# fsm_vedacao_flat

**fsm_vedacao_flat: sequential cells grouped by signal name**

Bar = 20 um. Other sequential cells in the stronger gray, the rest of the logic in the fainter gray.
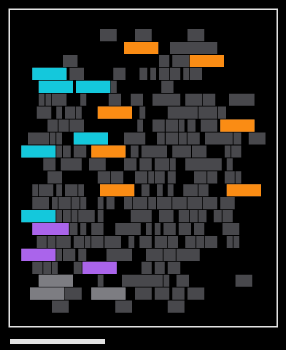
**fsm_vedacao_flat: logic cells by family**

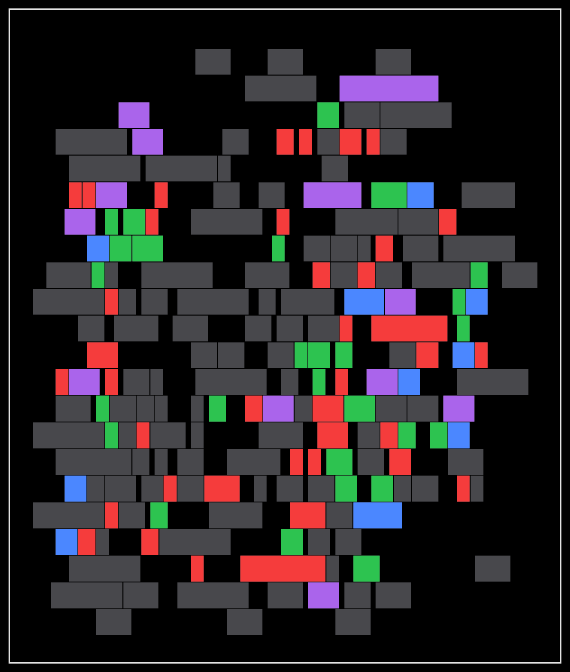
**fsm_vedacao_flat: congestion heat map**

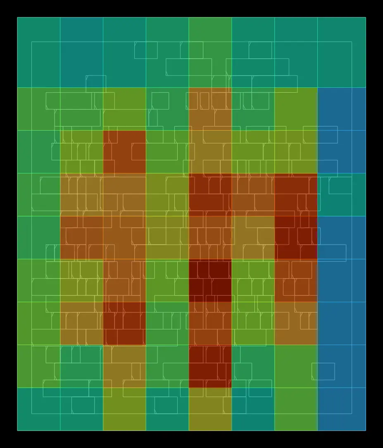
<file path="config.mk">
export PLATFORM = sky130hd
export DESIGN_NAME = fsm_vedacao_flat
export DESIGN_NICKNAME = d
export VERILOG_FILES = /design/src/rtl/fsm_vedacao_if.sv /design/src/rtl/fsm_vedacao.sv /design/src/flat_wrapper.sv
export SDC_FILE = /design/constraint.sdc
export NUM_CORES = 1
export LEC_CHECK = 0
export CAP_MARGIN = 0
export CORE_ASPECT_RATIO = 1.2
export CORE_MARGIN = 2
export CORE_UTILIZATION = 45
export DETAILED_ROUTE_END_ITERATION = 6
export PLACE_DENSITY = 0.68
export SETUP_SLACK_MARGIN = 0.02
export SLEW_MARGIN = 20
export SYNTH_ARGS = -nofsm -noshare
export SYNTH_HDL_FRONTEND = slang
export SYNTH_SLANG_ARGS = --single-unit
</file>
<file path="constraint.sdc">
create_clock -name clk -period 2.7 [get_ports clk]
set_input_delay 0.54 -clock clk [delete_from_list [all_inputs] [get_ports clk]]
set_output_delay 0.54 -clock clk [all_outputs]
set_load 0.02 [all_outputs]
</file>
<file path="src/rtl/fsm_vedacao_if.sv">
// Handshake between the master sequencer and the cork sealing station.
// The master raises the command; the station answers with done and alarm.
interface fsm_vedacao_if;
   logic cmd_vedar;
   logic vedacao_concluida;
   logic alarme_rolha;

   modport master (
      output cmd_vedar,
      input  vedacao_concluida,
      input  alarme_rolha
   );

   modport slave (
      input  cmd_vedar,
      output vedacao_concluida,
      output alarme_rolha
   );
endinterface

</file>
<file path="src/rtl/fsm_vedacao.sv">
// Cork sealing station slave FSM with stock counter and empty alarm.
// Define AVISO_ESTOQUE_EN to add the registered low-stock warning aviso_baixo.
module fsm_vedacao #(
   parameter int ESTOQUE_INICIAL = 20,
   parameter int ESTOQUE_MAX     = 99,
   parameter int INCREMENTO      = 15,
   parameter int TEMPO_VEDACAO   = 50,
   parameter int LIMIAR_AVISO    = 3
) (
   input  logic       clk,
   input  logic       reset,
   input  logic       botao_repor,
   fsm_vedacao_if.slave bus,
   output logic       vedando,
   output logic [6:0] estoque_rolhas
`ifdef AVISO_ESTOQUE_EN
   ,
   output logic       aviso_baixo
`endif
);

   localparam int TW = (TEMPO_VEDACAO > 1) ? $clog2(TEMPO_VEDACAO) : 1;
   localparam logic [TW-1:0] T_FIM = TW'(TEMPO_VEDACAO - 1);
   localparam logic [6:0] E_INI = 7'(ESTOQUE_INICIAL);
   localparam logic [6:0] E_MAX = 7'(ESTOQUE_MAX);
   localparam logic [7:0] E_MAX8 = 8'(ESTOQUE_MAX);
   localparam logic [7:0] INC8 = 8'(INCREMENTO);

   typedef enum logic [2:0] {
      IDLE,
      VEDANDO,
      CONCLUI,
      LIBERA,
      SEM_ROLHA
   } estado_t;

   estado_t       state_q, state_d;
   logic [TW-1:0] timer_q, timer_d;
   logic [6:0]    estoque_q, estoque_d;
   logic          vedando_q, vedando_d;
   logic          concl_q, concl_d;
   logic          alarme_q, alarme_d;
   logic [6:0]    base;
   logic [7:0]    soma;

   always_comb begin
      state_d = state_q;
      timer_d = timer_q;
      unique case (state_q)
         IDLE: begin
            if (bus.cmd_vedar) begin
               if (estoque_q == 7'd0) begin
                  state_d = SEM_ROLHA;
               end else begin
                  state_d = VEDANDO;
                  timer_d = '0;
               end
            end
         end
         VEDANDO: begin
            if (timer_q == T_FIM) state_d = CONCLUI;
            else                  timer_d = timer_q + 1'b1;
         end
         CONCLUI: state_d = LIBERA;
         LIBERA: begin
            if (!bus.cmd_vedar) state_d = IDLE;
         end
         SEM_ROLHA: begin
            if (!bus.cmd_vedar) begin
               state_d = IDLE;
            end else if (estoque_q != 7'd0) begin
               state_d = VEDANDO;
               timer_d = '0;
            end
         end
         default: state_d = IDLE;
      endcase

      // Decrement and refill may land in the same cycle
      base = estoque_q - {6'd0, (state_q == CONCLUI)};
      soma = {1'b0, base} + INC8;
      estoque_d = base;
      if (botao_repor) begin
         estoque_d = (soma > E_MAX8) ? E_MAX : soma[6:0];
      end

      vedando_d = (state_d == VEDANDO);
      concl_d   = (state_d == CONCLUI);
      alarme_d  = (estoque_q == 7'd0);
   end

`ifdef AVISO_ESTOQUE_EN
   localparam logic [6:0] LIM = 7'(LIMIAR_AVISO);
   logic aviso_q;
   logic aviso_d;

   always_comb begin
      aviso_d = (estoque_q != 7'd0) && (estoque_q <= LIM);
   end

   always_ff @(posedge clk) begin
      if (reset) aviso_q <= (E_INI != 7'd0) && (E_INI <= LIM);
      else       aviso_q <= aviso_d;
   end

   assign aviso_baixo = aviso_q;
`endif

   always_ff @(posedge clk) begin
      if (reset) begin
         state_q   <= IDLE;
         timer_q   <= '0;
         estoque_q <= E_INI;
         vedando_q <= 1'b0;
         concl_q   <= 1'b0;
         alarme_q  <= (E_INI == 7'd0);
      end else begin
         state_q   <= state_d;
         timer_q   <= timer_d;
         estoque_q <= estoque_d;
         vedando_q <= vedando_d;
         concl_q   <= concl_d;
         alarme_q  <= alarme_d;
      end
   end

   assign vedando               = vedando_q;
   assign estoque_rolhas        = estoque_q;
   assign bus.vedacao_concluida = concl_q;
   assign bus.alarme_rolha      = alarme_q;

endmodule

</file>
<file path="src/flat_wrapper.sv">
// flat-port wrapper written by rule: the top's interface ports become plain ports
module fsm_vedacao_flat 
#(
   parameter int ESTOQUE_INICIAL = 20,
   parameter int ESTOQUE_MAX     = 99,
   parameter int INCREMENTO      = 15,
   parameter int TEMPO_VEDACAO   = 50,
   parameter int LIMIAR_AVISO    = 3
)
  (clk, reset, botao_repor, vedando, estoque_rolhas, bus_cmd_vedar, bus_vedacao_concluida, bus_alarme_rolha);
  fsm_vedacao_if bus_i ();
  input  logic clk;
  input  logic reset;
  input  logic botao_repor;
  output logic vedando;
  output logic [6:0] estoque_rolhas;
  input wire logic [$bits(bus_i.cmd_vedar)-1:0] bus_cmd_vedar;
  output wire logic [$bits(bus_i.vedacao_concluida)-1:0] bus_vedacao_concluida;
  output wire logic [$bits(bus_i.alarme_rolha)-1:0] bus_alarme_rolha;
  assign bus_i.cmd_vedar = bus_cmd_vedar;
  assign bus_vedacao_concluida = bus_i.vedacao_concluida;
  assign bus_alarme_rolha = bus_i.alarme_rolha;
  fsm_vedacao #(.ESTOQUE_INICIAL(ESTOQUE_INICIAL), .ESTOQUE_MAX(ESTOQUE_MAX), .INCREMENTO(INCREMENTO), .TEMPO_VEDACAO(TEMPO_VEDACAO), .LIMIAR_AVISO(LIMIAR_AVISO)) u_core (.clk(clk), .reset(reset), .botao_repor(botao_repor), .bus(bus_i), .vedando(vedando), .estoque_rolhas(estoque_rolhas));
endmodule
</file>
==> flow_metrics.env <==
# physical design summary
export IMPL_status="finished clean"
export IMPL_final_clkbuf_count=4
export IMPL_hold_class="register to register"
export IMPL_vias=1351
export IMPL_n_antenna_cell=0
export IMPL_peakVddDrop_mv=0.2633
export IMPL_path_class="register to register"
export IMPL_ys_flops=19
export IMPL_finClkSkew_ps=0.9544
export IMPL_ff_type="dfxtp_1"
export IMPL_dp_cells=225
export IMPL_synth_largest_area_cell="dfxtp_1"
export IMPL_avgViaCountPerCell=5.900
export IMPL_num_fill_cells=299
export IMPL_drcViolationCount=0
export IMPL_cp_max_fo=6
export IMPL_r2r_start="u_core.state_q[1]"
export IMPL_cts_buffers=3
export IMPL_drv_slew=0
export IMPL_place_hpwl_um=2544
export IMPL_fin_crit_ps=2537
export IMPL_mi_logic_area_sq_um=1001
export IMPL_top_area_share_pct=25.98
export IMPL_timing_hold_ws_ps=553.3
export IMPL_max_freq_mhz=394.2
export IMPL_num_rows=22
export IMPL_clkPwrFrac_pct=21.6
export IMPL_crit_cells=10
export IMPL_root_buffer="clkbuf_4"
export IMPL_synth_area_per_cell_sq_um=8.413
export IMPL_critPathCapture="u_core.estoque_rolhas[2]"
export IMPL_largest_reg_flops=7
export IMPL_wl_met3_um=96
export IMPL_flops=19
export IMPL_finalClockPeriodUsage_pct=93.94
export IMPL_synthTopCellsByCount="20 x nor2_1, 19 x dfxtp_1, 11 x inv_1"
export IMPL_layout_nets=204
export IMPL_hold_buffers=0
export IMPL_total_power_uw=685.4
export IMPL_powerDensity_nw_per_um2=401.3
export IMPL_netlist_area_sq_um=1464
export IMPL_top_logic_kind="simple AND/OR/NAND/NOR gates"
export IMPL_die_area_sq_um=3727
export IMPL_dr_wl_met2_um=1781
export IMPL_dp_worst_setup_slack_ps=88.50
export IMPL_crit_start="u_core.state_q[1]"
export IMPL_p_clk_uw=148
export IMPL_hold_start="u_core.timer_q[5]"
Notes on 'sequential cells grouped by signal name' of fsm_vedacao_flat above:
- u_core.state_q: purple (placed flops 3)
- u_core.timer_q: cyan (placed flops 6)
- u_core.estoque_rolhas: orange (placed flops 7)
- not colored: 3

Notes on 'logic cells by family' of fsm_vedacao_flat above:
- nand cells: green (cells 27)
- xor and xnor cells: purple (cells 12)
- nor cells: red (cells 39)
- and/or cells: blue (cells 10)
Top cell excl fill/tap: nor2_1
Post-Layout Cell Count: 229
multi-input logic portion of the cell area: 58.61%

Notes on 'congestion heat map' of fsm_vedacao_flat above:
All-Layer GR Usage: 19.00%
post-layout util: 55.40%
met2 usage: 34.41%
wire per inst: 14.48 um
grt met1 use: 22.18%


# stack_reverse_ctrl_flat

File: config.mk
export PLATFORM = sky130hd
export DESIGN_NAME = stack_reverse_ctrl_flat
export DESIGN_NICKNAME = d
export VERILOG_FILES = /design/src/rtl/stack_reverse_ctrl_if.sv /design/src/rtl/stack_reverse_ctrl.sv /design/src/flat_wrapper.sv
export SDC_FILE = /design/constraint.sdc
export NUM_CORES = 1
export LEC_CHECK = 0
export CORE_ASPECT_RATIO = 0.9
export CORE_MARGIN = 1
export CORE_UTILIZATION = 50
export DETAILED_ROUTE_END_ITERATION = 6
export HOLD_SLACK_MARGIN = 0.05
export PLACE_DENSITY = 0.9
export SETUP_SLACK_MARGIN = 0.15
export SLEW_MARGIN = 20
export SYNTH_ARGS = -nofsm -noshare
export SYNTH_HDL_FRONTEND = slang
export SYNTH_SLANG_ARGS = --single-unit
File: constraint.sdc
create_clock -name Clk -period 5.2 [get_ports Clk]
set_input_delay 0.78 -clock Clk [delete_from_list [all_inputs] [get_ports Clk]]
set_output_delay 0.78 -clock Clk [all_outputs]
set_load 0.02 [all_outputs]
File: src/rtl/stack_reverse_ctrl_if.sv
// Stream and stack-port bundle for stack_reverse_ctrl.
// The slave modport is the controller's view; master is the surrounding environment.
interface stack_reverse_ctrl_if #(parameter int DATA_W = 8);
  logic [DATA_W-1:0] in_data;
  logic              in_valid;
  logic              in_last;
  logic              in_ready;
  logic [DATA_W-1:0] out_data;
  logic              out_valid;
  logic              out_last;
  logic              out_ready;
  logic              stk_PushPop;
  logic              stk_En;
  logic [DATA_W-1:0] stk_data_w;
  logic [DATA_W-1:0] stk_data_r;
  logic              stk_empty;
  logic              stk_full;

  modport slave (
    input  in_data, in_valid, in_last, out_ready, stk_data_r, stk_empty, stk_full,
    output in_ready, out_data, out_valid, out_last, stk_PushPop, stk_En, stk_data_w
  );

  modport master (
    output in_data, in_valid, in_last, out_ready, stk_data_r, stk_empty, stk_full,
    input  in_ready, out_data, out_valid, out_last, stk_PushPop, stk_En, stk_data_w
  );
endinterface

File: src/rtl/stack_reverse_ctrl.sv
// Packet reverser: pushes an input packet into PushDownStack, then drains it LIFO.
// Optional STACK_REVERSE_SPLIT_FLAG_EN adds sticky split_o for drains forced by a full stack.
module stack_reverse_ctrl #(
  parameter int DATA_W = 8,
  parameter int DEPTH  = 1024,
  parameter int CNT_W  = 11
) (
  input  logic                 Clk,
  input  logic                 Rst,
  stack_reverse_ctrl_if.slave  bus
`ifdef STACK_REVERSE_SPLIT_FLAG_EN
  ,
  output logic                 split_o
`endif
);

  localparam logic [CNT_W-1:0] DEPTH_C  = CNT_W'(DEPTH);
  localparam logic [CNT_W-1:0] DEPTH_M1 = CNT_W'(DEPTH - 1);

  typedef enum logic [1:0] {FILL, POP, CAPT, OUT} state_t;

  state_t           state;
  state_t           state_nxt;
  logic [CNT_W-1:0] count;
  logic             in_rdy;
  logic             accept;
  logic             full_hit;

  always_ff @(posedge Clk or negedge Rst) begin
    if (!Rst) state <= FILL;
    else      state <= state_nxt;
  end

  // in_ready is gated by Rst so it reads 0 while reset is held
  always_comb begin
    state_nxt       = state;
    in_rdy          = 1'b0;
    accept          = 1'b0;
    full_hit        = 1'b0;
    bus.stk_En      = 1'b0;
    bus.stk_PushPop = 1'b0;
    bus.stk_data_w  = '0;
    case (state)
      FILL: begin
        in_rdy   = Rst && !bus.stk_full && (count < DEPTH_C);
        accept   = bus.in_valid && in_rdy;
        full_hit = (count == DEPTH_M1);
        if (accept) begin
          bus.stk_En     = 1'b1;
          bus.stk_data_w = bus.in_data;
          if (bus.in_last || full_hit) state_nxt = POP;
        end
      end
      POP: begin
        bus.stk_En      = 1'b1;
        bus.stk_PushPop = 1'b1;
        state_nxt       = CAPT;
      end
      CAPT: state_nxt = OUT;
      OUT: begin
        if (bus.out_ready) state_nxt = (count == '0) ? FILL : POP;
      end
      default: state_nxt = FILL;
    endcase
    bus.in_ready = in_rdy;
  end

  always_ff @(posedge Clk or negedge Rst) begin
    if (!Rst) begin
      count         <= '0;
      bus.out_data  <= '0;
      bus.out_valid <= 1'b0;
      bus.out_last  <= 1'b0;
    end else begin
      case (state)
        FILL: begin
          if (accept) count <= count + CNT_W'(1);
        end
        POP: begin
          // An empty stack with entries still counted means the two disagree; end the drain here
          if (bus.stk_empty) count <= '0;
          else               count <= count - CNT_W'(1);
        end
        CAPT: begin
          bus.out_data  <= DATA_W'(bus.stk_data_r);
          bus.out_valid <= 1'b1;
          bus.out_last  <= (count == '0);
        end
        OUT: begin
          if (bus.out_ready) begin
            bus.out_valid <= 1'b0;
            bus.out_last  <= 1'b0;
          end
        end
        default: ;
      endcase
    end
  end

`ifdef STACK_REVERSE_SPLIT_FLAG_EN
  always_ff @(posedge Clk or negedge Rst) begin
    if (!Rst)                                   split_o <= 1'b0;
    else if (accept && full_hit && !bus.in_last) split_o <= 1'b1;
  end
`endif

endmodule

File: src/flat_wrapper.sv
// flat-port wrapper written by rule: the top's interface ports become plain ports
module stack_reverse_ctrl_flat 
#(
  parameter int DATA_W = 8,
  parameter int DEPTH  = 1024,
  parameter int CNT_W  = 11
)
  (Clk, Rst, bus_in_data, bus_in_valid, bus_in_last, bus_out_ready, bus_stk_data_r, bus_stk_empty, bus_stk_full, bus_in_ready, bus_out_data, bus_out_valid, bus_out_last, bus_stk_PushPop, bus_stk_En, bus_stk_data_w);
  stack_reverse_ctrl_if #(.DATA_W(DATA_W)) bus_i ();
  input  logic Clk;
  input  logic Rst;
  input wire logic [$bits(bus_i.in_data)-1:0] bus_in_data;
  input wire logic [$bits(bus_i.in_valid)-1:0] bus_in_valid;
  input wire logic [$bits(bus_i.in_last)-1:0] bus_in_last;
  input wire logic [$bits(bus_i.out_ready)-1:0] bus_out_ready;
  input wire logic [$bits(bus_i.stk_data_r)-1:0] bus_stk_data_r;
  input wire logic [$bits(bus_i.stk_empty)-1:0] bus_stk_empty;
  input wire logic [$bits(bus_i.stk_full)-1:0] bus_stk_full;
  output wire logic [$bits(bus_i.in_ready)-1:0] bus_in_ready;
  output wire logic [$bits(bus_i.out_data)-1:0] bus_out_data;
  output wire logic [$bits(bus_i.out_valid)-1:0] bus_out_valid;
  output wire logic [$bits(bus_i.out_last)-1:0] bus_out_last;
  output wire logic [$bits(bus_i.stk_PushPop)-1:0] bus_stk_PushPop;
  output wire logic [$bits(bus_i.stk_En)-1:0] bus_stk_En;
  output wire logic [$bits(bus_i.stk_data_w)-1:0] bus_stk_data_w;
  assign bus_i.in_data = bus_in_data;
  assign bus_i.in_valid = bus_in_valid;
  assign bus_i.in_last = bus_in_last;
  assign bus_i.out_ready = bus_out_ready;
  assign bus_i.stk_data_r = bus_stk_data_r;
  assign bus_i.stk_empty = bus_stk_empty;
  assign bus_i.stk_full = bus_stk_full;
  assign bus_in_ready = bus_i.in_ready;
  assign bus_out_data = bus_i.out_data;
  assign bus_out_valid = bus_i.out_valid;
  assign bus_out_last = bus_i.out_last;
  assign bus_stk_PushPop = bus_i.stk_PushPop;
  assign bus_stk_En = bus_i.stk_En;
  assign bus_stk_data_w = bus_i.stk_data_w;
  stack_reverse_ctrl #(.DATA_W(DATA_W), .DEPTH(DEPTH), .CNT_W(CNT_W)) u_core (.Clk(Clk), .Rst(Rst), .bus(bus_i));
endmodule
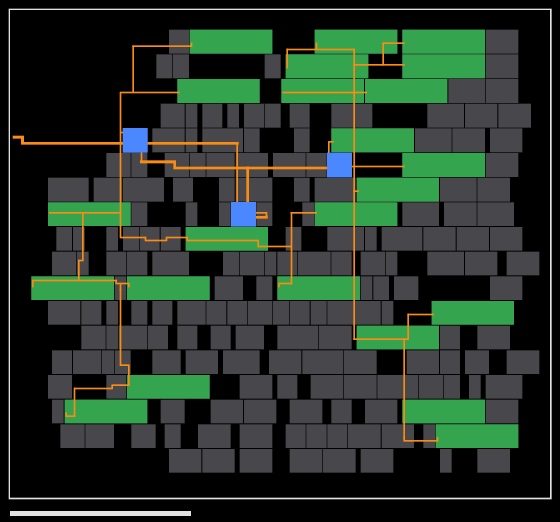
**Above:** stack_reverse_ctrl_flat (routed clock nets over the placement).
Bar = 20 um.
- clock wires: orange (length 288 um)
- clock drivers: blue (count 3)
- flip-flops: green (count 23)
- flops lie: spread over the die
clk_skew: 11.13 ps
Power Clock: 85.5 uW

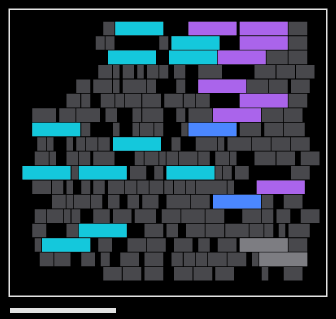
**Above:** stack_reverse_ctrl_flat (sequential cells grouped by signal name).
Bar = 20 um. Other sequential cells in the stronger gray, the rest of the logic in the fainter gray.
- u_core.state: blue (placed flops 2)
- u_core.bus.out_data: purple (placed flops 8)
- u_core.count: cyan (placed flops 11)
- not colored: 2

==> flow_metrics.env <==
# physical design summary
export IMPL_status="finished clean"
export IMPL_drtIter0Drc=75
export IMPL_stdcell_count=234
export IMPL_nNonClkInverters=8
export IMPL_cpMostUsedCell="clkdlybuf4s50_1"
export IMPL_global_route_usage_total_pct=25.39
export IMPL_r2r_cells=6
export IMPL_use_met2_pct=48.31
export IMPL_powerComb_uw=592
export IMPL_place_gp_congestion=0.8589
export IMPL_grt_use_met3_pct=5.288
export IMPL_synth_warnings=0
export IMPL_maxSlewHeadroom_pct=44.90
export IMPL_max_cap_violations=0
export IMPL_mi_logic_area_sq_um=837.1
export IMPL_critPathCapture="bus_stk_data_w[1]"
export IMPL_final_util_pct=70.12
export IMPL_place_hpwl_um=2879
export IMPL_ff2ff_setup_slack_ps=2890
export IMPL_crit_buf_inv=2
export IMPL_detail_route_antenna_nets=0
export IMPL_fp_util_pct=53.41
export IMPL_portBuffers=43
export IMPL_muxShareOfSynthArea_pct=8.809
export IMPL_ys_sh_adder_pct=5.034
export IMPL_yosys_stat_chipArea_sq_um=1491

# button_event_classifier

**button_event_classifier: sequential cells grouped by signal name**

Bar = 20 um. Other sequential cells in the stronger gray, the rest of the logic in the fainter gray.
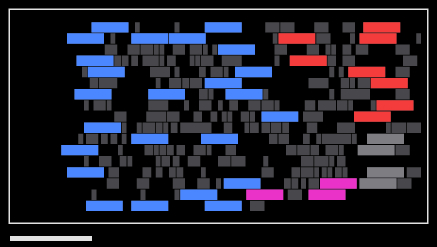
**button_event_classifier: routed clock nets over the placement**

Bar = 20 um.
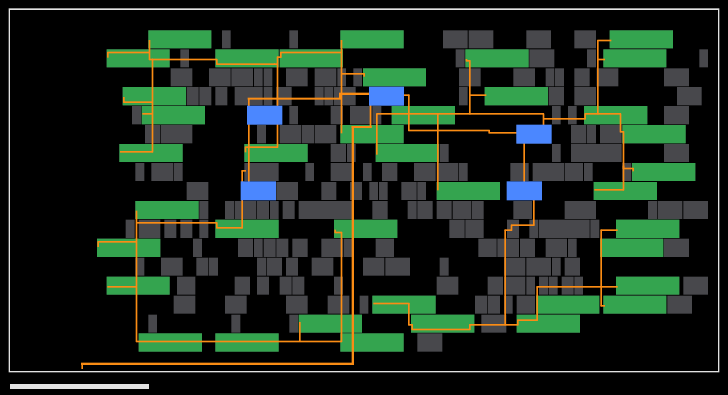
**src/rtl/button_event_classifier.sv**
```systemverilog
// Classifies debounced key_down/key_up pulses into short-press, long-press and
// double-click events. Optional auto-repeat while held: BUTTON_EVENT_AUTO_REPEAT_EN.
module button_event_classifier #(
    parameter int CNT_WIDTH     = 24,
    parameter int LONG_CYCLES   = 10_000_000,
    parameter int DCLICK_CYCLES = 5_000_000,
    parameter int REPEAT_CYCLES = 2_500_000,
    parameter int EVT_CNT_WIDTH = 8
) (
    input  logic                     clk,
    input  logic                     reset,
    input  logic                     key_down_i,
    input  logic                     key_up_i,
    output logic                     short_press_o,
    output logic                     long_press_o,
    output logic                     double_click_o,
    output logic                     repeat_o,
    output logic                     busy_o,
    output logic [EVT_CNT_WIDTH-1:0] event_cnt_o
);

`ifdef BUTTON_EVENT_AUTO_REPEAT_EN
    localparam bit REPEAT_EN = 1'b1;
`else
    localparam bit REPEAT_EN = 1'b0;
`endif

    localparam logic [CNT_WIDTH-1:0] LONG_LAST   = CNT_WIDTH'(LONG_CYCLES - 1);
    localparam logic [CNT_WIDTH-1:0] DCLICK_LAST = CNT_WIDTH'(DCLICK_CYCLES - 1);
    localparam logic [CNT_WIDTH-1:0] REPEAT_LAST = CNT_WIDTH'(REPEAT_CYCLES - 1);

    typedef enum logic [2:0] {
        IDLE,
        PRESSED,
        LONG_HELD,
        WAIT_SECOND,
        SECOND_PRESSED
    } state_t;

    state_t                   state_q, state_d;
    logic [CNT_WIDTH-1:0]     cnt_q, cnt_d, cnt_inc;
    logic                     short_q, short_d;
    logic                     long_q, long_d;
    logic                     dclick_q, dclick_d;
    logic                     repeat_q, repeat_d;
    logic                     busy_q, busy_d;
    logic [EVT_CNT_WIDTH-1:0] evt_cnt_q, evt_cnt_d;
    logic [2:0]               evt_inc;

    always_comb begin
        state_d  = state_q;
        cnt_d    = cnt_q;
        short_d  = 1'b0;
        long_d   = 1'b0;
        dclick_d = 1'b0;
        repeat_d = 1'b0;
        cnt_inc  = cnt_q + CNT_WIDTH'(1);

        // Release is checked before the timeout so it wins a same-cycle tie.
        case (state_q)
            IDLE: begin
                cnt_d = '0;
                if (key_down_i) begin
                    state_d = PRESSED;
                end
            end
            PRESSED: begin
                if (key_up_i) begin
                    state_d = WAIT_SECOND;
                    cnt_d   = '0;
                end else if (cnt_q == LONG_LAST) begin
                    long_d  = 1'b1;
                    state_d = LONG_HELD;
                    cnt_d   = '0;
                end else begin
                    cnt_d = cnt_inc;
                end
            end
            LONG_HELD: begin
                if (key_up_i) begin
                    state_d = IDLE;
                    cnt_d   = '0;
                end else if (!REPEAT_EN) begin
                    cnt_d = '0;
                end else if (cnt_q == REPEAT_LAST) begin
                    repeat_d = 1'b1;
                    cnt_d    = '0;
                end else begin
                    cnt_d = cnt_inc;
                end
            end
            WAIT_SECOND: begin
                if (key_down_i) begin
                    state_d = SECOND_PRESSED;
                    cnt_d   = '0;
                end else if (cnt_q == DCLICK_LAST) begin
                    short_d = 1'b1;
                    state_d = IDLE;
                    cnt_d   = '0;
                end else begin
                    cnt_d = cnt_inc;
                end
            end
            SECOND_PRESSED: begin
                if (key_up_i) begin
                    dclick_d = 1'b1;
                    state_d  = IDLE;
                    cnt_d    = '0;
                end else if (cnt_q == LONG_LAST) begin
                    // The first click stands alone; the held second press is a long press.
                    short_d = 1'b1;
                    long_d  = 1'b1;
                    state_d = LONG_HELD;
                    cnt_d   = '0;
                end else begin
                    cnt_d = cnt_inc;
                end
            end
            default: begin
                state_d = IDLE;
                cnt_d   = '0;
            end
        endcase

        busy_d    = (state_d != IDLE);
        evt_inc   = 3'(short_d) + 3'(long_d) + 3'(dclick_d) + 3'(repeat_d);
        evt_cnt_d = evt_cnt_q + EVT_CNT_WIDTH'(evt_inc);
    end

    always_ff @(posedge clk or posedge reset) begin
        if (reset) begin
            state_q   <= IDLE;
            cnt_q     <= '0;
            short_q   <= 1'b0;
            long_q    <= 1'b0;
            dclick_q  <= 1'b0;
            repeat_q  <= 1'b0;
            busy_q    <= 1'b0;
            evt_cnt_q <= '0;
        end else begin
            state_q   <= state_d;
            cnt_q     <= cnt_d;
            short_q   <= short_d;
            long_q    <= long_d;
            dclick_q  <= dclick_d;
            repeat_q  <= repeat_d;
            busy_q    <= busy_d;
            evt_cnt_q <= evt_cnt_d;
        end
    end

    assign short_press_o  = short_q;
    assign long_press_o   = long_q;
    assign double_click_o = dclick_q;
    assign repeat_o       = repeat_q;
    assign busy_o         = busy_q;
    assign event_cnt_o    = evt_cnt_q;

endmodule

```
**config.mk**
```make
export PLATFORM = sky130hd
export DESIGN_NAME = button_event_classifier
export DESIGN_NICKNAME = d
export VERILOG_FILES = /design/src/rtl/button_event_classifier.sv
export SDC_FILE = /design/constraint.sdc
export NUM_CORES = 1
export LEC_CHECK = 0
export CAP_MARGIN = 20
export CORE_ASPECT_RATIO = 0.5
export CORE_UTILIZATION = 40
export CTS_CLUSTER_DIAMETER = 50
export CTS_CLUSTER_SIZE = 10
export DETAILED_ROUTE_END_ITERATION = 7
export PLACE_DENSITY = 0.59
export RECOVER_POWER = 50
export SLEW_MARGIN = 5
export SYNTH_ARGS = -nofsm -noshare
export SYNTH_HDL_FRONTEND = slang
export SYNTH_SLANG_ARGS = --single-unit
```
**constraint.sdc**
```tcl
create_clock -name clk -period 3.9 [get_ports clk]
set_clock_uncertainty 0.05 [all_clocks]
set_input_delay 0.39 -clock clk [delete_from_list [all_inputs] [get_ports clk]]
set_output_delay 0.39 -clock clk [all_outputs]
set_load 0.01 [all_outputs]
```
==> flow_metrics.env <==
# physical design summary
export IMPL_internal_power_uw=684.3
export IMPL_place_hpwl_um=2486
export IMPL_r2r_cells=13
export IMPL_ff_type="dfrtp_1"
export IMPL_slowest_delay_ps=540
export IMPL_final_clkbuf_count=6
export IMPL_crit_arrival_ps=3610
export IMPL_avgViaCountPerCell=4.871
export IMPL_required_ps=4020
export IMPL_grt_max_degree=40
export IMPL_largest_reg_flops=24
export IMPL_design_area_sq_um=2280
export IMPL_final_util_pct=49.85
export IMPL_yosysMostFrequentCell="dfrtp_1"
export IMPL_yosysSeqAreaShare_pct=49.15
export IMPL_max_cap_violations=1
export IMPL_clk_pin_slew_ps=70
export IMPL_num_multi_input_gates=147
export IMPL_use_met2_pct=24.66
export IMPL_cp_max_fo=5
export IMPL_top_logic_kind="simple AND/OR/NAND/NOR gates"
export IMPL_num_fill_cells=450
export IMPL_antenna_found_initial=0
export IMPL_powerComb_uw=215
export IMPL_cts_htree_levels=2
export IMPL_flops=39
export IMPL_status="finished with violations"
export IMPL_hold_buffers=0
export IMPL_comb_share_pct=41.16
export IMPL_yosys_cells=203
export IMPL_cts_path_max_buffers=2
export IMPL_cts_buffers=5
export IMPL_edf_count=0
export IMPL_finalHoldViolations=0
export IMPL_clk_share_pct=3.842
export IMPL_swShare_pct=30.29
export IMPL_drive_gt1_share_pct=4.545
export IMPL_tightest_slew_ps=2050
export IMPL_drv_slew=40
export IMPL_n_antenna_cell=0
export IMPL_p_seq_share_pct=50.2
export IMPL_core_sq_um=4573
export IMPL_wl_met3_um=102
export IMPL_fin_crit_ps=3494
export IMPL_maxSlewHeadroom_pct=-36.69
export IMPL_netlist_area_sq_um=1986
export IMPL_leakage_uw=0.0009274
export IMPL_drt_wl_total_um=3582
export IMPL_placed_cell_area_sq_um=2196
export IMPL_ff2ff_setup_slack_ps=410
export IMPL_worst_slack_ps=405.8
export IMPL_violations="max-capacitance violations, max-slew violations"
## Picture notes: 'sequential cells grouped by signal name' of button_event_classifier
- cnt_q: blue (placed flops 24)
- state_q: magenta (placed flops 3)
- event_cnt_o: red (placed flops 8)
- not colored: 4

## Picture notes: 'routed clock nets over the placement' of button_event_classifier
- flip-flops: green (count 39)
- clock wires: orange (length 533 um)
- clock drivers: blue (count 5)
- routed clock nets: 6
- flops lie: spread over the die
worst-skew pair later-pin latency: 280 ps
Clock Power Share: 27.8%
Power Clock: 273 uW


# if_trace_queue

**config.mk**
```make
export PLATFORM = sky130hd
export DESIGN_NAME = if_trace_queue
export DESIGN_NICKNAME = d
export VERILOG_FILES = /design/src/rtl/if_trace_queue.sv
export SDC_FILE = /design/constraint.sdc
export NUM_CORES = 1
export LEC_CHECK = 0
export ABC_AREA = 0
export CAP_MARGIN = 25
export CORE_MARGIN = 4
export CORE_UTILIZATION = 52
export CTS_CLUSTER_SIZE = 12
export DETAILED_ROUTE_END_ITERATION = 16
export PLACE_DENSITY = 0.84
export SLEW_MARGIN = 20
export SYNTH_ARGS = -nofsm -noshare
export SYNTH_HDL_FRONTEND = slang
export SYNTH_SLANG_ARGS = --single-unit
export TNS_END_PERCENT = 20
```
**constraint.sdc**
```tcl
create_clock -name clk -period 7.6 [get_ports clk]
set_input_delay 0.76 -clock clk [delete_from_list [all_inputs] [get_ports clk]]
set_output_delay 0.76 -clock clk [all_outputs]
set_load 0.1 [all_outputs]
```
**src/rtl/if_trace_queue.sv**
```systemverilog
// if_trace_queue: instruction-fetch trace stage. Captures load/store fetches,
// confirms each one on the next fetch response if no jump intervened, and
// queues the confirmed fetches with their fetch timestamp in a DEPTH-entry FIFO.
//   clk, rst_n        : clock, asynchronous active-low reset
//   jump_done         : branch/jump redirect taken (cancels the pending capture)
//   instr_rvalid/rdata: instruction memory response
//   trace_valid_o/ready_i, trace_instr_o, trace_ts_o : FIFO head, valid/ready drain
//   fifo_level_o      : occupied FIFO entries
//   drop_count_o      : saturating count of commits lost to a full FIFO
//   clear_drops_i     : synchronous clear of drop_count_o
// Optional: define IF_TRACE_TIMESTAMP_EN to build the timestamp counter and
// per-entry timestamp storage; otherwise trace_ts_o is tied to 0.
module if_trace_queue #(
    parameter int DATA_WIDTH   = 32,
    parameter int DEPTH        = 4,
    parameter int TS_WIDTH     = 32,
    parameter int CAPTURE_MODE = 0,
    parameter int DROP_WIDTH   = 8
) (
    input  logic                    clk,
    input  logic                    rst_n,
    input  logic                    jump_done,
    input  logic                    instr_rvalid,
    input  logic [DATA_WIDTH-1:0]   instr_rdata,
    output logic                    trace_valid_o,
    input  logic                    trace_ready_i,
    output logic [DATA_WIDTH-1:0]   trace_instr_o,
    output logic [TS_WIDTH-1:0]     trace_ts_o,
    output logic [$clog2(DEPTH):0]  fifo_level_o,
    output logic [DROP_WIDTH-1:0]   drop_count_o,
    input  logic                    clear_drops_i
);
    localparam int AW = $clog2(DEPTH);
    typedef enum logic {IDLE, PENDING} state_t;
    state_t state, state_n;
    logic [DATA_WIDTH-1:0] pend_instr;
    logic pend_jump;
    logic [DATA_WIDTH-1:0] mem [DEPTH];
    logic [AW-1:0] wr_ptr, rd_ptr;
    logic [AW:0] level;
    logic is_load, is_store, match, hit, kill, commit, full, pop, push, drop;
    assign is_load  = instr_rdata[6:0] == 7'h03;
    assign is_store = instr_rdata[6:0] == 7'h23;
    assign match = (CAPTURE_MODE == 1) ? is_load : (CAPTURE_MODE == 2) ? is_store : (is_load || is_store);
    assign hit = instr_rvalid && match;
    // A new matching fetch always becomes the pending slot, whichever way the
    // old one was resolved (discarded by a jump or committed).
    always_comb begin
        kill    = (state == PENDING) && (pend_jump || jump_done);
        commit  = (state == PENDING) && !kill && instr_rvalid;
        state_n = hit ? PENDING : (kill || commit) ? IDLE : state;
    end
    always_ff @(posedge clk or negedge rst_n) begin
        if (!rst_n) begin
            state      <= IDLE;
            pend_instr <= '0;
            pend_jump  <= 1'b0;
        end else begin
            state <= state_n;
            if (hit) begin
                pend_instr <= instr_rdata;
                pend_jump  <= (state == IDLE) && jump_done;
            end
        end
    end
    assign full = level == (AW+1)'(DEPTH);
    assign pop  = trace_valid_o && trace_ready_i;
    assign push = commit && (!full || pop);
    assign drop = commit && full && !pop;
    always_ff @(posedge clk or negedge rst_n) begin
        if (!rst_n) begin
            wr_ptr       <= '0;
            rd_ptr       <= '0;
            level        <= '0;
            drop_count_o <= '0;
        end else begin
            wr_ptr <= wr_ptr + AW'(push);
            rd_ptr <= rd_ptr + AW'(pop);
            level  <= level + (AW+1)'(push) - (AW+1)'(pop);
            if (clear_drops_i)
                drop_count_o <= '0;
            else if (drop && drop_count_o != '1)
                drop_count_o <= drop_count_o + 1'b1;
        end
    end
    always_ff @(posedge clk) begin
        if (push)
            mem[wr_ptr] <= pend_instr;
    end
    // Head outputs are masked when empty so they read 0 after reset.
    assign trace_valid_o = level != '0;
    assign trace_instr_o = trace_valid_o ? mem[rd_ptr] : '0;
    assign fifo_level_o  = level;
`ifdef IF_TRACE_TIMESTAMP_EN
    logic [TS_WIDTH-1:0] ts, pend_ts;
    logic [TS_WIDTH-1:0] mem_ts [DEPTH];
    always_ff @(posedge clk or negedge rst_n) begin
        if (!rst_n) begin
            ts      <= '0;
            pend_ts <= '0;
        end else begin
            ts <= ts + 1'b1;
            if (hit)
                pend_ts <= ts;
        end
    end
    always_ff @(posedge clk) begin
        if (push)
            mem_ts[wr_ptr] <= pend_ts;
    end
    assign trace_ts_o = trace_valid_o ? mem_ts[rd_ptr] : '0;
`else
    assign trace_ts_o = '0;
`endif
endmodule
```
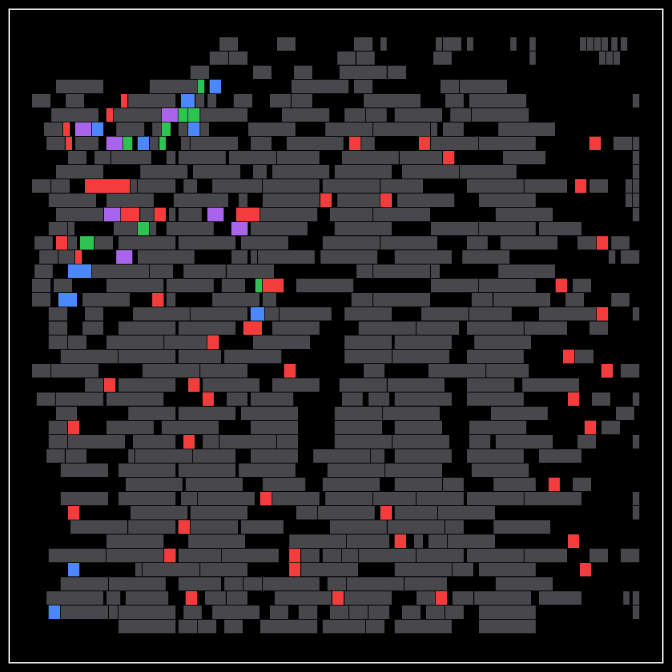
**Above:** if_trace_queue (logic cells by family).
- and/or cells: blue (cells 10)
- nand cells: green (cells 9; where upper left)
- xor and xnor cells: purple (cells 7)
- nor cells: red (cells 48; where spread over the die)
Top cell excl fill/tap: edfxtp_1
multi-input logic portion of the cell area: 21.47%
Post-Layout Cell Count: 662

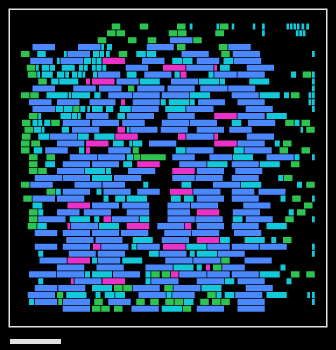
**Above:** if_trace_queue (placed cells, one color a class).
Bar = 20 um.
- combinational and other logic: cyan (cells 190; share of their area 22%)
- sequential cells: blue (cells 177; share of their area 61%)
- remaining buffers and delay cells: green (cells 87; share of their area 10%)
- clock drivers and dummy loads: magenta (cells 32; share of their area 6.3%)

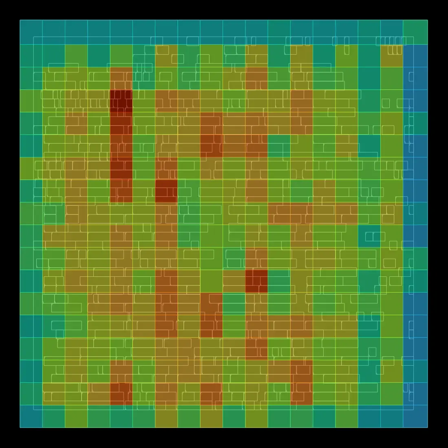
**Above:** if_trace_queue (congestion heat map).
GR Util met3: 4.674%
Top Usage Layer GRT: met2
post-layout util: 64.26%
grt met1 use: 21.41%

==> flow_metrics.env <==
# physical design summary
export IMPL_antenna_found_initial=0
export IMPL_setup_worst_path_start_class="register"
export IMPL_core_sq_um=13300
export IMPL_fp_util_pct=53.37
export IMPL_tightest_slew_ps=997.2
export IMPL_dieHeight_um=124.8
export IMPL_die_area_sq_um=15580
export IMPL_overflow=0
export IMPL_ys_flops=177
export IMPL_cts_resized=0
export IMPL_ys_sh_adder_pct=1.164
export IMPL_crit_path_top_delay_cell="clkdlybuf4s50_1"
export IMPL_r2r_end="fifo_level_o[2]"
export IMPL_seq_power_uw=1220
export IMPL_top_register="mem"
export IMPL_root_buffer="clkbuf_16"
export IMPL_grt_first_pass_wirelength_um=20220
export IMPL_finalSetupViolations=0
export IMPL_drtIter0Drc=176
export IMPL_final_nonclk_buf_share_pct=10.19
export IMPL_clk_pin_slew_ps=60
export IMPL_clock_sinks=177
export IMPL_final_cell_mix="128 x edfxtp_1, 80 x clkdlybuf4s50_1, 47 x dfrtp_1"
export IMPL_cts_tree="done"
export IMPL_mi_logic_area_sq_um=1834
export IMPL_vias=3502
export IMPL_n_antenna_cell=0
export IMPL_top_logic_kind="multiplexers"
export IMPL_timing_hold_ws_ps=476.7
export IMPL_wl_per_cell_um=18.97
export IMPL_crit_family="buffers and inverters"
export IMPL_wl_met3_um=646
export IMPL_grt_pass1_vias=3795
export IMPL_power_top_group="combinational cells"
export IMPL_netlist_area_sq_um=7096
export IMPL_largest_reg_flops=128
export IMPL_crit_arrival_ps=3110
export IMPL_slowest_delay_ps=1180
export IMPL_m1WireLength_um=5344
export IMPL_peakVddDrop_mv=0.2685
export IMPL_cts_buffers=17
export IMPL_synth_area_per_cell_sq_um=18.48
export IMPL_ys_sh_aoi_pct=1.428
export IMPL_num_rows=42
export IMPL_finalClockPeriodUsage_pct=50.86
export IMPL_dp_worst_setup_slack_ps=4169
export IMPL_crit_chain="mux4_2 > nor2b_1 > clkdlybuf4s50_1"
export IMPL_yosys_cells=384
export IMPL_status="finished clean"
export IMPL_synth_cell_types=39
export IMPL_muxShareOfSynthArea_pct=14.42
export IMPL_area_sequential_sq_um=5075
export IMPL_global_route_usage_total_pct=16.89
export IMPL_path_class="register to output pin"
export IMPL_r2r_cells=9
export IMPL_design_area_sq_um=8543
export IMPL_grt_max_degree=50
export IMPL_r2r_start="fifo_level_o[1]"
export IMPL_max_freq_mhz=258.7
export IMPL_place_gp_congestion=0.7187

# line_read_extractor_flat

**line_read_extractor_flat: logic cells by family**

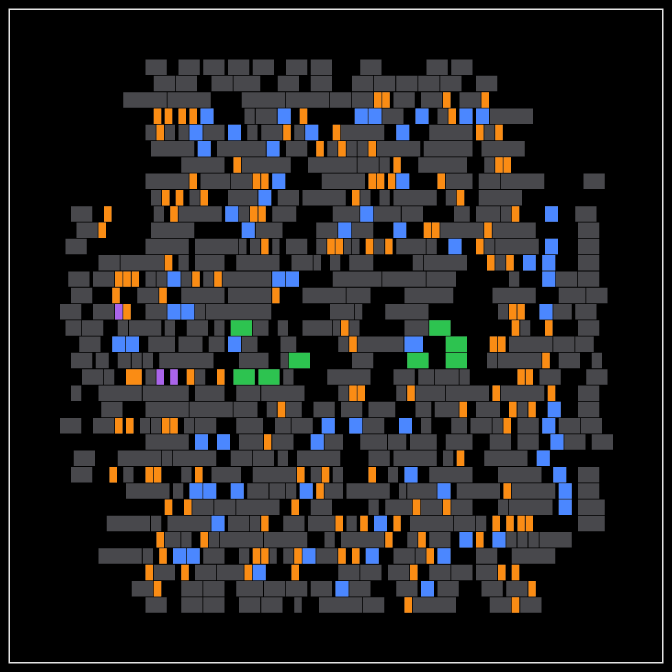
**line_read_extractor_flat: congestion heat map**

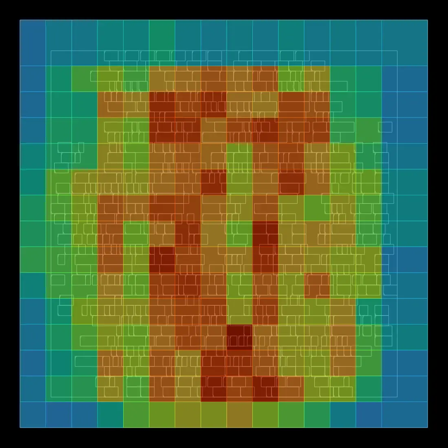
$ cat src/rtl/line_read_extractor_pkg.sv
`default_nettype none
// ============================================================================
//  Module   : line_read_pkg
//  Purpose  : Shared constants and FSM state type for the line read extractor.
//             State STREAM exists only when LINE_STREAM_EN is defined.
//  Revision : 1.0 - initial release
// ============================================================================
package line_read_pkg;

  localparam int LINE_BYTES = 8;
  localparam int BYTE_W     = 8;
  localparam int ADDR_W     = $clog2(LINE_BYTES);
  localparam int LINE_W     = LINE_BYTES * BYTE_W;

  typedef enum logic [1:0] {
    ST_IDLE     = 2'd0,
    ST_BYTE_OUT = 2'd1,
`ifdef LINE_STREAM_EN
    ST_LINE_OUT = 2'd2,
    ST_STREAM   = 2'd3
`else
    ST_LINE_OUT = 2'd2
`endif
  } state_t;

endpackage : line_read_pkg
`default_nettype wire

$ cat src/rtl/line_read_extractor_if.sv
`default_nettype none
// ============================================================================
//  Module   : line_read_extractor_if
//  Purpose  : Request / response bundle between the load path (master) and
//             the line read extractor (slave).
//  Revision : 1.0 - initial release
// ============================================================================
interface line_read_extractor_if;
  import line_read_pkg::*;

  logic              Req;
  logic              LineOrByte;
  logic [ADDR_W-1:0] AddressLine;
  logic [LINE_W-1:0] LineData;
  logic              Ready;
  logic              Busy;
  logic [BYTE_W-1:0] ByteOut;
  logic              ByteValid;
  logic              ByteLast;
  logic [LINE_W-1:0] LineOut;
  logic              LineValid;

  modport master (
    output Req, LineOrByte, AddressLine, LineData, Ready,
    input  Busy, ByteOut, ByteValid, ByteLast, LineOut, LineValid
  );

  modport slave (
    input  Req, LineOrByte, AddressLine, LineData, Ready,
    output Busy, ByteOut, ByteValid, ByteLast, LineOut, LineValid
  );

endinterface : line_read_extractor_if
`default_nettype wire

$ cat src/rtl/line_read_extractor_byte_mux.sv
`default_nettype none
// ============================================================================
//  Module   : line_byte_mux
//  Purpose  : Combinational 8:1 byte select from a captured cache line.
//  Revision : 1.0 - initial release
// ============================================================================
module line_byte_mux
  import line_read_pkg::*;
(
  input  wire logic [LINE_W-1:0] line_i,
  input  wire logic [ADDR_W-1:0] idx_i,
  output logic      [BYTE_W-1:0] byte_o
);

  // Byte 0 sits in the least significant lane of the line
  assign byte_o = line_i[idx_i*BYTE_W +: BYTE_W];

endmodule : line_byte_mux
`default_nettype wire

$ cat src/rtl/line_read_extractor.sv
`default_nettype none
// ============================================================================
//  Module   : line_read_extractor
//  Purpose  : Captures a cache line on request and returns the addressed
//             byte or the whole line over a valid/ready handshake.
//             Optional macro LINE_STREAM_EN: line accesses are streamed as
//             eight byte beats, critical byte first, instead of one 64-bit beat.
//  Revision : 1.0 - initial release
// ============================================================================
module line_read_extractor
  import line_read_pkg::*;
(
  input  wire logic            CLK,
  input  wire logic            Clear,
  line_read_extractor_if.slave bus
);

  state_t            state_q, state_d;
  logic [LINE_W-1:0] line_q, line_d;
  logic [ADDR_W-1:0] ptr_q, ptr_d;
  logic              byte_valid;
  logic              byte_last;
  logic              line_valid;
  logic [BYTE_W-1:0] sel_byte;

`ifdef LINE_STREAM_EN
  logic [ADDR_W-1:0] cnt_q, cnt_d;

  // Beat counter for the streamed line; restarts on every accepted request
  always_ff @(posedge CLK) begin
    if (Clear) cnt_q <= '0;
    else       cnt_q <= cnt_d;
  end
`endif

  // State, captured line and byte pointer
  always_ff @(posedge CLK) begin
    if (Clear) begin
      state_q <= ST_IDLE;
      line_q  <= '0;
      ptr_q   <= '0;
    end else begin
      state_q <= state_d;
      line_q  <= line_d;
      ptr_q   <= ptr_d;
    end
  end

  // Next-state and beat qualifiers; data is only captured in IDLE so later
  // LineData changes cannot disturb a pending beat
  always_comb begin
    state_d    = state_q;
    line_d     = line_q;
    ptr_d      = ptr_q;
    byte_valid = 1'b0;
    byte_last  = 1'b0;
    line_valid = 1'b0;
`ifdef LINE_STREAM_EN
    cnt_d      = cnt_q;
`endif
    case (state_q)
      ST_IDLE: begin
        if (bus.Req) begin
          line_d = bus.LineData;
          ptr_d  = bus.AddressLine;
`ifdef LINE_STREAM_EN
          cnt_d   = '0;
          state_d = bus.LineOrByte ? ST_BYTE_OUT : ST_STREAM;
`else
          state_d = bus.LineOrByte ? ST_BYTE_OUT : ST_LINE_OUT;
`endif
        end
      end
      ST_BYTE_OUT: begin
        byte_valid = 1'b1;
        byte_last  = 1'b1;
        if (bus.Ready) state_d = ST_IDLE;
      end
      ST_LINE_OUT: begin
        line_valid = 1'b1;
        if (bus.Ready) state_d = ST_IDLE;
      end
`ifdef LINE_STREAM_EN
      ST_STREAM: begin
        byte_valid = 1'b1;
        byte_last  = (cnt_q == ADDR_W'(LINE_BYTES - 1));
        if (bus.Ready) begin
          ptr_d = ptr_q + 1'b1;   // natural wrap 7 -> 0
          cnt_d = cnt_q + 1'b1;
          if (byte_last) state_d = ST_IDLE;
        end
      end
`endif
      default: state_d = ST_IDLE;
    endcase
  end

  line_byte_mux u_byte_mux (
    .line_i (line_q),
    .idx_i  (ptr_q),
    .byte_o (sel_byte)
  );

  // Outputs derive from registered state only; data lanes are zero when idle
  assign bus.Busy      = (state_q != ST_IDLE);
  assign bus.ByteValid = byte_valid;
  assign bus.ByteLast  = byte_last;
  assign bus.ByteOut   = byte_valid ? sel_byte : '0;
  assign bus.LineValid = line_valid;
  assign bus.LineOut   = line_valid ? line_q : '0;

endmodule : line_read_extractor
`default_nettype wire

$ cat src/flat_wrapper.sv
// flat-port wrapper written by rule: the top's interface ports become plain ports
module line_read_extractor_flat import line_read_pkg::*;
  (CLK, Clear, bus_Req, bus_LineOrByte, bus_AddressLine, bus_LineData, bus_Ready, bus_Busy, bus_ByteOut, bus_ByteValid, bus_ByteLast, bus_LineOut, bus_LineValid);
  line_read_extractor_if bus_i ();
  input  wire logic CLK;
  input  wire logic Clear;
  input wire logic [$bits(bus_i.Req)-1:0] bus_Req;
  input wire logic [$bits(bus_i.LineOrByte)-1:0] bus_LineOrByte;
  input wire logic [$bits(bus_i.AddressLine)-1:0] bus_AddressLine;
  input wire logic [$bits(bus_i.LineData)-1:0] bus_LineData;
  input wire logic [$bits(bus_i.Ready)-1:0] bus_Ready;
  output wire logic [$bits(bus_i.Busy)-1:0] bus_Busy;
  output wire logic [$bits(bus_i.ByteOut)-1:0] bus_ByteOut;
  output wire logic [$bits(bus_i.ByteValid)-1:0] bus_ByteValid;
  output wire logic [$bits(bus_i.ByteLast)-1:0] bus_ByteLast;
  output wire logic [$bits(bus_i.LineOut)-1:0] bus_LineOut;
  output wire logic [$bits(bus_i.LineValid)-1:0] bus_LineValid;
  assign bus_i.Req = bus_Req;
  assign bus_i.LineOrByte = bus_LineOrByte;
  assign bus_i.AddressLine = bus_AddressLine;
  assign bus_i.LineData = bus_LineData;
  assign bus_i.Ready = bus_Ready;
  assign bus_Busy = bus_i.Busy;
  assign bus_ByteOut = bus_i.ByteOut;
  assign bus_ByteValid = bus_i.ByteValid;
  assign bus_ByteLast = bus_i.ByteLast;
  assign bus_LineOut = bus_i.LineOut;
  assign bus_LineValid = bus_i.LineValid;
  line_read_extractor u_core (.CLK(CLK), .Clear(Clear), .bus(bus_i));
endmodule
$ cat config.mk
export PLATFORM = sky130hd
export DESIGN_NAME = line_read_extractor_flat
export DESIGN_NICKNAME = d
export VERILOG_FILES = /design/src/rtl/line_read_extractor_pkg.sv /design/src/rtl/line_read_extractor_if.sv /design/src/rtl/line_read_extractor_byte_mux.sv /design/src/rtl/line_read_extractor.sv /design/src/flat_wrapper.sv
export SDC_FILE = /design/constraint.sdc
export NUM_CORES = 1
export LEC_CHECK = 0
export CORE_MARGIN = 8
export CORE_UTILIZATION = 40
export CTS_CLUSTER_SIZE = 16
export DETAILED_ROUTE_END_ITERATION = 6
export GPL_TIMING_DRIVEN = 0
export HOLD_SLACK_MARGIN = 0.08
export PLACE_DENSITY = 0.78
export SYNTH_ARGS = -nofsm -noshare
export SYNTH_HDL_FRONTEND = slang
export SYNTH_SLANG_ARGS = --single-unit
$ cat constraint.sdc
create_clock -name CLK -period 2.2 [get_ports CLK]
set_input_delay 0.33 -clock CLK [delete_from_list [all_inputs] [get_ports CLK]]
set_output_delay 0.33 -clock CLK [all_outputs]
set_load 0.005 [all_outputs]
==> flow_metrics.env <==
# physical design summary
export IMPL_status="finished clean"
export IMPL_internal_power_uw=2226
export IMPL_edf_count=0
export IMPL_final_cell_mix="135 x nand2_1, 121 x clkdlybuf4s50_1, 69 x a21oi_1"
export IMPL_clkPwrFrac_pct=33.2
export IMPL_cts_tree="done"
export IMPL_synthArstFlopShare_pct=0
export IMPL_place_gp_congestion=0.8598
export IMPL_power_top_group="sequential cells"
export IMPL_timing_hold_ws_ps=468.6
export IMPL_grt_use_met3_pct=4.019
export IMPL_synth_largest_area_cell="dfxtp_1"
export IMPL_slowest_delay_ps=520
export IMPL_gr_usage_met1_pct=23.87
export IMPL_m1WireLength_um=4978
export IMPL_cts_buffers=9
export IMPL_drv_slew=0
export IMPL_drt_wl_total_um=12070
export IMPL_max_freq_mhz=464.8
export IMPL_clock_sinks=69
export IMPL_path_class="register to output pin"
export IMPL_synth_area_per_cell_sq_um=8.001
export IMPL_end_kind="output pin"
export IMPL_r2r_start="u_core.state_q[1]"
export IMPL_synth_cell_types=22
export IMPL_crit_chain="buf_6 > buf_6 > mux4_2 > o211a_1 > buf_2"
export IMPL_finalHoldViolations=0
export IMPL_rsz0062_at_grt="yes"
export IMPL_crit_cells=5
export IMPL_num_fill_cells=743
export IMPL_comb_share_pct=34.55
export IMPL_use_met2_pct=33.52
export IMPL_fp_util_pct=40.33
## Picture notes: 'logic cells by family' of line_read_extractor_flat
- non-inverting ao/oa cells: green (cells 8; where center)
- inv cells: purple (cells 3)
- nand cells: orange (cells 136)
- and/or cells: blue (cells 68)

## Picture notes: 'congestion heat map' of line_read_extractor_flat
post-layout util: 62.89%
Top Usage Layer GRT: met2
All-Layer GR Usage: 19.88%
wire per inst: 17.09 um


# alu_result_serializer

**alu_result_serializer: congestion heat map**

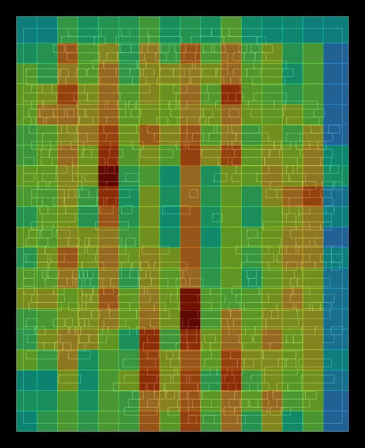
**alu_result_serializer: routed clock nets over the placement**

Bar = 20 um.
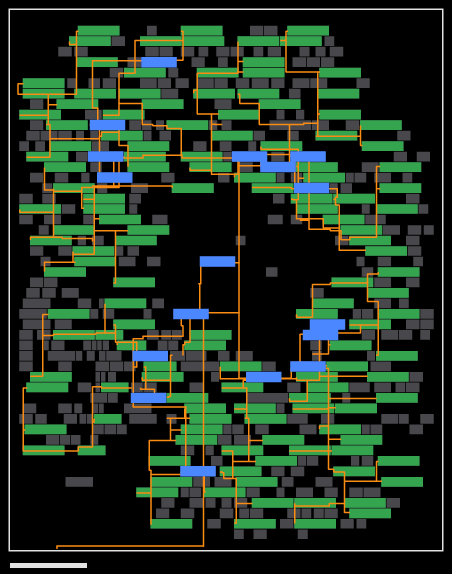
## src/rtl/alu_result_serializer.sv

```systemverilog
// Result buffer between the ALU and a 32-bit downstream stream.
// Add results leave as one word; multiply results leave as two (low word, then high word).

module alu_result_serializer #(
    parameter int DEPTH = 2
) (
    input  logic                   clk,
    input  logic                   rst_n,
    input  logic                   in_valid,
    output logic                   in_ready,
    input  logic                   in_sel,
    input  logic [63:0]            in_result,
    input  logic                   in_carry,
    output logic                   out_valid,
    input  logic                   out_ready,
    output logic [31:0]            out_data,
    output logic                   out_last,
    output logic                   out_carry,
    output logic [$clog2(DEPTH):0] count
);

    localparam int AW = $clog2(DEPTH);
    localparam logic [AW:0] FULL_COUNT = (AW + 1)'(DEPTH);

    typedef enum logic {
        BEAT_LOW  = 1'b0,
        BEAT_HIGH = 1'b1
    } beat_t;

    logic [63:0]   entry_result [DEPTH];
    logic          entry_sel    [DEPTH];
    logic          entry_carry  [DEPTH];

    logic [AW-1:0] wr_ptr;
    logic [AW-1:0] rd_ptr;
    beat_t         beat;

    logic          push;
    logic          beat_xfer;
    logic          last_xfer;
    logic [63:0]   head_result;
    logic          head_sel;
    logic          head_carry;

    // in_ready looks only at the registered count, so out_ready never reaches it.
    assign in_ready  = (count != FULL_COUNT);
    assign out_valid = (count != '0);
    assign push      = in_valid && in_ready;
    assign beat_xfer = out_valid && out_ready;
    assign last_xfer = beat_xfer && out_last;

    assign head_result = entry_result[rd_ptr];
    assign head_sel    = entry_sel[rd_ptr];
    assign head_carry  = entry_carry[rd_ptr];

    always_ff @(posedge clk) begin
        if (push) begin
            entry_result[wr_ptr] <= in_result;
            entry_sel[wr_ptr]    <= in_sel;
            entry_carry[wr_ptr]  <= in_carry;
        end
    end

    always_ff @(posedge clk) begin
        if (!rst_n) begin
            wr_ptr <= '0;
            rd_ptr <= '0;
            count  <= '0;
            beat   <= BEAT_LOW;
        end else begin
            if (push) begin
                wr_ptr <= wr_ptr + 1'b1;
            end

            if (last_xfer) begin
                rd_ptr <= rd_ptr + 1'b1;
                beat   <= BEAT_LOW;
            end else if (beat_xfer) begin
                beat   <= BEAT_HIGH;
            end

            // A push paired with a last-beat pop leaves the occupancy unchanged.
            if (push && !last_xfer) begin
                count <= count + 1'b1;
            end else if (!push && last_xfer) begin
                count <= count - 1'b1;
            end
        end
    end

    always_comb begin
        out_data  = '0;
        out_last  = 1'b0;
        out_carry = 1'b0;
        if (out_valid) begin
            if (head_sel && (beat == BEAT_LOW)) begin
                out_data = head_result[31:0];
            end else if (head_sel) begin
                out_data  = head_result[63:32];
                out_last  = 1'b1;
                out_carry = head_carry;
            end else begin
                out_data  = head_result[31:0];
                out_last  = 1'b1;
                out_carry = head_carry;
            end
        end
    end

endmodule

```

## config.mk

```make
export PLATFORM = sky130hd
export DESIGN_NAME = alu_result_serializer
export DESIGN_NICKNAME = d
export VERILOG_FILES = /design/src/rtl/alu_result_serializer.sv
export SDC_FILE = /design/constraint.sdc
export NUM_CORES = 1
export LEC_CHECK = 0
export CAP_MARGIN = 20
export CORE_AREA = 2 2 110 138
export CTS_CLUSTER_DIAMETER = 120
export DETAILED_ROUTE_END_ITERATION = 8
export DIE_AREA = 0 0 112 140
export GPL_ROUTABILITY_DRIVEN = 0
export PLACE_DENSITY = 0.66
export SYNTH_ARGS = -nofsm -noshare
export SYNTH_HDL_FRONTEND = slang
export SYNTH_SLANG_ARGS = --single-unit
```

## constraint.sdc

```tcl
create_clock -name clk -period 2.8 [get_ports clk]
set_input_delay 0.7 -clock clk [delete_from_list [all_inputs] [get_ports clk]]
set_output_delay 0.7 -clock clk [all_outputs]
set_load 0.05 [all_outputs]
```

==> flow_metrics.env <==
# physical design summary
export IMPL_status="finished clean"
export IMPL_syn2layout_area_growth_pct=34.19
export IMPL_antenna_found_initial=0
export IMPL_highest_layer="met4"
export IMPL_slowest_delay_ps=420
export IMPL_stage_log_warnings=28
export IMPL_critPathCapture="out_data[21]"
export IMPL_top_usage_layer="met2"
export IMPL_xor_share_pct=0.3108
export IMPL_top_register="entry_result"
export IMPL_synth_simple_gate_area_share_pct=5.040
export IMPL_clk_share_pct=7.760
export IMPL_root_buffer="clkbuf_16"
export IMPL_nNonClkInverters=5
export IMPL_r2r_end="count[1]"
export IMPL_num_multi_input_gates=160
export IMPL_setup_worst_path_start_class="register"
export IMPL_netlist_area_sq_um=5635
export IMPL_fin_crit_ps=2739
export IMPL_layout_top_cell="edfxtp_1"
export IMPL_crit_path_top_delay_cell="edfxtp_1"
export IMPL_grt_pass1_vias=3619
export IMPL_m1WireLength_um=5124
export IMPL_tightest_slew_ps=504.5
export IMPL_clock_sinks=138
export IMPL_cp_max_fo=16
export IMPL_dp_worst_setup_slack_ps=293.8
export IMPL_layout_nets=510
export IMPL_total_power_uw=8076
export IMPL_grt_max_degree=98
export IMPL_final_util_pct=52.71
export IMPL_drtPass1Iterations=4
export IMPL_yosysMostFrequentCell="edfxtp_1"
export IMPL_muxShareOfSynthArea_pct=6.483
export IMPL_comb_share_pct=19.42
export IMPL_timing_hold_ws_ps=484.7
export IMPL_grt_first_pass_wirelength_um=19420
export IMPL_worst_slack_ps=61.13
export IMPL_top_area_share_pct=70.34
export IMPL_powerComb_uw=3150
export IMPL_cts_htree_levels=4
export IMPL_mi_logic_area_sq_um=1469
export IMPL_portBuffers=107
export IMPL_fin_setup_tns_ps=0
export IMPL_final_cell_mix="132 x edfxtp_1, 73 x clkdlybuf4s50_1, 35 x mux2i_1, 35 x buf_4"
export IMPL_finalHoldViolations=0
export IMPL_p_sw_uw=3101
export IMPL_cts_setup_buffers=0
export IMPL_p_seq_share_pct=33.5
export IMPL_stdcell_count=629
## Picture notes: 'congestion heat map' of alu_result_serializer
met2 usage: 29.03%
grt met1 use: 19.01%
wire per inst: 19.82 um
All-Layer GR Usage: 16.33%

## Picture notes: 'routed clock nets over the placement' of alu_result_serializer
- clock drivers: blue (count 17)
- clock wires: orange (length 1,690 um)
- flip-flops: green (count 138)
- flops lie: spread over the die
worst-skew pair later-pin latency: 410 ps
clk_skew: 7.092 ps
Clock Power Share: 27.5%
Power Clock: 2220 uW


# square_root_extractor_flat

**square_root_extractor_flat: congestion heat map**

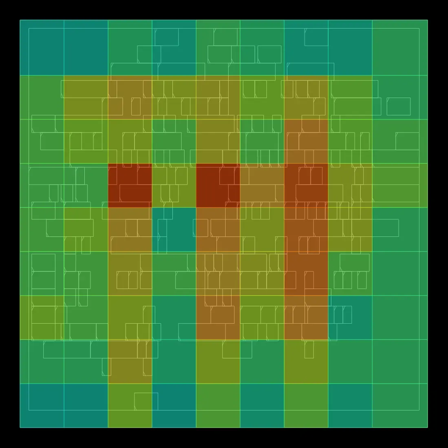
**square_root_extractor_flat: logic cells by family**

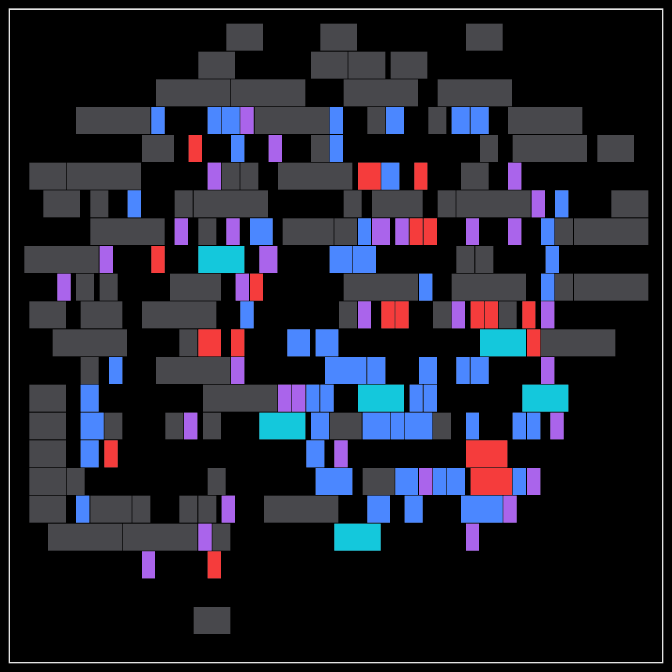
**square_root_extractor_flat: placed cells, one color a class**

Bar = 20 um.
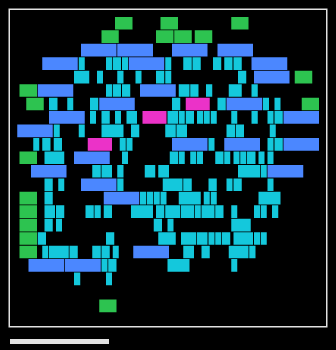
==> src/rtl/square_root_extractor_if.sv <==
// Start/done handshake and result bus for square_root_extractor.
// master drives the request side; slave is the extractor itself.
interface square_root_extractor_if #(
  parameter int unsigned WIDTH = 6
) ();
  localparam int unsigned ROOT_W = WIDTH / 2;

  logic              start;
  logic [WIDTH-1:0]  radicand;
  logic              busy;
  logic              done;
  logic [ROOT_W-1:0] root;
  logic [ROOT_W:0]   remainder;
  logic              exact;

  modport master (
    output start, radicand,
    input  busy, done, root, remainder, exact
  );

  modport slave (
    input  start, radicand,
    output busy, done, root, remainder, exact
  );
endinterface

==> src/rtl/square_root_extractor.sv <==
// Sequential restoring square root: one root bit per clock, start/done handshake.
// Optional macro SQRT_RESTART_EN: start during CALC restarts from the new radicand.
module square_root_extractor #(
  parameter int unsigned WIDTH = 6
) (
  input  logic                   clk,
  input  logic                   rst,
  square_root_extractor_if.slave sq
);
  localparam int unsigned ROOT_W = WIDTH / 2;
  localparam int unsigned REM_W  = ROOT_W + 1;
  localparam int unsigned ACC_W  = ROOT_W + 2;
  localparam int unsigned CNT_W  = $clog2(ROOT_W + 1);

  typedef enum logic [1:0] {
    S_IDLE,
    S_CALC,
    S_DONE
  } state_e;

  state_e             state_q, state_d;
  logic [WIDTH-1:0]   shreg_q, shreg_d;
  logic [ROOT_W-1:0]  q_q, q_d;
  logic [ACC_W-1:0]   r_q, r_d;
  logic [CNT_W-1:0]   cnt_q, cnt_d;
  logic               busy_q, busy_d;
  logic               done_q, done_d;
  logic [ROOT_W-1:0]  root_q, root_d;
  logic [REM_W-1:0]   remainder_q, remainder_d;
  logic               exact_q, exact_d;

  logic [ACC_W-1:0]   r_shift_c;
  logic [ACC_W-1:0]   trial_c;
  logic               ge_c;
  logic [ACC_W-1:0]   r_iter_c;
  logic [ROOT_W-1:0]  q_iter_c;
  logic               accept_c;

  // One restoring step: bring down two radicand bits, try subtracting (4q+1).
  always_comb begin
    r_shift_c = ACC_W'({r_q, shreg_q[WIDTH-1 -: 2]});
    trial_c   = {q_q, 2'b01};
    ge_c      = (r_shift_c >= trial_c);
    r_iter_c  = ge_c ? (r_shift_c - trial_c) : r_shift_c;
    q_iter_c  = ROOT_W'({q_q, ge_c});
  end

  always_comb begin
    state_d     = state_q;
    shreg_d     = shreg_q;
    q_d         = q_q;
    r_d         = r_q;
    cnt_d       = cnt_q;
    busy_d      = busy_q;
    done_d      = 1'b0;
    root_d      = root_q;
    remainder_d = remainder_q;
    exact_d     = exact_q;
    accept_c    = 1'b0;

    unique case (state_q)
      S_IDLE: begin
        accept_c = sq.start;
      end
      S_CALC: begin
`ifdef SQRT_RESTART_EN
        accept_c = sq.start;
`endif
        if (!accept_c) begin
          shreg_d = WIDTH'({shreg_q, 2'b00});
          r_d     = r_iter_c;
          q_d     = q_iter_c;
          cnt_d   = cnt_q - CNT_W'(1);
          if (cnt_q == CNT_W'(1)) begin
            root_d      = q_iter_c;
            remainder_d = REM_W'(r_iter_c);
            exact_d     = (r_iter_c == '0);
            done_d      = 1'b1;
            busy_d      = 1'b0;
            state_d     = S_DONE;
          end
        end
      end
      S_DONE: begin
        state_d = S_IDLE;
      end
      default: begin
        state_d = S_IDLE;
      end
    endcase

    // Fresh load; published results stay untouched until the next completion.
    if (accept_c) begin
      shreg_d = sq.radicand;
      q_d     = '0;
      r_d     = '0;
      cnt_d   = CNT_W'(ROOT_W);
      busy_d  = 1'b1;
      state_d = S_CALC;
    end
  end

  always_ff @(posedge clk) begin
    if (rst) begin
      state_q     <= S_IDLE;
      shreg_q     <= '0;
      q_q         <= '0;
      r_q         <= '0;
      cnt_q       <= '0;
      busy_q      <= 1'b0;
      done_q      <= 1'b0;
      root_q      <= '0;
      remainder_q <= '0;
      exact_q     <= 1'b0;
    end else begin
      state_q     <= state_d;
      shreg_q     <= shreg_d;
      q_q         <= q_d;
      r_q         <= r_d;
      cnt_q       <= cnt_d;
      busy_q      <= busy_d;
      done_q      <= done_d;
      root_q      <= root_d;
      remainder_q <= remainder_d;
      exact_q     <= exact_d;
    end
  end

  assign sq.busy      = busy_q;
  assign sq.done      = done_q;
  assign sq.root      = root_q;
  assign sq.remainder = remainder_q;
  assign sq.exact     = exact_q;

endmodule

==> src/flat_wrapper.sv <==
// flat-port wrapper written by rule: the top's interface ports become plain ports
module square_root_extractor_flat 
#(
  parameter int unsigned WIDTH = 6
)
  (clk, rst, sq_start, sq_radicand, sq_busy, sq_done, sq_root, sq_remainder, sq_exact);
  square_root_extractor_if #(.WIDTH(WIDTH)) sq_i ();
  input  logic clk;
  input  logic rst;
  input wire logic [$bits(sq_i.start)-1:0] sq_start;
  input wire logic [$bits(sq_i.radicand)-1:0] sq_radicand;
  output wire logic [$bits(sq_i.busy)-1:0] sq_busy;
  output wire logic [$bits(sq_i.done)-1:0] sq_done;
  output wire logic [$bits(sq_i.root)-1:0] sq_root;
  output wire logic [$bits(sq_i.remainder)-1:0] sq_remainder;
  output wire logic [$bits(sq_i.exact)-1:0] sq_exact;
  assign sq_i.start = sq_start;
  assign sq_i.radicand = sq_radicand;
  assign sq_busy = sq_i.busy;
  assign sq_done = sq_i.done;
  assign sq_root = sq_i.root;
  assign sq_remainder = sq_i.remainder;
  assign sq_exact = sq_i.exact;
  square_root_extractor #(.WIDTH(WIDTH)) u_core (.clk(clk), .rst(rst), .sq(sq_i));
endmodule
==> config.mk <==
export PLATFORM = sky130hd
export DESIGN_NAME = square_root_extractor_flat
export DESIGN_NICKNAME = d
export VERILOG_FILES = /design/src/rtl/square_root_extractor_if.sv /design/src/rtl/square_root_extractor.sv /design/src/flat_wrapper.sv
export SDC_FILE = /design/constraint.sdc
export NUM_CORES = 1
export LEC_CHECK = 0
export ABC_AREA = 1
export CORE_MARGIN = 1
export CORE_UTILIZATION = 35
export DETAILED_ROUTE_END_ITERATION = 6
export RECOVER_POWER = 50
export REMOVE_ABC_BUFFERS = 1
export SYNTH_ARGS = -nofsm -noshare
export SYNTH_HDL_FRONTEND = slang
export SYNTH_SLANG_ARGS = --single-unit
==> constraint.sdc <==
create_clock -name clk -period 4.45 [get_ports clk]
set_input_delay 0.445 -clock clk [delete_from_list [all_inputs] [get_ports clk]]
set_output_delay 0.445 -clock clk [all_outputs]
set_load 0.05 [all_outputs]
==> flow_metrics.env <==
# physical design summary
export IMPL_status="finished clean"
export IMPL_top_register="u_core.shreg_q"
export IMPL_synth_cell_types=26
export IMPL_root_buffer="clkbuf_8"
export IMPL_placed_cell_area_sq_um=1572
export IMPL_peakVddDrop_mv=0.2034
export IMPL_finalSetupViolations=0
export IMPL_powerDensity_nw_per_um2=364.4
export IMPL_total_power_uw=575.3
export IMPL_num_multi_input_gates=117
export IMPL_crit_cells=10
export IMPL_largestClassByArea="multi-input combinational cells"
export IMPL_p_seq_share_pct=45.0
export IMPL_p_clk_uw=130
export IMPL_grt_first_pass_wirelength_um=4374
export IMPL_edf_count=0
export IMPL_num_fill_cells=397
export IMPL_yosys_stat_chipArea_sq_um=1340
export IMPL_fin_setup_tns_ps=0
export IMPL_dp_cells=241
export IMPL_synth_largest_area_cell="dfxtp_1"
export IMPL_ff_type="dfxtp_1"
export IMPL_hold_buffers=0
export IMPL_crit_start="u_core.state_q[0]"
export IMPL_clk_pin_slew_ps=90
export IMPL_slowest_delay_ps=510
export IMPL_max_freq_mhz=354.9
export IMPL_die_area_sq_um=4080
export IMPL_synthTopCellsByCount="28 x inv_1, 26 x dfxtp_1, 26 x nand2_1"
export IMPL_cp_max_fo=10
export IMPL_tightest_slew_ps=566.6
export IMPL_avgViaCountPerCell=4.553
export IMPL_maxSlewHeadroom_pct=62.09
export IMPL_ys_sh_aoi_pct=14.29
export IMPL_m1WireLength_um=1303
export IMPL_grt_use_met3_pct=3.214
export IMPL_clk_latency_ps=260
export IMPL_grt_pass1_vias=1009
export IMPL_finClkSkew_ps=3.749
export IMPL_mi_logic_area_sq_um=654.4
export IMPL_final_clkbuf_count=3
export IMPL_p_sw_uw=199.7
export IMPL_area_sequential_sq_um=520.5
export IMPL_crit_buf_inv=5
export IMPL_syn2layout_area_growth_pct=17.83
export IMPL_cts_htree_levels=1
export IMPL_r2r_start="u_core.state_q[0]"
## Picture notes: 'congestion heat map' of square_root_extractor_flat
met2 usage: 21.54%
wire per inst: 10.14 um
Top Usage Layer GRT: met2
grt met1 use: 18.26%

## Picture notes: 'logic cells by family' of square_root_extractor_flat
- inv cells: purple (cells 32)
- fa/ha/maj cells: cyan (cells 6)
- nand cells: blue (cells 53)
- nor cells: red (cells 19)
multi-input logic portion of the cell area: 41.44%
Post-Layout Cell Count: 244

## Picture notes: 'placed cells, one color a class' of square_root_extractor_flat
- combinational and other logic: cyan (cells 149; share of their area 51%)
- sequential cells: blue (cells 26; share of their area 34%)
- remaining buffers and delay cells: green (cells 18; share of their area 12%)
- clock drivers: magenta (cells 3; share of their area 2.7%)
post-layout util: 43.13%
core area: 3661 sq um
Rows: 22
register share of the cell area: 32.96%
fin area: 1579 sq um


# indexed_reg_array

==> config.mk <==
export PLATFORM = sky130hd
export DESIGN_NAME = indexed_reg_array
export DESIGN_NICKNAME = d
export VERILOG_FILES = /design/src/rtl/indexed_reg_array_pkg.sv /design/src/rtl/indexed_reg_array_entry.sv /design/src/rtl/indexed_reg_array.sv
export SDC_FILE = /design/constraint.sdc
export NUM_CORES = 1
export LEC_CHECK = 0
export CORE_MARGIN = 3
export CORE_UTILIZATION = 47
export DETAILED_ROUTE_END_ITERATION = 8
export HOLD_SLACK_MARGIN = 0.06
export PLACE_DENSITY_LB_ADDON = 0.15
export SYNTH_ARGS = -nofsm -noshare
export SYNTH_HDL_FRONTEND = slang
export SYNTH_SLANG_ARGS = --single-unit
==> constraint.sdc <==
create_clock -name clk -period 1.6 [get_ports clk]
set_input_delay 0.48 -clock clk [delete_from_list [all_inputs] [get_ports clk]]
set_output_delay 0.48 -clock clk [all_outputs]
set_load 0.01 [all_outputs]
==> src/rtl/indexed_reg_array_pkg.sv <==
// Shared definitions for the indexed register-file array: default geometry,
// the depth helper and the per-entry update action.
package indexed_reg_array_pkg;

  // Default geometry: one data bit per entry, eight entries.
  localparam int DEFAULT_WIDTH       = 1;
  localparam int DEFAULT_INDEX_WIDTH = 3;

  // What a single entry does at the next rising edge.
  typedef enum logic [1:0] {
    ENTRY_HOLD       = 2'd0,
    ENTRY_LOAD       = 2'd1,
    ENTRY_INVALIDATE = 2'd2
  } entry_action_e;

  // Number of entries addressed by an index of the given width.
  function automatic int depth_of(input int index_width);
    return 1 << index_width;
  endfunction

endpackage

==> src/rtl/indexed_reg_array_entry.sv <==
// One storage slot of the indexed register array: a width-bit data register
// plus its valid bit, both cleared by the asynchronous active-low reset.
// Loading sets the valid bit; invalidating drops it but keeps the data.
module indexed_reg_array_entry
  import indexed_reg_array_pkg::*;
#(
  parameter int width = DEFAULT_WIDTH
) (
  input  logic             clk,
  input  logic             rst_n,
  input  entry_action_e    action,
  input  logic [width-1:0] datain,
  output logic [width-1:0] data,
  output logic             valid
);

  // Data and valid register for this slot; reset dominates any pending load.
  always_ff @(posedge clk or negedge rst_n) begin
    if (!rst_n) begin
      data  <= '0;
      valid <= 1'b0;
    end else begin
      case (action)
        ENTRY_LOAD: begin
          data  <= datain;
          valid <= 1'b1;
        end
        ENTRY_INVALIDATE: begin
          valid <= 1'b0;
        end
        default: begin
        end
      endcase
    end
  end

endmodule

==> src/rtl/indexed_reg_array.sv <==
// Indexed register-file array: 2^index_width entries of width bits sharing a
// single index for the combinational read and the synchronous write. Each
// entry carries a valid bit; clear flash-invalidates every valid bit while a
// simultaneous write still lands (and stays valid) at the addressed entry.
//
// Optional build macro INDEXED_REG_ARRAY_WRITE_BYPASS_EN: when defined, a
// write forwards datain (and valid=1) to the outputs in the write cycle.
// When undefined, the outputs always show the stored contents.
module indexed_reg_array
  import indexed_reg_array_pkg::*;
#(
  parameter int width       = DEFAULT_WIDTH,
  parameter int index_width = DEFAULT_INDEX_WIDTH
) (
  input  logic                   clk,
  input  logic                   rst_n,
  input  logic                   write,
  input  logic [index_width-1:0] index,
  input  logic [width-1:0]       datain,
  input  logic                   clear,
  output logic [width-1:0]       dataout,
  output logic                   valid
);

  localparam int depth = depth_of(index_width);

  logic [depth-1:0][width-1:0] entry_data;
  logic [depth-1:0]            valid_bits;

  for (genvar e = 0; e < depth; e++) begin : g_entry
    localparam logic [index_width-1:0] ENTRY_INDEX = index_width'(e);

    entry_action_e action;
    logic [width-1:0] slot_data;
    logic             slot_valid;

    // Decode this slot's update: an addressed write beats clear, otherwise clear invalidates.
    always_comb begin
      action = ENTRY_HOLD;
      if (write && (index == ENTRY_INDEX)) begin
        action = ENTRY_LOAD;
      end else if (clear) begin
        action = ENTRY_INVALIDATE;
      end
    end

    indexed_reg_array_entry #(
      .width(width)
    ) u_entry (
      .clk    (clk),
      .rst_n  (rst_n),
      .action (action),
      .datain (datain),
      .data   (slot_data),
      .valid  (slot_valid)
    );

    assign entry_data[e] = slot_data;
    assign valid_bits[e] = slot_valid;
  end

`ifdef INDEXED_REG_ARRAY_WRITE_BYPASS_EN
  // Combinational read with write-through: a live write is forwarded in its own cycle.
  always_comb begin
    dataout = entry_data[index];
    valid   = valid_bits[index];
    if (write && rst_n) begin
      dataout = datain;
      valid   = 1'b1;
    end
  end
`else
  // Combinational read of the stored contents; a write becomes visible after the edge.
  always_comb begin
    dataout = entry_data[index];
    valid   = valid_bits[index];
  end
`endif

  // An unknown index during a write matches no slot, so storage is left intact; flag it.
  assert property (@(posedge clk) disable iff (!rst_n) write |-> !$isunknown(index));

endmodule

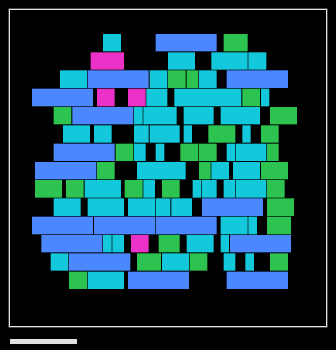
**Above:** indexed_reg_array (placed cells, one color a class).
Bar = 10 um.
- clock drivers and dummy loads: magenta (cells 4; share of their area 3.3%)
- sequential cells: blue (cells 16; share of their area 36%)
- combinational and other logic: cyan (cells 49; share of their area 40%)
- remaining buffers and delay cells: green (cells 27; share of their area 20%)
post-layout util: 72.89%
core area: 1541 sq um
register share of the cell area: 35.63%
Rows: 14
fin area: 1124 sq um

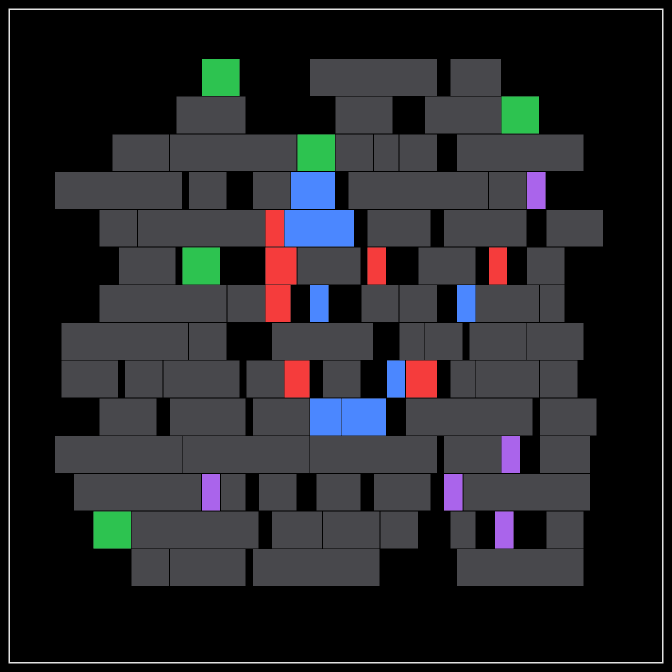
**Above:** indexed_reg_array (logic cells by family).
- nand cells: blue (cells 7; where center)
- non-inverting ao/oa cells: green (cells 5)
- inv cells: purple (cells 5)
- nor cells: red (cells 7; where center)

==> flow_metrics.env <==
# physical design summary
export IMPL_grt_max_degree=17
export IMPL_final_clkbuf_count=4
export IMPL_top_usage_layer="met2"
export IMPL_cts_resized=30
export IMPL_r2r_start="g_entry[4].u_entry.data"
export IMPL_share_comb_of_total_power_pct=24.6
export IMPL_top_logic_kind="multiplexers"
export IMPL_violations="negative setup slack"
export IMPL_yosys_cells=68
export IMPL_fin_crit_ps=1806
export IMPL_required_ps=1120
export IMPL_whs_endpoint="g_entry[1].u_entry.valid"
export IMPL_powerComb_uw=250
export IMPL_swShare_pct=26.11
export IMPL_ff_type="dfrtp_1"
export IMPL_fp_util_pct=51.30
export IMPL_drtIter0Drc=4
export IMPL_worst_slack_ps=-205.8
export IMPL_synth_area_per_cell_sq_um=11.63
export IMPL_hold_class="register to register"
export IMPL_grt_use_met3_pct=3.448
export IMPL_num_multi_input_gates=44
export IMPL_powerDensity_nw_per_um2=903.9
export IMPL_status="finished with violations"
export IMPL_cp_max_fo=2
export IMPL_drv_slew=0
export IMPL_ff2ff_setup_slack_ps=720
export IMPL_die_x_um=47.02
export IMPL_dr_wl_met2_um=879
export IMPL_finalSetupViolations=2
export IMPL_r2r_cells=2
export IMPL_flops=16
export IMPL_yosysMostFrequentCell="dfrtp_1"
export IMPL_critPathCapture="dataout"
export IMPL_drt_wl_total_um=1822
export IMPL_synth_simple_gate_area_share_pct=12.50
export IMPL_grt_pass1_vias=644
export IMPL_setup_worst_path_start_class="register"
export IMPL_total_power_uw=1016
export IMPL_drcViolationCount=0
export IMPL_gr_usage_met1_pct=25.54
export IMPL_synth_largest_area_cell="dfrtp_1"

# stream_decrypt_fsm

**stream_decrypt_fsm: congestion heat map**

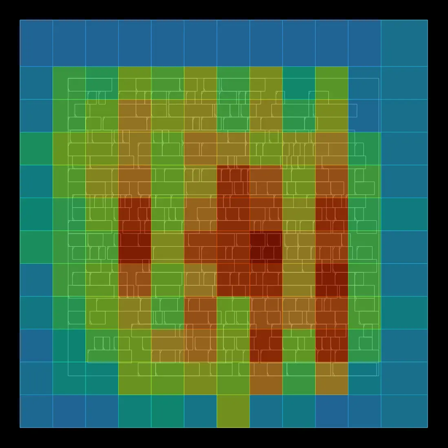
**stream_decrypt_fsm: logic cells by family**

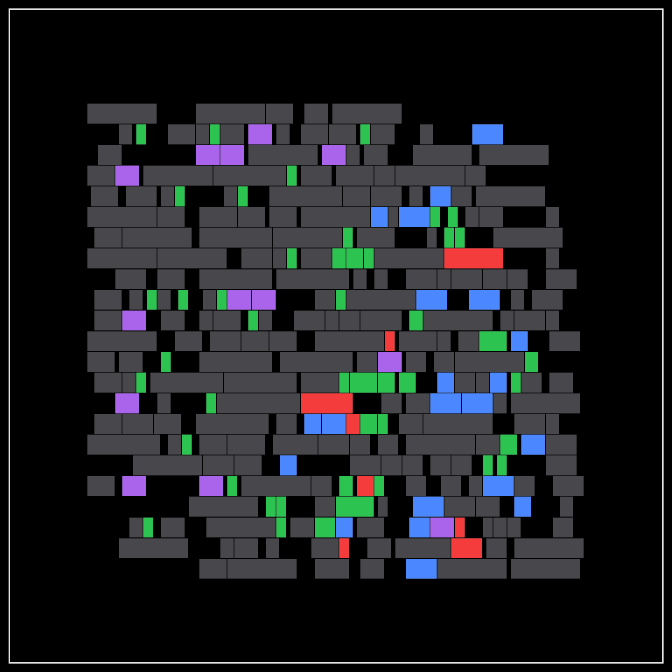
$ cat src/rtl/stream_cipher_pkg.sv
// Shared stream-cipher definitions: FSM states, default seed and LFSR feedback.
// Both the encryptor and decryptor use lfsr_next, so the two ends share one keystream.
package stream_cipher_pkg;

  typedef enum logic [1:0] {
    IDLE  = 2'd0,
    RUN   = 2'd1,
    DRAIN = 2'd2
  } state_t;

  localparam logic [7:0] SEED_DEFAULT = 8'hCD;
  localparam logic [7:0] TAP_MASK     = 8'hB8;

  // The feedback bit is the parity of the tapped bits 7, 5, 4 and 3.
  function automatic logic [7:0] lfsr_next(input logic [7:0] k);
    return {k[6:0], ^(k & TAP_MASK)};
  endfunction

endpackage

$ cat src/rtl/stream_lfsr8.sv
// 8-bit keystream LFSR. A load takes priority over an advance in the same cycle.
module stream_lfsr8
  import stream_cipher_pkg::*;
#(
  parameter logic [7:0] SEED = SEED_DEFAULT
) (
  input  logic       clk,
  input  logic       rst_n,
  input  logic       load,
  input  logic [7:0] load_val,
  input  logic       adv,
  output logic [7:0] k
);

  always_ff @(posedge clk or negedge rst_n) begin
    if (!rst_n)    k <= SEED;
    else if (load) k <= load_val;
    else if (adv)  k <= lfsr_next(k);
  end

endmodule

$ cat src/rtl/stream_decrypt_fsm.sv
// Stream-cipher decryptor: ciphertext XOR regenerated LFSR keystream, with a one-entry output register.
// Optional macro STREAM_DEC_ZERO_SEED_GUARD_EN replaces a zero seed with SEED and pulses seed_err.
module stream_decrypt_fsm
  import stream_cipher_pkg::*;
#(
  parameter logic [7:0] SEED  = SEED_DEFAULT,
  parameter int         CNT_W = 16
) (
  input  logic             clk,
  input  logic             rst_n,
  input  logic             seed_valid,
  input  logic [7:0]       seed_in,
  input  logic             start,
  input  logic             ct_valid,
  input  logic [7:0]       ct_data,
  input  logic             ct_last,
  output logic             ct_ready,
  output logic             pt_valid,
  output logic [7:0]       pt_data,
  output logic             pt_last,
  input  logic             pt_ready,
  output logic             busy,
`ifdef STREAM_DEC_ZERO_SEED_GUARD_EN
  output logic             seed_err,
`endif
  output logic [CNT_W-1:0] byte_cnt
);

  state_t     state, state_nxt;
  logic [7:0] seed_reg, seed_eff, k, lfsr_val;
  logic       lfsr_load, seed_ld, cnt_clr, accept;

`ifdef STREAM_DEC_ZERO_SEED_GUARD_EN
  logic seed_zero;
  assign seed_zero = (seed_in == 8'h00);
  assign seed_eff  = seed_zero ? SEED : seed_in;
`else
  assign seed_eff  = seed_in;
`endif

  assign accept = ct_valid & ct_ready;
  assign busy   = (state != IDLE);

  always_comb begin
    state_nxt = state;
    ct_ready  = 1'b0;
    lfsr_load = 1'b0;
    lfsr_val  = seed_reg;
    seed_ld   = 1'b0;
    cnt_clr   = 1'b0;
    case (state)
      IDLE: begin
        if (seed_valid) begin
          seed_ld   = 1'b1;
          lfsr_load = 1'b1;
          lfsr_val  = seed_eff;
          cnt_clr   = 1'b1;
          state_nxt = RUN;
        end else if (start) begin
          lfsr_load = 1'b1;
          cnt_clr   = 1'b1;
          state_nxt = RUN;
        end
      end
      RUN: begin
        ct_ready = !pt_valid || pt_ready;
        // Reload the seed on the last byte so the next frame decodes independently.
        if (ct_valid && ct_ready && ct_last) begin
          lfsr_load = 1'b1;
          state_nxt = DRAIN;
        end
      end
      DRAIN: begin
        if (pt_valid && pt_ready && pt_last) state_nxt = IDLE;
      end
      default: state_nxt = IDLE;
    endcase
  end

  stream_lfsr8 #(.SEED(SEED)) u_lfsr (
    .clk      (clk),
    .rst_n    (rst_n),
    .load     (lfsr_load),
    .load_val (lfsr_val),
    .adv      (accept),
    .k        (k)
  );

  always_ff @(posedge clk or negedge rst_n) begin
    if (!rst_n) begin
      state    <= IDLE;
      seed_reg <= SEED;
      pt_valid <= 1'b0;
      pt_data  <= 8'h00;
      pt_last  <= 1'b0;
      byte_cnt <= '0;
    end else begin
      state <= state_nxt;
      if (seed_ld) seed_reg <= seed_eff;
      if (cnt_clr)     byte_cnt <= '0;
      else if (accept) byte_cnt <= byte_cnt + 1'b1;
      if (accept) begin
        pt_valid <= 1'b1;
        pt_data  <= ct_data ^ k;
        pt_last  <= ct_last;
      end else if (pt_ready) begin
        pt_valid <= 1'b0;
      end
    end
  end

`ifdef STREAM_DEC_ZERO_SEED_GUARD_EN
  always_ff @(posedge clk or negedge rst_n) begin
    if (!rst_n) seed_err <= 1'b0;
    else        seed_err <= (state == IDLE) && seed_valid && seed_zero;
  end
`endif

endmodule

$ cat config.mk
export PLATFORM = sky130hd
export DESIGN_NAME = stream_decrypt_fsm
export DESIGN_NICKNAME = d
export VERILOG_FILES = /design/src/rtl/stream_cipher_pkg.sv /design/src/rtl/stream_lfsr8.sv /design/src/rtl/stream_decrypt_fsm.sv
export SDC_FILE = /design/constraint.sdc
export NUM_CORES = 1
export LEC_CHECK = 0
export CAP_MARGIN = 20
export CORE_MARGIN = 10
export CORE_UTILIZATION = 49
export DETAILED_ROUTE_END_ITERATION = 8
export GPL_ROUTABILITY_DRIVEN = 0
export PLACE_DENSITY = 0.79
export REMOVE_ABC_BUFFERS = 1
export SETUP_SLACK_MARGIN = 0.5
export SLEW_MARGIN = 40
export SYNTH_ARGS = -nofsm -noshare
export SYNTH_HDL_FRONTEND = slang
export SYNTH_SLANG_ARGS = --single-unit
$ cat constraint.sdc
create_clock -name clk -period 2.2 [get_ports clk]
set_input_delay 0.44 -clock clk [delete_from_list [all_inputs] [get_ports clk]]
set_output_delay 0.44 -clock clk [all_outputs]
set_load 0.05 [all_outputs]
==> flow_metrics.env <==
# physical design summary
export IMPL_status="finished clean"
export IMPL_num_rows=23
export IMPL_avgViaCountPerCell=5.453
export IMPL_crit_cells=5
export IMPL_critPathCapture="byte_cnt[14]"
export IMPL_synth_largest_area_cell="dfrtp_1"
export IMPL_nNonClkInverters=4
export IMPL_p_clk_uw=655
export IMPL_n_antenna_cell=0
export IMPL_clk_share_pct=3.945
export IMPL_cp_max_fo=3
export IMPL_top_area_share_pct=40.24
export IMPL_synth_warnings=0
export IMPL_top_logic_kind="simple AND/OR/NAND/NOR gates"
export IMPL_place_hpwl_um=3849
export IMPL_grt_pass1_vias=2009
export IMPL_powerComb_uw=1930
export IMPL_p_sw_uw=1632
export IMPL_timing_hold_ws_ps=50.77
export IMPL_p_seq_share_pct=34.0
export IMPL_ios=51
export IMPL_clk_latency_ps=300
export IMPL_r2r_start="byte_cnt[0]"
export IMPL_cts_tree="done"
export IMPL_powerDensity_nw_per_um2=1271
export IMPL_netlist_area_sq_um=2115
export IMPL_finalHoldViolations=0
export IMPL_comb_share_pct=34.57
export IMPL_r2r_cells=5
export IMPL_detail_route_antenna_nets=0
export IMPL_clock_sinks=44
export IMPL_buffers=78
export IMPL_fin_crit_ps=1841
export IMPL_syn_inst=206
export IMPL_largest_reg_flops=16
export IMPL_drt_wl_total_um=5535
export IMPL_slowest_delay_ps=510
export IMPL_end_kind="register"
## Picture notes: 'congestion heat map' of stream_decrypt_fsm
wire per inst: 16.62 um
All-Layer GR Usage: 15.35%
Top Usage Layer GRT: met2
GR Util met3: 5.487%

## Picture notes: 'logic cells by family' of stream_decrypt_fsm
- xor and xnor cells: purple (cells 13)
- nor cells: red (cells 8)
- and/or cells: blue (cells 21)
- nand cells: green (cells 46)


# spi_master_tx_flat

**spi_master_tx_flat: congestion heat map**

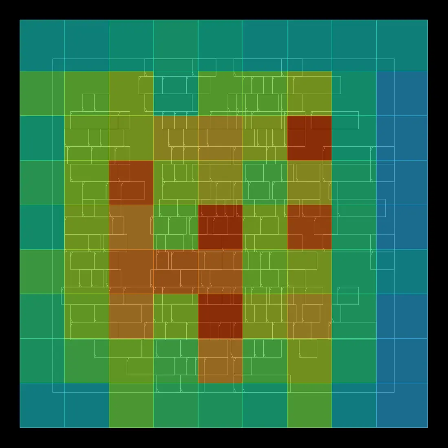
**spi_master_tx_flat: sequential cells grouped by signal name**

Bar = 20 um. Other sequential cells in the stronger gray, the rest of the logic in the fainter gray.
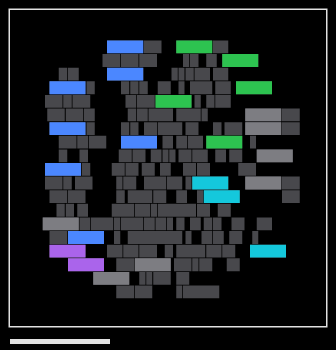
**spi_master_tx_flat: placed cells, one color a class**

Bar = 20 um.
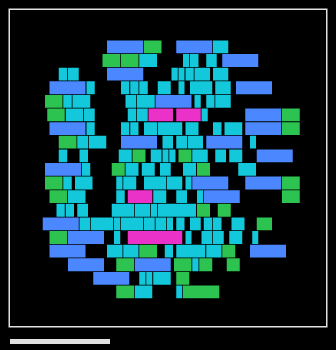
==> src/rtl/spi_master_tx_if.sv <==
// Word-level handshake bundle between the command/pixel sequencer and spi_master_tx.
// The master modport is the word source; the slave modport is the SPI block.
interface spi_master_tx_if #(
    parameter int DATA_W = 8
);
    logic              tx_valid;
    logic              tx_ready;
    logic [DATA_W-1:0] tx_data;
    logic              tx_dc;
    logic              tx_last;

    modport master (output tx_valid, output tx_data, output tx_dc, output tx_last, input tx_ready);
    modport slave  (input tx_valid, input tx_data, input tx_dc, input tx_last, output tx_ready);
endinterface

==> src/rtl/spi_master_tx.sv <==
// SPI mode-0 write master for the ILI9341 panel: per-word D/C, CS held across bursts.
// Define SPI_RX_EN to add miso capture (i_miso, o_rx_data, o_rx_valid).
module spi_master_tx #(
    parameter int DATA_W  = 8,
    parameter int CLK_DIV = 2,
    parameter int CS_HOLD = 1
) (
    input  logic              i_clk,
    input  logic              i_rst,
    spi_master_tx_if.slave    tx,
    output logic              o_busy,
    output logic              o_done,
    output logic              o_sclk,
    output logic              o_mosi,
    output logic              o_cs_n,
    output logic              o_dc
`ifdef SPI_RX_EN
    ,
    input  logic              i_miso,
    output logic [DATA_W-1:0] o_rx_data,
    output logic              o_rx_valid
`endif
);
    localparam int CNT_MAX = (CLK_DIV > CS_HOLD) ? CLK_DIV : CS_HOLD;
    localparam int CNT_W   = $clog2(CNT_MAX + 1);
    localparam int PH_W    = $clog2(2 * DATA_W + 1);
    localparam logic [CNT_W-1:0] DIV_LAST  = CNT_W'(CLK_DIV - 1);
    localparam logic [CNT_W-1:0] HOLD_LAST = CNT_W'(CS_HOLD - 1);
    localparam logic [PH_W-1:0]  PH_LAST   = PH_W'(2 * DATA_W - 1);

    typedef enum logic [2:0] {S_IDLE, S_SETUP, S_SHIFT, S_DONE, S_HOLD, S_BURST} state_t;

    state_t            r_state, w_nxt_state;
    logic [CNT_W-1:0]  r_cnt, w_nxt_cnt;
    logic [PH_W-1:0]   r_phase, w_nxt_phase;
    logic [DATA_W-1:0] r_shreg, w_nxt_shreg;
    logic              r_dc, w_nxt_dc;
    logic              r_last, w_nxt_last;
    logic              w_accept;

    assign tx.tx_ready = (r_state == S_IDLE || r_state == S_BURST) && !i_rst;
    assign w_accept    = tx.tx_valid && tx.tx_ready;

    always_comb begin
        w_nxt_state = r_state;
        w_nxt_cnt   = r_cnt;
        w_nxt_phase = r_phase;
        w_nxt_shreg = r_shreg;
        w_nxt_dc    = r_dc;
        w_nxt_last  = r_last;
        case (r_state)
            S_IDLE, S_BURST: begin
                if (w_accept) begin
                    w_nxt_state = S_SETUP;
                    w_nxt_cnt   = '0;
                    w_nxt_phase = '0;
                    w_nxt_shreg = tx.tx_data;
                    w_nxt_dc    = tx.tx_dc;
                    w_nxt_last  = tx.tx_last;
                end
            end
            S_SETUP: begin
                w_nxt_cnt = r_cnt + CNT_W'(1);
                if (r_cnt == DIV_LAST) begin
                    w_nxt_state = S_SHIFT;
                    w_nxt_cnt   = '0;
                    w_nxt_phase = '0;
                end
            end
            S_SHIFT: begin
                w_nxt_cnt = r_cnt + CNT_W'(1);
                if (r_cnt == DIV_LAST) begin
                    w_nxt_cnt = '0;
                    if (r_phase == PH_LAST) begin
                        w_nxt_state = S_DONE;
                    end else begin
                        w_nxt_phase = r_phase + PH_W'(1);
                        // leaving an sclk-high phase: present the next bit
                        if (!r_phase[0]) w_nxt_shreg = r_shreg << 1;
                    end
                end
            end
            S_DONE: begin
                w_nxt_cnt = '0;
                if (r_last) w_nxt_state = (CS_HOLD > 0) ? S_HOLD : S_IDLE;
                else        w_nxt_state = S_BURST;
            end
            S_HOLD: begin
                w_nxt_cnt = r_cnt + CNT_W'(1);
                if (r_cnt == HOLD_LAST) begin
                    w_nxt_state = S_IDLE;
                    w_nxt_cnt   = '0;
                end
            end
            default: w_nxt_state = S_IDLE;
        endcase
    end

    // Pins are registered from next-state values so they line up with the state register.
    always_ff @(posedge i_clk) begin
        if (i_rst) begin
            r_state <= S_IDLE;
            r_cnt   <= '0;
            r_phase <= '0;
            r_shreg <= '0;
            r_dc    <= 1'b0;
            r_last  <= 1'b0;
            o_busy  <= 1'b0;
            o_done  <= 1'b0;
            o_sclk  <= 1'b0;
            o_mosi  <= 1'b0;
            o_cs_n  <= 1'b1;
            o_dc    <= 1'b0;
        end else begin
            r_state <= w_nxt_state;
            r_cnt   <= w_nxt_cnt;
            r_phase <= w_nxt_phase;
            r_shreg <= w_nxt_shreg;
            r_dc    <= w_nxt_dc;
            r_last  <= w_nxt_last;
            o_busy  <= (w_nxt_state != S_IDLE);
            o_done  <= (w_nxt_state == S_DONE);
            o_sclk  <= (w_nxt_state == S_SHIFT) && !w_nxt_phase[0];
            o_mosi  <= w_nxt_shreg[DATA_W-1];
            o_cs_n  <= (w_nxt_state == S_IDLE);
            o_dc    <= w_nxt_dc;
        end
    end

`ifdef SPI_RX_EN
    logic [DATA_W-1:0] r_rx_sh;

    // miso is taken on the last clk of each sclk-high phase, first bit ending up as MSB
    always_ff @(posedge i_clk) begin
        if (i_rst) begin
            r_rx_sh    <= '0;
            o_rx_data  <= '0;
            o_rx_valid <= 1'b0;
        end else begin
            if (r_state == S_SHIFT && !r_phase[0] && r_cnt == DIV_LAST)
                r_rx_sh <= (r_rx_sh << 1) | DATA_W'(i_miso);
            o_rx_valid <= (w_nxt_state == S_DONE);
            if (w_nxt_state == S_DONE) o_rx_data <= r_rx_sh;
        end
    end
`endif
endmodule

==> src/flat_wrapper.sv <==
// flat-port wrapper written by rule: the top's interface ports become plain ports
module spi_master_tx_flat 
#(
    parameter int DATA_W  = 8,
    parameter int CLK_DIV = 2,
    parameter int CS_HOLD = 1
)
  (i_clk, i_rst, o_busy, o_done, o_sclk, o_mosi, o_cs_n, o_dc, tx_tx_valid, tx_tx_data, tx_tx_dc, tx_tx_last, tx_tx_ready);
  spi_master_tx_if #(.DATA_W(DATA_W)) tx_i ();
  input  logic i_clk;
  input  logic i_rst;
  output logic o_busy;
  output logic o_done;
  output logic o_sclk;
  output logic o_mosi;
  output logic o_cs_n;
  output logic o_dc;
  input wire logic [$bits(tx_i.tx_valid)-1:0] tx_tx_valid;
  input wire logic [$bits(tx_i.tx_data)-1:0] tx_tx_data;
  input wire logic [$bits(tx_i.tx_dc)-1:0] tx_tx_dc;
  input wire logic [$bits(tx_i.tx_last)-1:0] tx_tx_last;
  output wire logic [$bits(tx_i.tx_ready)-1:0] tx_tx_ready;
  assign tx_i.tx_valid = tx_tx_valid;
  assign tx_i.tx_data = tx_tx_data;
  assign tx_i.tx_dc = tx_tx_dc;
  assign tx_i.tx_last = tx_tx_last;
  assign tx_tx_ready = tx_i.tx_ready;
  spi_master_tx #(.DATA_W(DATA_W), .CLK_DIV(CLK_DIV), .CS_HOLD(CS_HOLD)) u_core (.i_clk(i_clk), .i_rst(i_rst), .tx(tx_i), .o_busy(o_busy), .o_done(o_done), .o_sclk(o_sclk), .o_mosi(o_mosi), .o_cs_n(o_cs_n), .o_dc(o_dc));
endmodule
==> config.mk <==
export PLATFORM = sky130hd
export DESIGN_NAME = spi_master_tx_flat
export DESIGN_NICKNAME = d
export VERILOG_FILES = /design/src/rtl/spi_master_tx_if.sv /design/src/rtl/spi_master_tx.sv /design/src/flat_wrapper.sv
export SDC_FILE = /design/constraint.sdc
export NUM_CORES = 1
export LEC_CHECK = 0
export CORE_MARGIN = 5
export CORE_UTILIZATION = 45
export CTS_BUF_LIST = sky130_fd_sc_hd__clkbuf_8 sky130_fd_sc_hd__clkbuf_16
export CTS_CLUSTER_DIAMETER = 150
export CTS_CLUSTER_SIZE = 12
export DETAILED_ROUTE_END_ITERATION = 10
export PLACE_DENSITY = 0.71
export SYNTH_ARGS = -nofsm -noshare
export SYNTH_HDL_FRONTEND = slang
export SYNTH_SLANG_ARGS = --single-unit
==> constraint.sdc <==
create_clock -name i_clk -period 2.4 [get_ports i_clk]
set_input_delay 0.72 -clock i_clk [delete_from_list [all_inputs] [get_ports i_clk]]
set_output_delay 0.72 -clock i_clk [all_outputs]
set_load 0.05 [all_outputs]
==> flow_metrics.env <==
# physical design summary
export IMPL_status="finished clean"
export IMPL_finalSetupViolations=0
export IMPL_use_met2_pct=23.97
export IMPL_path_class="input port to output pin"
export IMPL_drtPass1Iterations=4
export IMPL_cp_max_fo=7
export IMPL_cts_buffers=3
export IMPL_top_usage_layer="met2"
export IMPL_place_gp_congestion=0.7453
export IMPL_fin_crit_ps=2172
export IMPL_setup_worst_path_start_class="input port"
export IMPL_grt_pass1_vias=1024
export IMPL_finClkSkew_ps=6.342
export IMPL_antenna_found_initial=0
export IMPL_layout_nets=184
export IMPL_hold_buffers=0
export IMPL_maxSlewHeadroom_pct=59.25
export IMPL_dieHeight_um=63.13
export IMPL_clk_pin_slew_ps=90
export IMPL_flops=24
export IMPL_netlist_area_sq_um=1270
export IMPL_worst_slack_ps=227.5
export IMPL_ys_sh_adder_pct=3.941
export IMPL_buffers=29
export IMPL_nNonClkInverters=7
export IMPL_cts_tree="done"
export IMPL_drtIter0Drc=44
export IMPL_p_sw_uw=224.1
export IMPL_required_ps=1680
export IMPL_seq_power_uw=425
export IMPL_num_multi_input_gates=102
export IMPL_clk_share_pct=4.429
export IMPL_syn2layout_area_growth_pct=26.80
export IMPL_holdPathStages=2
export IMPL_yosys_stat_chipArea_sq_um=1270
export IMPL_vias=1084
export IMPL_yosys_cells=143
export IMPL_crit_path_top_delay_cell="dlygate4sd2_1"
export IMPL_grt_first_pass_wirelength_um=4595
export IMPL_swShare_pct=23.91
export IMPL_powerComb_uw=158
export IMPL_die_area_sq_um=3985
export IMPL_xor_share_pct=1.379
export IMPL_crit_arrival_ps=1450
export IMPL_n_tap_cell=31
export IMPL_rsz0062_at_grt="no"
export IMPL_r2r_start="u_core.r_state[1]"
export IMPL_dr_wl_met2_um=1323
export IMPL_fp_util_pct=46.45
export IMPL_ios=20
export IMPL_final_clkbuf_count=3
export IMPL_synthTopCellsByCount="24 x dfxtp_1, 13 x a21oi_1, 10 x o21ai_0"
export IMPL_critPathCapture="tx_tx_ready"
export IMPL_yosysSeqAreaShare_pct=37.83
export IMPL_layout_top_cell="dfxtp_1"
export IMPL_ys_flops=24
export IMPL_finalClockPeriodUsage_pct=90.52
export IMPL_crit_start="i_rst"
export IMPL_crit_cells=3
export IMPL_clk_latency_ps=270
export IMPL_wl_met3_um=100
export IMPL_synth_simple_gate_area_share_pct=22.96
export IMPL_power_top_group="sequential cells"
export IMPL_top_register="u_core.r_shreg"
export IMPL_n_antenna_cell=0
About 'congestion heat map' of spi_master_tx_flat:
post-layout util: 58.90%
GR Util met3: 3.375%
wire per inst: 13.63 um

About 'sequential cells grouped by signal name' of spi_master_tx_flat:
- u_core.r_cnt: purple (placed flops 2)
- u_core.r_phase: green (placed flops 5)
- u_core.r_state: cyan (placed flops 3)
- u_core.r_shreg: blue (placed flops 7)

About 'placed cells, one color a class' of spi_master_tx_flat:
- combinational and other logic: cyan (cells 109; share of their area 47%)
- clock drivers and dummy loads: magenta (cells 4; share of their area 4.5%)
- remaining buffers and delay cells: green (cells 29; share of their area 17%)
- sequential cells: blue (cells 24; share of their area 31%)
core area: 2734 sq um
register share of the cell area: 29.84%
fin area: 1610 sq um
Rows: 19


# ac_motor_vector_pwm

**ac_motor_vector_pwm: sequential cells grouped by signal name**

Bar = 50 um. Other sequential cells in the stronger gray, the rest of the logic in the fainter gray.
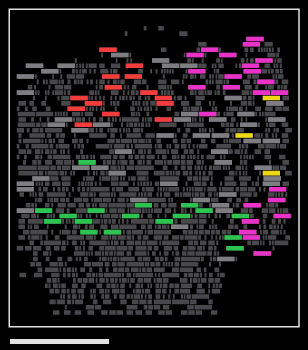
## config.mk

```make
export PLATFORM = sky130hd
export DESIGN_NAME = ac_motor_vector_pwm
export DESIGN_NICKNAME = d
export VERILOG_FILES = /design/src/rtl/ac_motor_vector_pwm.sv
export SDC_FILE = /design/constraint.sdc
export NUM_CORES = 1
export LEC_CHECK = 0
export ABC_AREA = 1
export CORE_ASPECT_RATIO = 1.1
export CORE_MARGIN = 3
export CORE_UTILIZATION = 38
export CTS_BUF_LIST = sky130_fd_sc_hd__clkbuf_8
export CTS_CLUSTER_DIAMETER = 30
export DETAILED_ROUTE_END_ITERATION = 16
export PLACE_DENSITY = 0.6
export SETUP_SLACK_MARGIN = 0.5
export SYNTH_ARGS = -nofsm -noshare
export SYNTH_HDL_FRONTEND = slang
export SYNTH_SLANG_ARGS = --single-unit
```

## constraint.sdc

```tcl
create_clock -name CLK -period 3.9 [get_ports CLK]
set_input_delay 0.585 -clock CLK [delete_from_list [all_inputs] [get_ports CLK]]
set_output_delay 0.585 -clock CLK [all_outputs]
set_load 0.005 [all_outputs]
```

## src/rtl/ac_motor_vector_pwm.sv

```systemverilog
// ac_motor_vector_pwm
// Plays one sampling period of space-vector PWM out of four dwell times
// (zero 000, active Va, active Vb, zero 111). Each inverter leg gets
// complementary high/low gate drives with a dead-time gap on every switch.
//
// Ports
//   CLK, RST_N           clock, asynchronous active-low reset
//   ENABLE               modulator enable, sampled at period start
//   SECTOR[2:0]          voltage sector 1..6 (0 and 7 raise FAULT)
//   T_0/T_1/T_2/T_7      dwell times in clock cycles (15 bit each)
//   HI_x / LO_x          high/low side gate commands for legs A, B, C
//   PERIOD_START         one-cycle pulse per period, coincident with new shadow values
//   OVR                  dwell sum of the current period exceeds the period length
//   FAULT                illegal sector latched for the current period
module ac_motor_vector_pwm #(
    parameter int F_CLK  = 100*10**6,
    parameter int F_TAST = 10*10**3,
    parameter int DEAD   = 100
) (
    input  logic        CLK,
    input  logic        RST_N,
    input  logic        ENABLE,
    input  logic [2:0]  SECTOR,
    input  logic [14:0] T_0,
    input  logic [14:0] T_1,
    input  logic [14:0] T_2,
    input  logic [14:0] T_7,
    output logic        HI_A,
    output logic        HI_B,
    output logic        HI_C,
    output logic        LO_A,
    output logic        LO_B,
    output logic        LO_C,
    output logic        PERIOD_START,
    output logic        OVR,
    output logic        FAULT
);

    localparam int                T_TAST    = F_CLK / F_TAST;
    localparam int                CNT_W     = $clog2(T_TAST);
    localparam logic [CNT_W-1:0]  CNT_LAST  = CNT_W'(T_TAST - 1);
    localparam logic [16:0]       T_TAST_17 = 17'(T_TAST);
    localparam logic [7:0]        DEAD_LD   = 8'(DEAD);

    // Vector bits are {A,B,C}.
    function automatic logic [2:0] vec_of(input logic [2:0] k);
        case (k)
            3'd1:    vec_of = 3'b100;
            3'd2:    vec_of = 3'b110;
            3'd3:    vec_of = 3'b010;
            3'd4:    vec_of = 3'b011;
            3'd5:    vec_of = 3'b001;
            3'd6:    vec_of = 3'b101;
            default: vec_of = 3'b000;
        endcase
    endfunction

    logic [CNT_W-1:0] cnt_q, cnt_d;
    logic             period_start_q, period_start_d;
    logic [16:0]      b1_q, b1_d, b2_q, b2_d, b3_q, b3_d;
    logic [2:0]       sector_q, sector_d;
    logic             en_q, en_d;
    logic             ovr_q, ovr_d;
    logic             fault_q, fault_d;
    logic [2:0]       ph_q, ph_d;
    logic [2:0]       hi_q, hi_d, lo_q, lo_d;
    logic [2:0][7:0]  dt_q, dt_d;

    logic             load;
    logic             off_q, off_d;
    logic [16:0]      cnt_ext;
    logic [2:0]       va, vb, nxt_sector;
    logic [2:0]       chg;

    always_comb begin
        load           = (cnt_q == '0);
        cnt_d          = (cnt_q == CNT_LAST) ? '0 : cnt_q + CNT_W'(1);
        period_start_d = load;

        b1_d     = b1_q;
        b2_d     = b2_q;
        b3_d     = b3_q;
        sector_d = sector_q;
        en_d     = en_q;
        ovr_d    = ovr_q;
        fault_d  = fault_q;

        if (load) begin
            sector_d = SECTOR;
            en_d     = ENABLE;
            b1_d     = {2'b00, T_0};
            b2_d     = b1_d + {2'b00, T_1};
            b3_d     = b2_d + {2'b00, T_2};
            ovr_d    = (b3_d + {2'b00, T_7}) > T_TAST_17;
            fault_d  = (SECTOR == 3'd0) || (SECTOR == 3'd7);
        end

        // PH for count c uses the values the period will run with, so the
        // shadow being loaded at c==0 already governs the first segment.
        off_q      = !en_q || fault_q;
        off_d      = !en_d || fault_d;
        cnt_ext    = 17'(cnt_q);
        nxt_sector = (sector_d == 3'd6) ? 3'd1 : sector_d + 3'd1;
        va         = vec_of(sector_d);
        vb         = vec_of(nxt_sector);

        if (off_d)                 ph_d = 3'b000;
        else if (cnt_ext < b1_d)   ph_d = 3'b000;
        else if (cnt_ext < b2_d)   ph_d = va;
        else if (cnt_ext < b3_d)   ph_d = vb;
        else                       ph_d = 3'b111;

        // Coming out of the disabled/fault state counts as a switch so the
        // dead time is honoured before any gate is driven.
        for (int i = 0; i < 3; i++) begin
            chg[i]  = (ph_d[i] != ph_q[i]) || (off_q && !off_d);
            dt_d[i] = chg[i] ? DEAD_LD : ((dt_q[i] != 8'd0) ? dt_q[i] - 8'd1 : 8'd0);
            hi_d[i] = !chg[i] && (dt_q[i] == 8'd0) && !off_d && ph_d[i];
            lo_d[i] = !chg[i] && (dt_q[i] == 8'd0) && !off_d && !ph_d[i];
        end
    end

    always_ff @(posedge CLK or negedge RST_N) begin
        if (!RST_N) begin
            cnt_q          <= '0;
            period_start_q <= 1'b0;
            b1_q           <= '0;
            b2_q           <= '0;
            b3_q           <= '0;
            sector_q       <= '0;
            en_q           <= 1'b0;
            ovr_q          <= 1'b0;
            fault_q        <= 1'b0;
            ph_q           <= '0;
            hi_q           <= '0;
            lo_q           <= '0;
            dt_q           <= '0;
        end else begin
            cnt_q          <= cnt_d;
            period_start_q <= period_start_d;
            b1_q           <= b1_d;
            b2_q           <= b2_d;
            b3_q           <= b3_d;
            sector_q       <= sector_d;
            en_q           <= en_d;
            ovr_q          <= ovr_d;
            fault_q        <= fault_d;
            ph_q           <= ph_d;
            hi_q           <= hi_d;
            lo_q           <= lo_d;
            dt_q           <= dt_d;
        end
    end

    assign HI_A         = hi_q[2];
    assign HI_B         = hi_q[1];
    assign HI_C         = hi_q[0];
    assign LO_A         = lo_q[2];
    assign LO_B         = lo_q[1];
    assign LO_C         = lo_q[0];
    assign PERIOD_START = period_start_q;
    assign OVR          = ovr_q;
    assign FAULT        = fault_q;

endmodule

```

==> flow_metrics.env <==
# physical design summary
export IMPL_yosysMostFrequentCell="nand2_1"
export IMPL_ff2ff_setup_slack_ps=70
export IMPL_largest_reg_flops=24
export IMPL_placed_cell_area_sq_um=10510
export IMPL_clock_sinks=105
export IMPL_core_sq_um=20920
export IMPL_syn2layout_area_growth_pct=48.99
export IMPL_n_tap_cell=285
export IMPL_xor_share_pct=5.224
export IMPL_cpMostUsedCell="nand2_1"
export IMPL_worst_slack_ps=-273.1
export IMPL_top_usage_layer="met2"
export IMPL_final_nonclk_buf_share_pct=18.41
export IMPL_top_area_share_pct=31.98
export IMPL_wl_per_cell_um=13.96
export IMPL_share_comb_of_total_power_pct=63.3
export IMPL_seq_power_uw=1390
export IMPL_ys_sh_aoi_pct=9.108
export IMPL_r2r_start="cnt_q[0]"
export IMPL_setup_worst_path_start_class="input port"
export IMPL_dp_worst_setup_slack_ps=-1333
export IMPL_yosys_stat_chipArea_sq_um=8215
export IMPL_wl_met3_um=820
export IMPL_vias=7878
export IMPL_largestClassByArea="multi-input combinational cells"
export IMPL_drcViolationCount=0
export IMPL_crit_buf_inv=5
export IMPL_leakage_uw=0.006224
export IMPL_drive_gt1_share_pct=33.94
export IMPL_layout_nets=1543
export IMPL_synth_warnings=0
export IMPL_finalSetupViolations=35
export IMPL_powerDensity_nw_per_um2=466.4
export IMPL_cts_tree="done"
export IMPL_status="finished with violations"
export IMPL_synth_cell_types=49
export IMPL_stage_log_warnings=35
export IMPL_num_rows=55
export IMPL_rsz0062_at_grt="yes"
export IMPL_tightest_slew_ps=1061
export IMPL_flops=105
export IMPL_powerComb_uw=3610
export IMPL_layout_top_cell="nand2_1"
export IMPL_r2r_cells=29
export IMPL_finalHoldViolations=0
export IMPL_m1WireLength_um=10360
export IMPL_dp_cells=1596
export IMPL_place_gp_congestion=0.8954
export IMPL_total_power_uw=5709
export IMPL_power_top_group="combinational cells"
export IMPL_netlist_area_sq_um=8215
export IMPL_cp_max_fo=5
export IMPL_fin_setup_tns_ps=-7322
export IMPL_cts_path_max_buffers=2
export IMPL_p_clk_uw=707
export IMPL_drv_slew=0
export IMPL_n_antenna_cell=1
export IMPL_root_buffer="clkbuf_8"
export IMPL_timing_hold_ws_ps=194.0
export IMPL_cts_buffers=9
export IMPL_violations="negative setup slack"
export IMPL_edf_count=0
export IMPL_cts_setup_buffers=41
export IMPL_synth_area_top_cells="dfrtp_1 32%, ha_1 14%, nand2_1 12%"
export IMPL_critPathCapture="dt_q[12]"
export IMPL_required_ps=4250
export IMPL_grt_first_pass_wirelength_um=37180
export IMPL_stdcell_count=1671
## Picture notes: 'sequential cells grouped by signal name' of ac_motor_vector_pwm
- cnt_q: red (placed flops 14)
- b3_q: green (placed flops 17)
- dt_q: magenta (placed flops 24)
- hi_q: yellow (placed flops 3)
- not colored: 47


# barrier_arrival_tracker

===== config.mk =====
export PLATFORM = sky130hd
export DESIGN_NAME = barrier_arrival_tracker
export DESIGN_NICKNAME = d
export VERILOG_FILES = /design/src/rtl/barrier_arrival_tracker.sv
export SDC_FILE = /design/constraint.sdc
export NUM_CORES = 1
export LEC_CHECK = 0
export CAP_MARGIN = 20
export CELL_PAD_IN_SITES_DETAIL_PLACEMENT = 0
export CELL_PAD_IN_SITES_GLOBAL_PLACEMENT = 1
export CORE_UTILIZATION = 35
export CTS_BUF_LIST = sky130_fd_sc_hd__clkbuf_8
export DETAILED_ROUTE_END_ITERATION = 8
export PLACE_DENSITY_LB_ADDON = 0.25
export SYNTH_ARGS = -nofsm -noshare
export SYNTH_HDL_FRONTEND = slang
export SYNTH_SLANG_ARGS = --single-unit

===== constraint.sdc =====
create_clock -name clk -period 5.7 [get_ports clk]
set_input_delay 1.14 -clock clk [delete_from_list [all_inputs] [get_ports clk]]
set_output_delay 1.14 -clock clk [all_outputs]
set_load 0.005 [all_outputs]

===== src/rtl/barrier_arrival_tracker.sv =====
// Per-level arrival collector feeding the multilevel barrier: arms levels, gathers thread arrivals, returns wake masks.
// One-cycle registered update; arrivals stall (ready low) while a wake mask waits for in_wake_ready.
module barrier_arrival_tracker #(
  parameter int NUM_LEVELS  = 5,
  parameter int NUM_THREADS = 16,
  parameter int LEVEL_W     = $clog2(NUM_LEVELS),
  parameter int THREAD_W    = $clog2(NUM_THREADS),
  parameter int CNT_W       = $clog2(NUM_THREADS + 1)
) (
  input  logic                   clk,
  input  logic                   reset,
  input  logic                   in_config_valid,
  input  logic [LEVEL_W-1:0]     in_config_level,
  input  logic [CNT_W-1:0]       in_config_count,
  input  logic                   in_arrive_valid,
  input  logic [LEVEL_W-1:0]     in_arrive_level,
  input  logic [THREAD_W-1:0]    in_arrive_thread,
  output logic                   out_arrive_ready,
  output logic [NUM_LEVELS-1:0]  out_wait,
  input  logic                   in_release,
  output logic                   out_wake_valid,
  output logic [NUM_THREADS-1:0] out_wake_mask,
  input  logic                   in_wake_ready,
  output logic                   out_error
);

  typedef enum logic [1:0] {LVL_IDLE, LVL_GATHER, LVL_DONE} lvl_state_t;
  typedef enum logic {G_RUN, G_WAKE} glb_state_t;

  lvl_state_t             lvl_state [NUM_LEVELS];
  lvl_state_t             lvl_nxt   [NUM_LEVELS];
  logic [CNT_W-1:0]       cnt       [NUM_LEVELS];
  logic [CNT_W-1:0]       cnt_nxt   [NUM_LEVELS];
  logic [CNT_W-1:0]       expd      [NUM_LEVELS];
  logic [CNT_W-1:0]       expd_nxt  [NUM_LEVELS];
  logic [NUM_THREADS-1:0] tmask     [NUM_LEVELS];
  logic [NUM_THREADS-1:0] tmask_nxt [NUM_LEVELS];

  glb_state_t             glb, glb_nxt;
  logic [NUM_THREADS-1:0] wake_mask, wake_mask_nxt;
  logic                   error_flag, error_nxt;

  logic                   arrive_acc;
  logic                   wake_hs;
  logic                   done_any;
  logic [NUM_THREADS-1:0] done_mask;
  logic [CNT_W-1:0]       cnt_inc;

  assign out_arrive_ready = (glb == G_RUN) & ~in_config_valid & reset;
  assign arrive_acc       = in_arrive_valid & out_arrive_ready;
  assign wake_hs          = (glb == G_WAKE) & in_wake_ready;
  assign out_wake_valid   = (glb == G_WAKE);
  assign out_wake_mask    = wake_mask;
  assign out_error        = error_flag;

  always_comb begin
    for (int l = 0; l < NUM_LEVELS; l++) begin
      out_wait[l] = (lvl_state[l] == LVL_GATHER);
    end
  end

  always_comb begin
    glb_nxt       = glb;
    wake_mask_nxt = wake_mask;
    error_nxt     = error_flag;
    done_any      = 1'b0;
    done_mask     = '0;
    cnt_inc       = '0;
    for (int l = 0; l < NUM_LEVELS; l++) begin
      lvl_nxt[l]   = lvl_state[l];
      cnt_nxt[l]   = cnt[l];
      expd_nxt[l]  = expd[l];
      tmask_nxt[l] = tmask[l];
    end

    if (in_config_valid && int'(in_config_level) >= NUM_LEVELS) error_nxt = 1'b1;
    if (arrive_acc && int'(in_arrive_level) >= NUM_LEVELS) error_nxt = 1'b1;

    for (int l = 0; l < NUM_LEVELS; l++) begin
      if (in_config_valid && int'(in_config_level) == l) begin
        if (lvl_state[l] == LVL_IDLE) begin
          expd_nxt[l]  = in_config_count;
          cnt_nxt[l]   = '0;
          tmask_nxt[l] = '0;
          lvl_nxt[l]   = (in_config_count == '0) ? LVL_DONE : LVL_GATHER;
        end else begin
          error_nxt = 1'b1;
        end
      end
      // Config and arrival never hit the same level on one edge: ready is low while config is valid.
      if (arrive_acc && int'(in_arrive_level) == l) begin
        if (lvl_state[l] == LVL_GATHER && !tmask[l][in_arrive_thread]) begin
          cnt_inc                        = cnt[l] + 1'b1;
          cnt_nxt[l]                     = cnt_inc;
          tmask_nxt[l][in_arrive_thread] = 1'b1;
          if (cnt_inc == expd[l]) lvl_nxt[l] = LVL_DONE;
        end else begin
          error_nxt = 1'b1;
        end
      end
      // Only levels that were already complete belong to the mask being handed back.
      if (wake_hs && lvl_state[l] == LVL_DONE) begin
        lvl_nxt[l]   = LVL_IDLE;
        cnt_nxt[l]   = '0;
        tmask_nxt[l] = '0;
      end
    end

    // Release sees post-arrival state so a completing arrival on the same edge joins the mask.
    for (int l = 0; l < NUM_LEVELS; l++) begin
      if (lvl_nxt[l] == LVL_DONE) begin
        done_any  = 1'b1;
        done_mask = done_mask | tmask_nxt[l];
      end
    end

    if (wake_hs) begin
      glb_nxt       = G_RUN;
      wake_mask_nxt = '0;
    end
    if (in_release) begin
      if (glb == G_WAKE) begin
        error_nxt = 1'b1;
      end else if (done_any) begin
        glb_nxt       = G_WAKE;
        wake_mask_nxt = done_mask;
      end
    end
  end

  always_ff @(posedge clk) begin
    if (!reset) begin
      glb        <= G_RUN;
      wake_mask  <= '0;
      error_flag <= 1'b0;
      for (int l = 0; l < NUM_LEVELS; l++) begin
        lvl_state[l] <= LVL_IDLE;
        cnt[l]       <= '0;
        expd[l]      <= '0;
        tmask[l]     <= '0;
      end
    end else begin
      glb        <= glb_nxt;
      wake_mask  <= wake_mask_nxt;
      error_flag <= error_nxt;
      for (int l = 0; l < NUM_LEVELS; l++) begin
        lvl_state[l] <= lvl_nxt[l];
        cnt[l]       <= cnt_nxt[l];
        expd[l]      <= expd_nxt[l];
        tmask[l]     <= tmask_nxt[l];
      end
    end
  end

endmodule


==> flow_metrics.env <==
# physical design summary
export IMPL_ys_sh_adder_pct=0.7554
export IMPL_synth_cell_types=71
export IMPL_cts_tree="done"
export IMPL_p_sw_uw=633.3
export IMPL_share_comb_of_total_power_pct=7.1
export IMPL_drt_wl_total_um=26160
export IMPL_overflow=0
export IMPL_final_nonclk_buf_share_pct=6.794
export IMPL_crit_arrival_ps=5060
export IMPL_dp_worst_setup_slack_ps=490.7
export IMPL_drtIter0Drc=664
export IMPL_layout_top_cell="dfxtp_1"
export IMPL_mi_logic_area_sq_um=4847
export IMPL_num_multi_input_gates=723
export IMPL_final_cell_mix="158 x dfxtp_1, 121 x nor2_1, 65 x nor2b_1"
export IMPL_required_ps=6030
export IMPL_status="finished clean"
export IMPL_drtPass1Iterations=8
export IMPL_grt_use_met3_pct=3.556
export IMPL_whs_endpoint="expd[0][16]"
export IMPL_synth_largest_area_cell="dfxtp_1"
export IMPL_top_area_share_pct=38.19
export IMPL_n_antenna_cell=1
export IMPL_final_clkbuf_count=17
export IMPL_dieHeight_um=155.8
export IMPL_ff2ff_setup_slack_ps=2140
export IMPL_setup_worst_path_start_class="input port"
export IMPL_edf_count=0
export IMPL_r2r_start="lvl_state[0][8]"
export IMPL_flops=158
export IMPL_seq_cell_share_pct=33.29
export IMPL_dr_wl_met2_um=12020
export IMPL_path_class="input port to register"
export IMPL_dp_cells=1272
export IMPL_clk_share_pct=4.529
export IMPL_hold_buffers=0
export IMPL_finalSetupViolations=0
export IMPL_place_gp_congestion=0.8379
export IMPL_cp_max_fo=16
export IMPL_highest_layer="met4"
export IMPL_max_freq_mhz=211.5
export IMPL_peakVddDrop_mv=0.1407
export IMPL_yosysSeqAreaShare_pct=38.19
export IMPL_synth_warnings=0
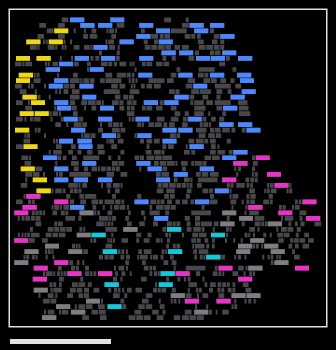
**Above:** barrier_arrival_tracker (sequential cells grouped by signal name).
Bar = 50 um. Other sequential cells in the stronger gray, the rest of the logic in the fainter gray.
- lvl_state: cyan (placed flops 10; where bottom center)
- cnt: magenta (placed flops 25)
- out_wake_mask: yellow (placed flops 16)
- tmask: blue (placed flops 80)
- not colored: 27
Flop+latch power: 1120 uW
post-layout util: 41.47%

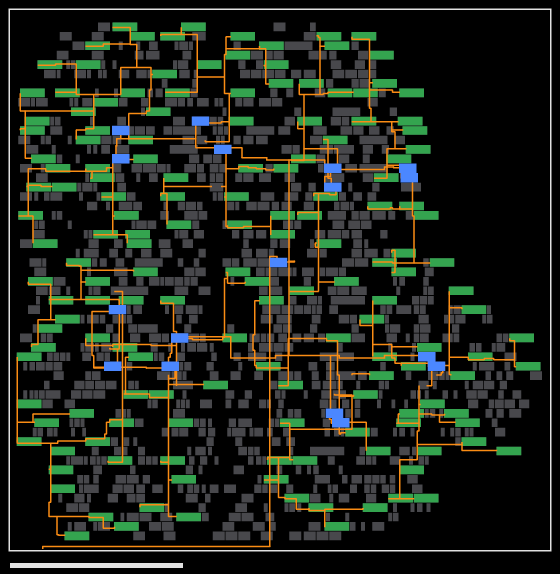
**Above:** barrier_arrival_tracker (routed clock nets over the placement).
Bar = 50 um.
- flip-flops: green (count 158)
- clock drivers: blue (count 17)
- clock wires: orange (length 2,240 um)
- flops lie: spread over the die
- routed clock nets: 18
worst-skew pair later-pin latency: 480 ps
Power Clock: 904 uW
clk_skew: 20.78 ps
Clock Power Share: 41.6%



==> layout pictures side by side <==
Congestion heat map.
Plate I
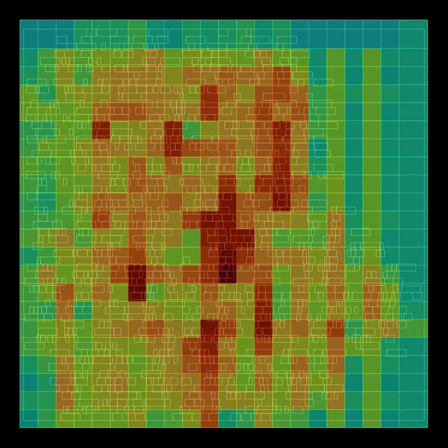
Plate II
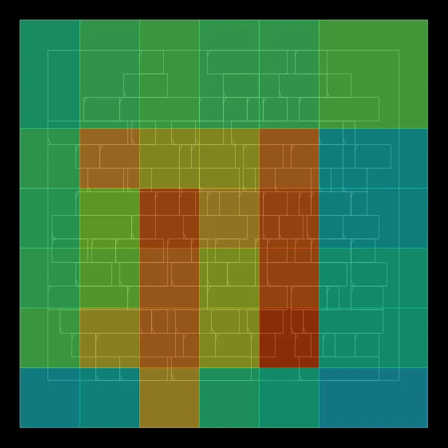
Plate III
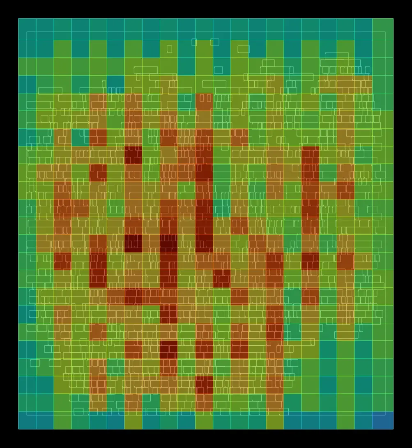
Plate IV
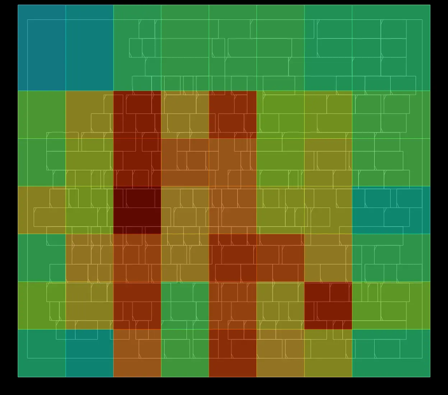
- lowest utilization: Plate I
- most wire per cell: Plate I
For indexed_reg_array, see Plate II.
For barrier_arrival_tracker, see Plate I.
For ac_motor_vector_pwm, see Plate III.
For stack_reverse_ctrl_flat, see Plate IV.


==> layout pictures side by side <==
Routed clock nets over the placement.
image #1
Bar = 20 um.
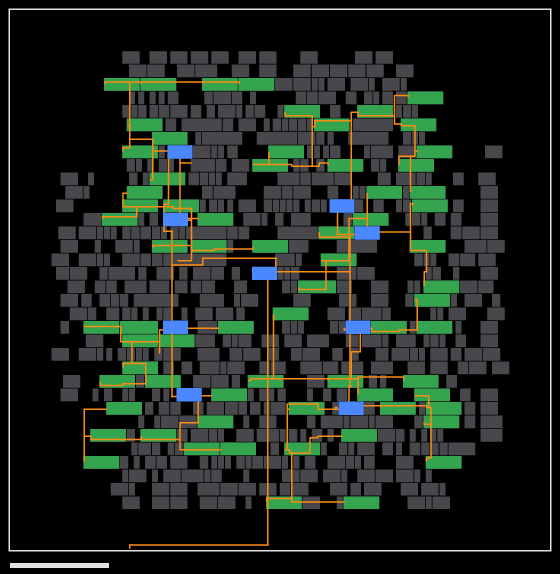
image #2
Bar = 20 um.
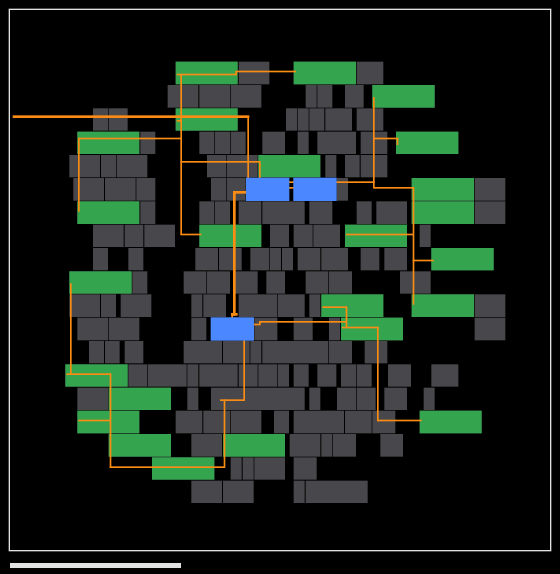
image #3
Bar = 10 um.
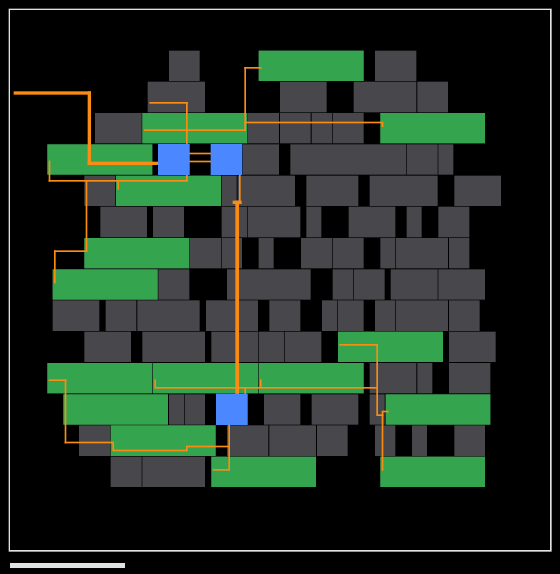
image #4
Bar = 20 um.
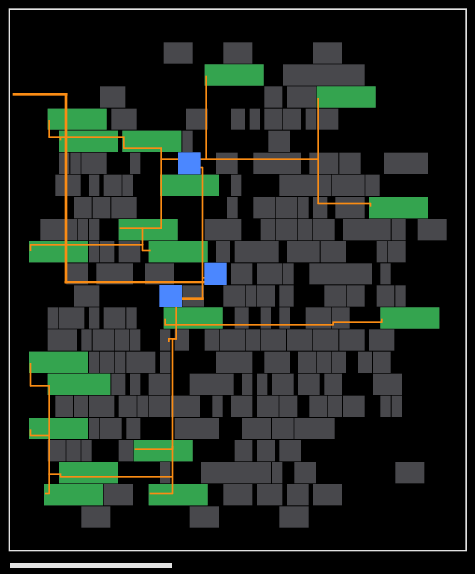
image #5
Bar = 20 um.
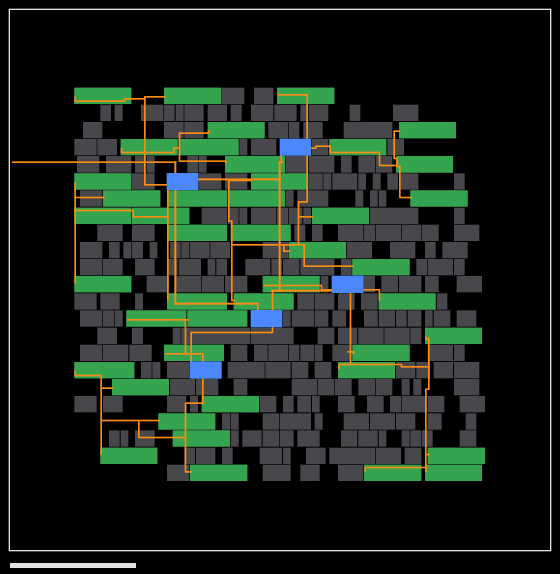
image #6
Bar = 50 um.
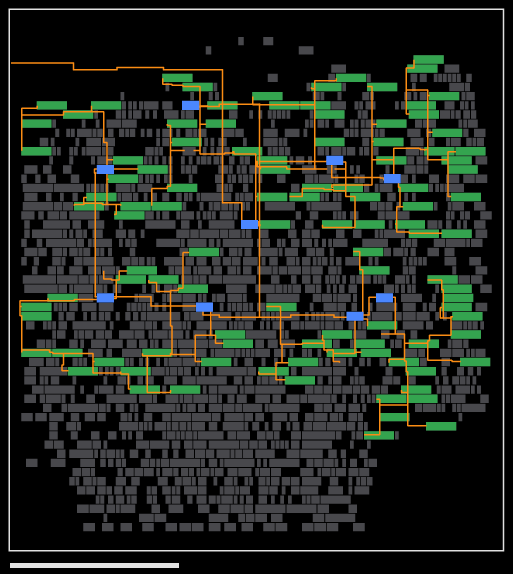
- most sequential cells: image #6
- smallest die: image #3
line_read_extractor_flat -> image #1
spi_master_tx_flat -> image #2
stream_decrypt_fsm -> image #5
fsm_vedacao_flat -> image #4
indexed_reg_array -> image #3
ac_motor_vector_pwm -> image #6

No activity file was given, so power comes from the tool's default toggle rates.
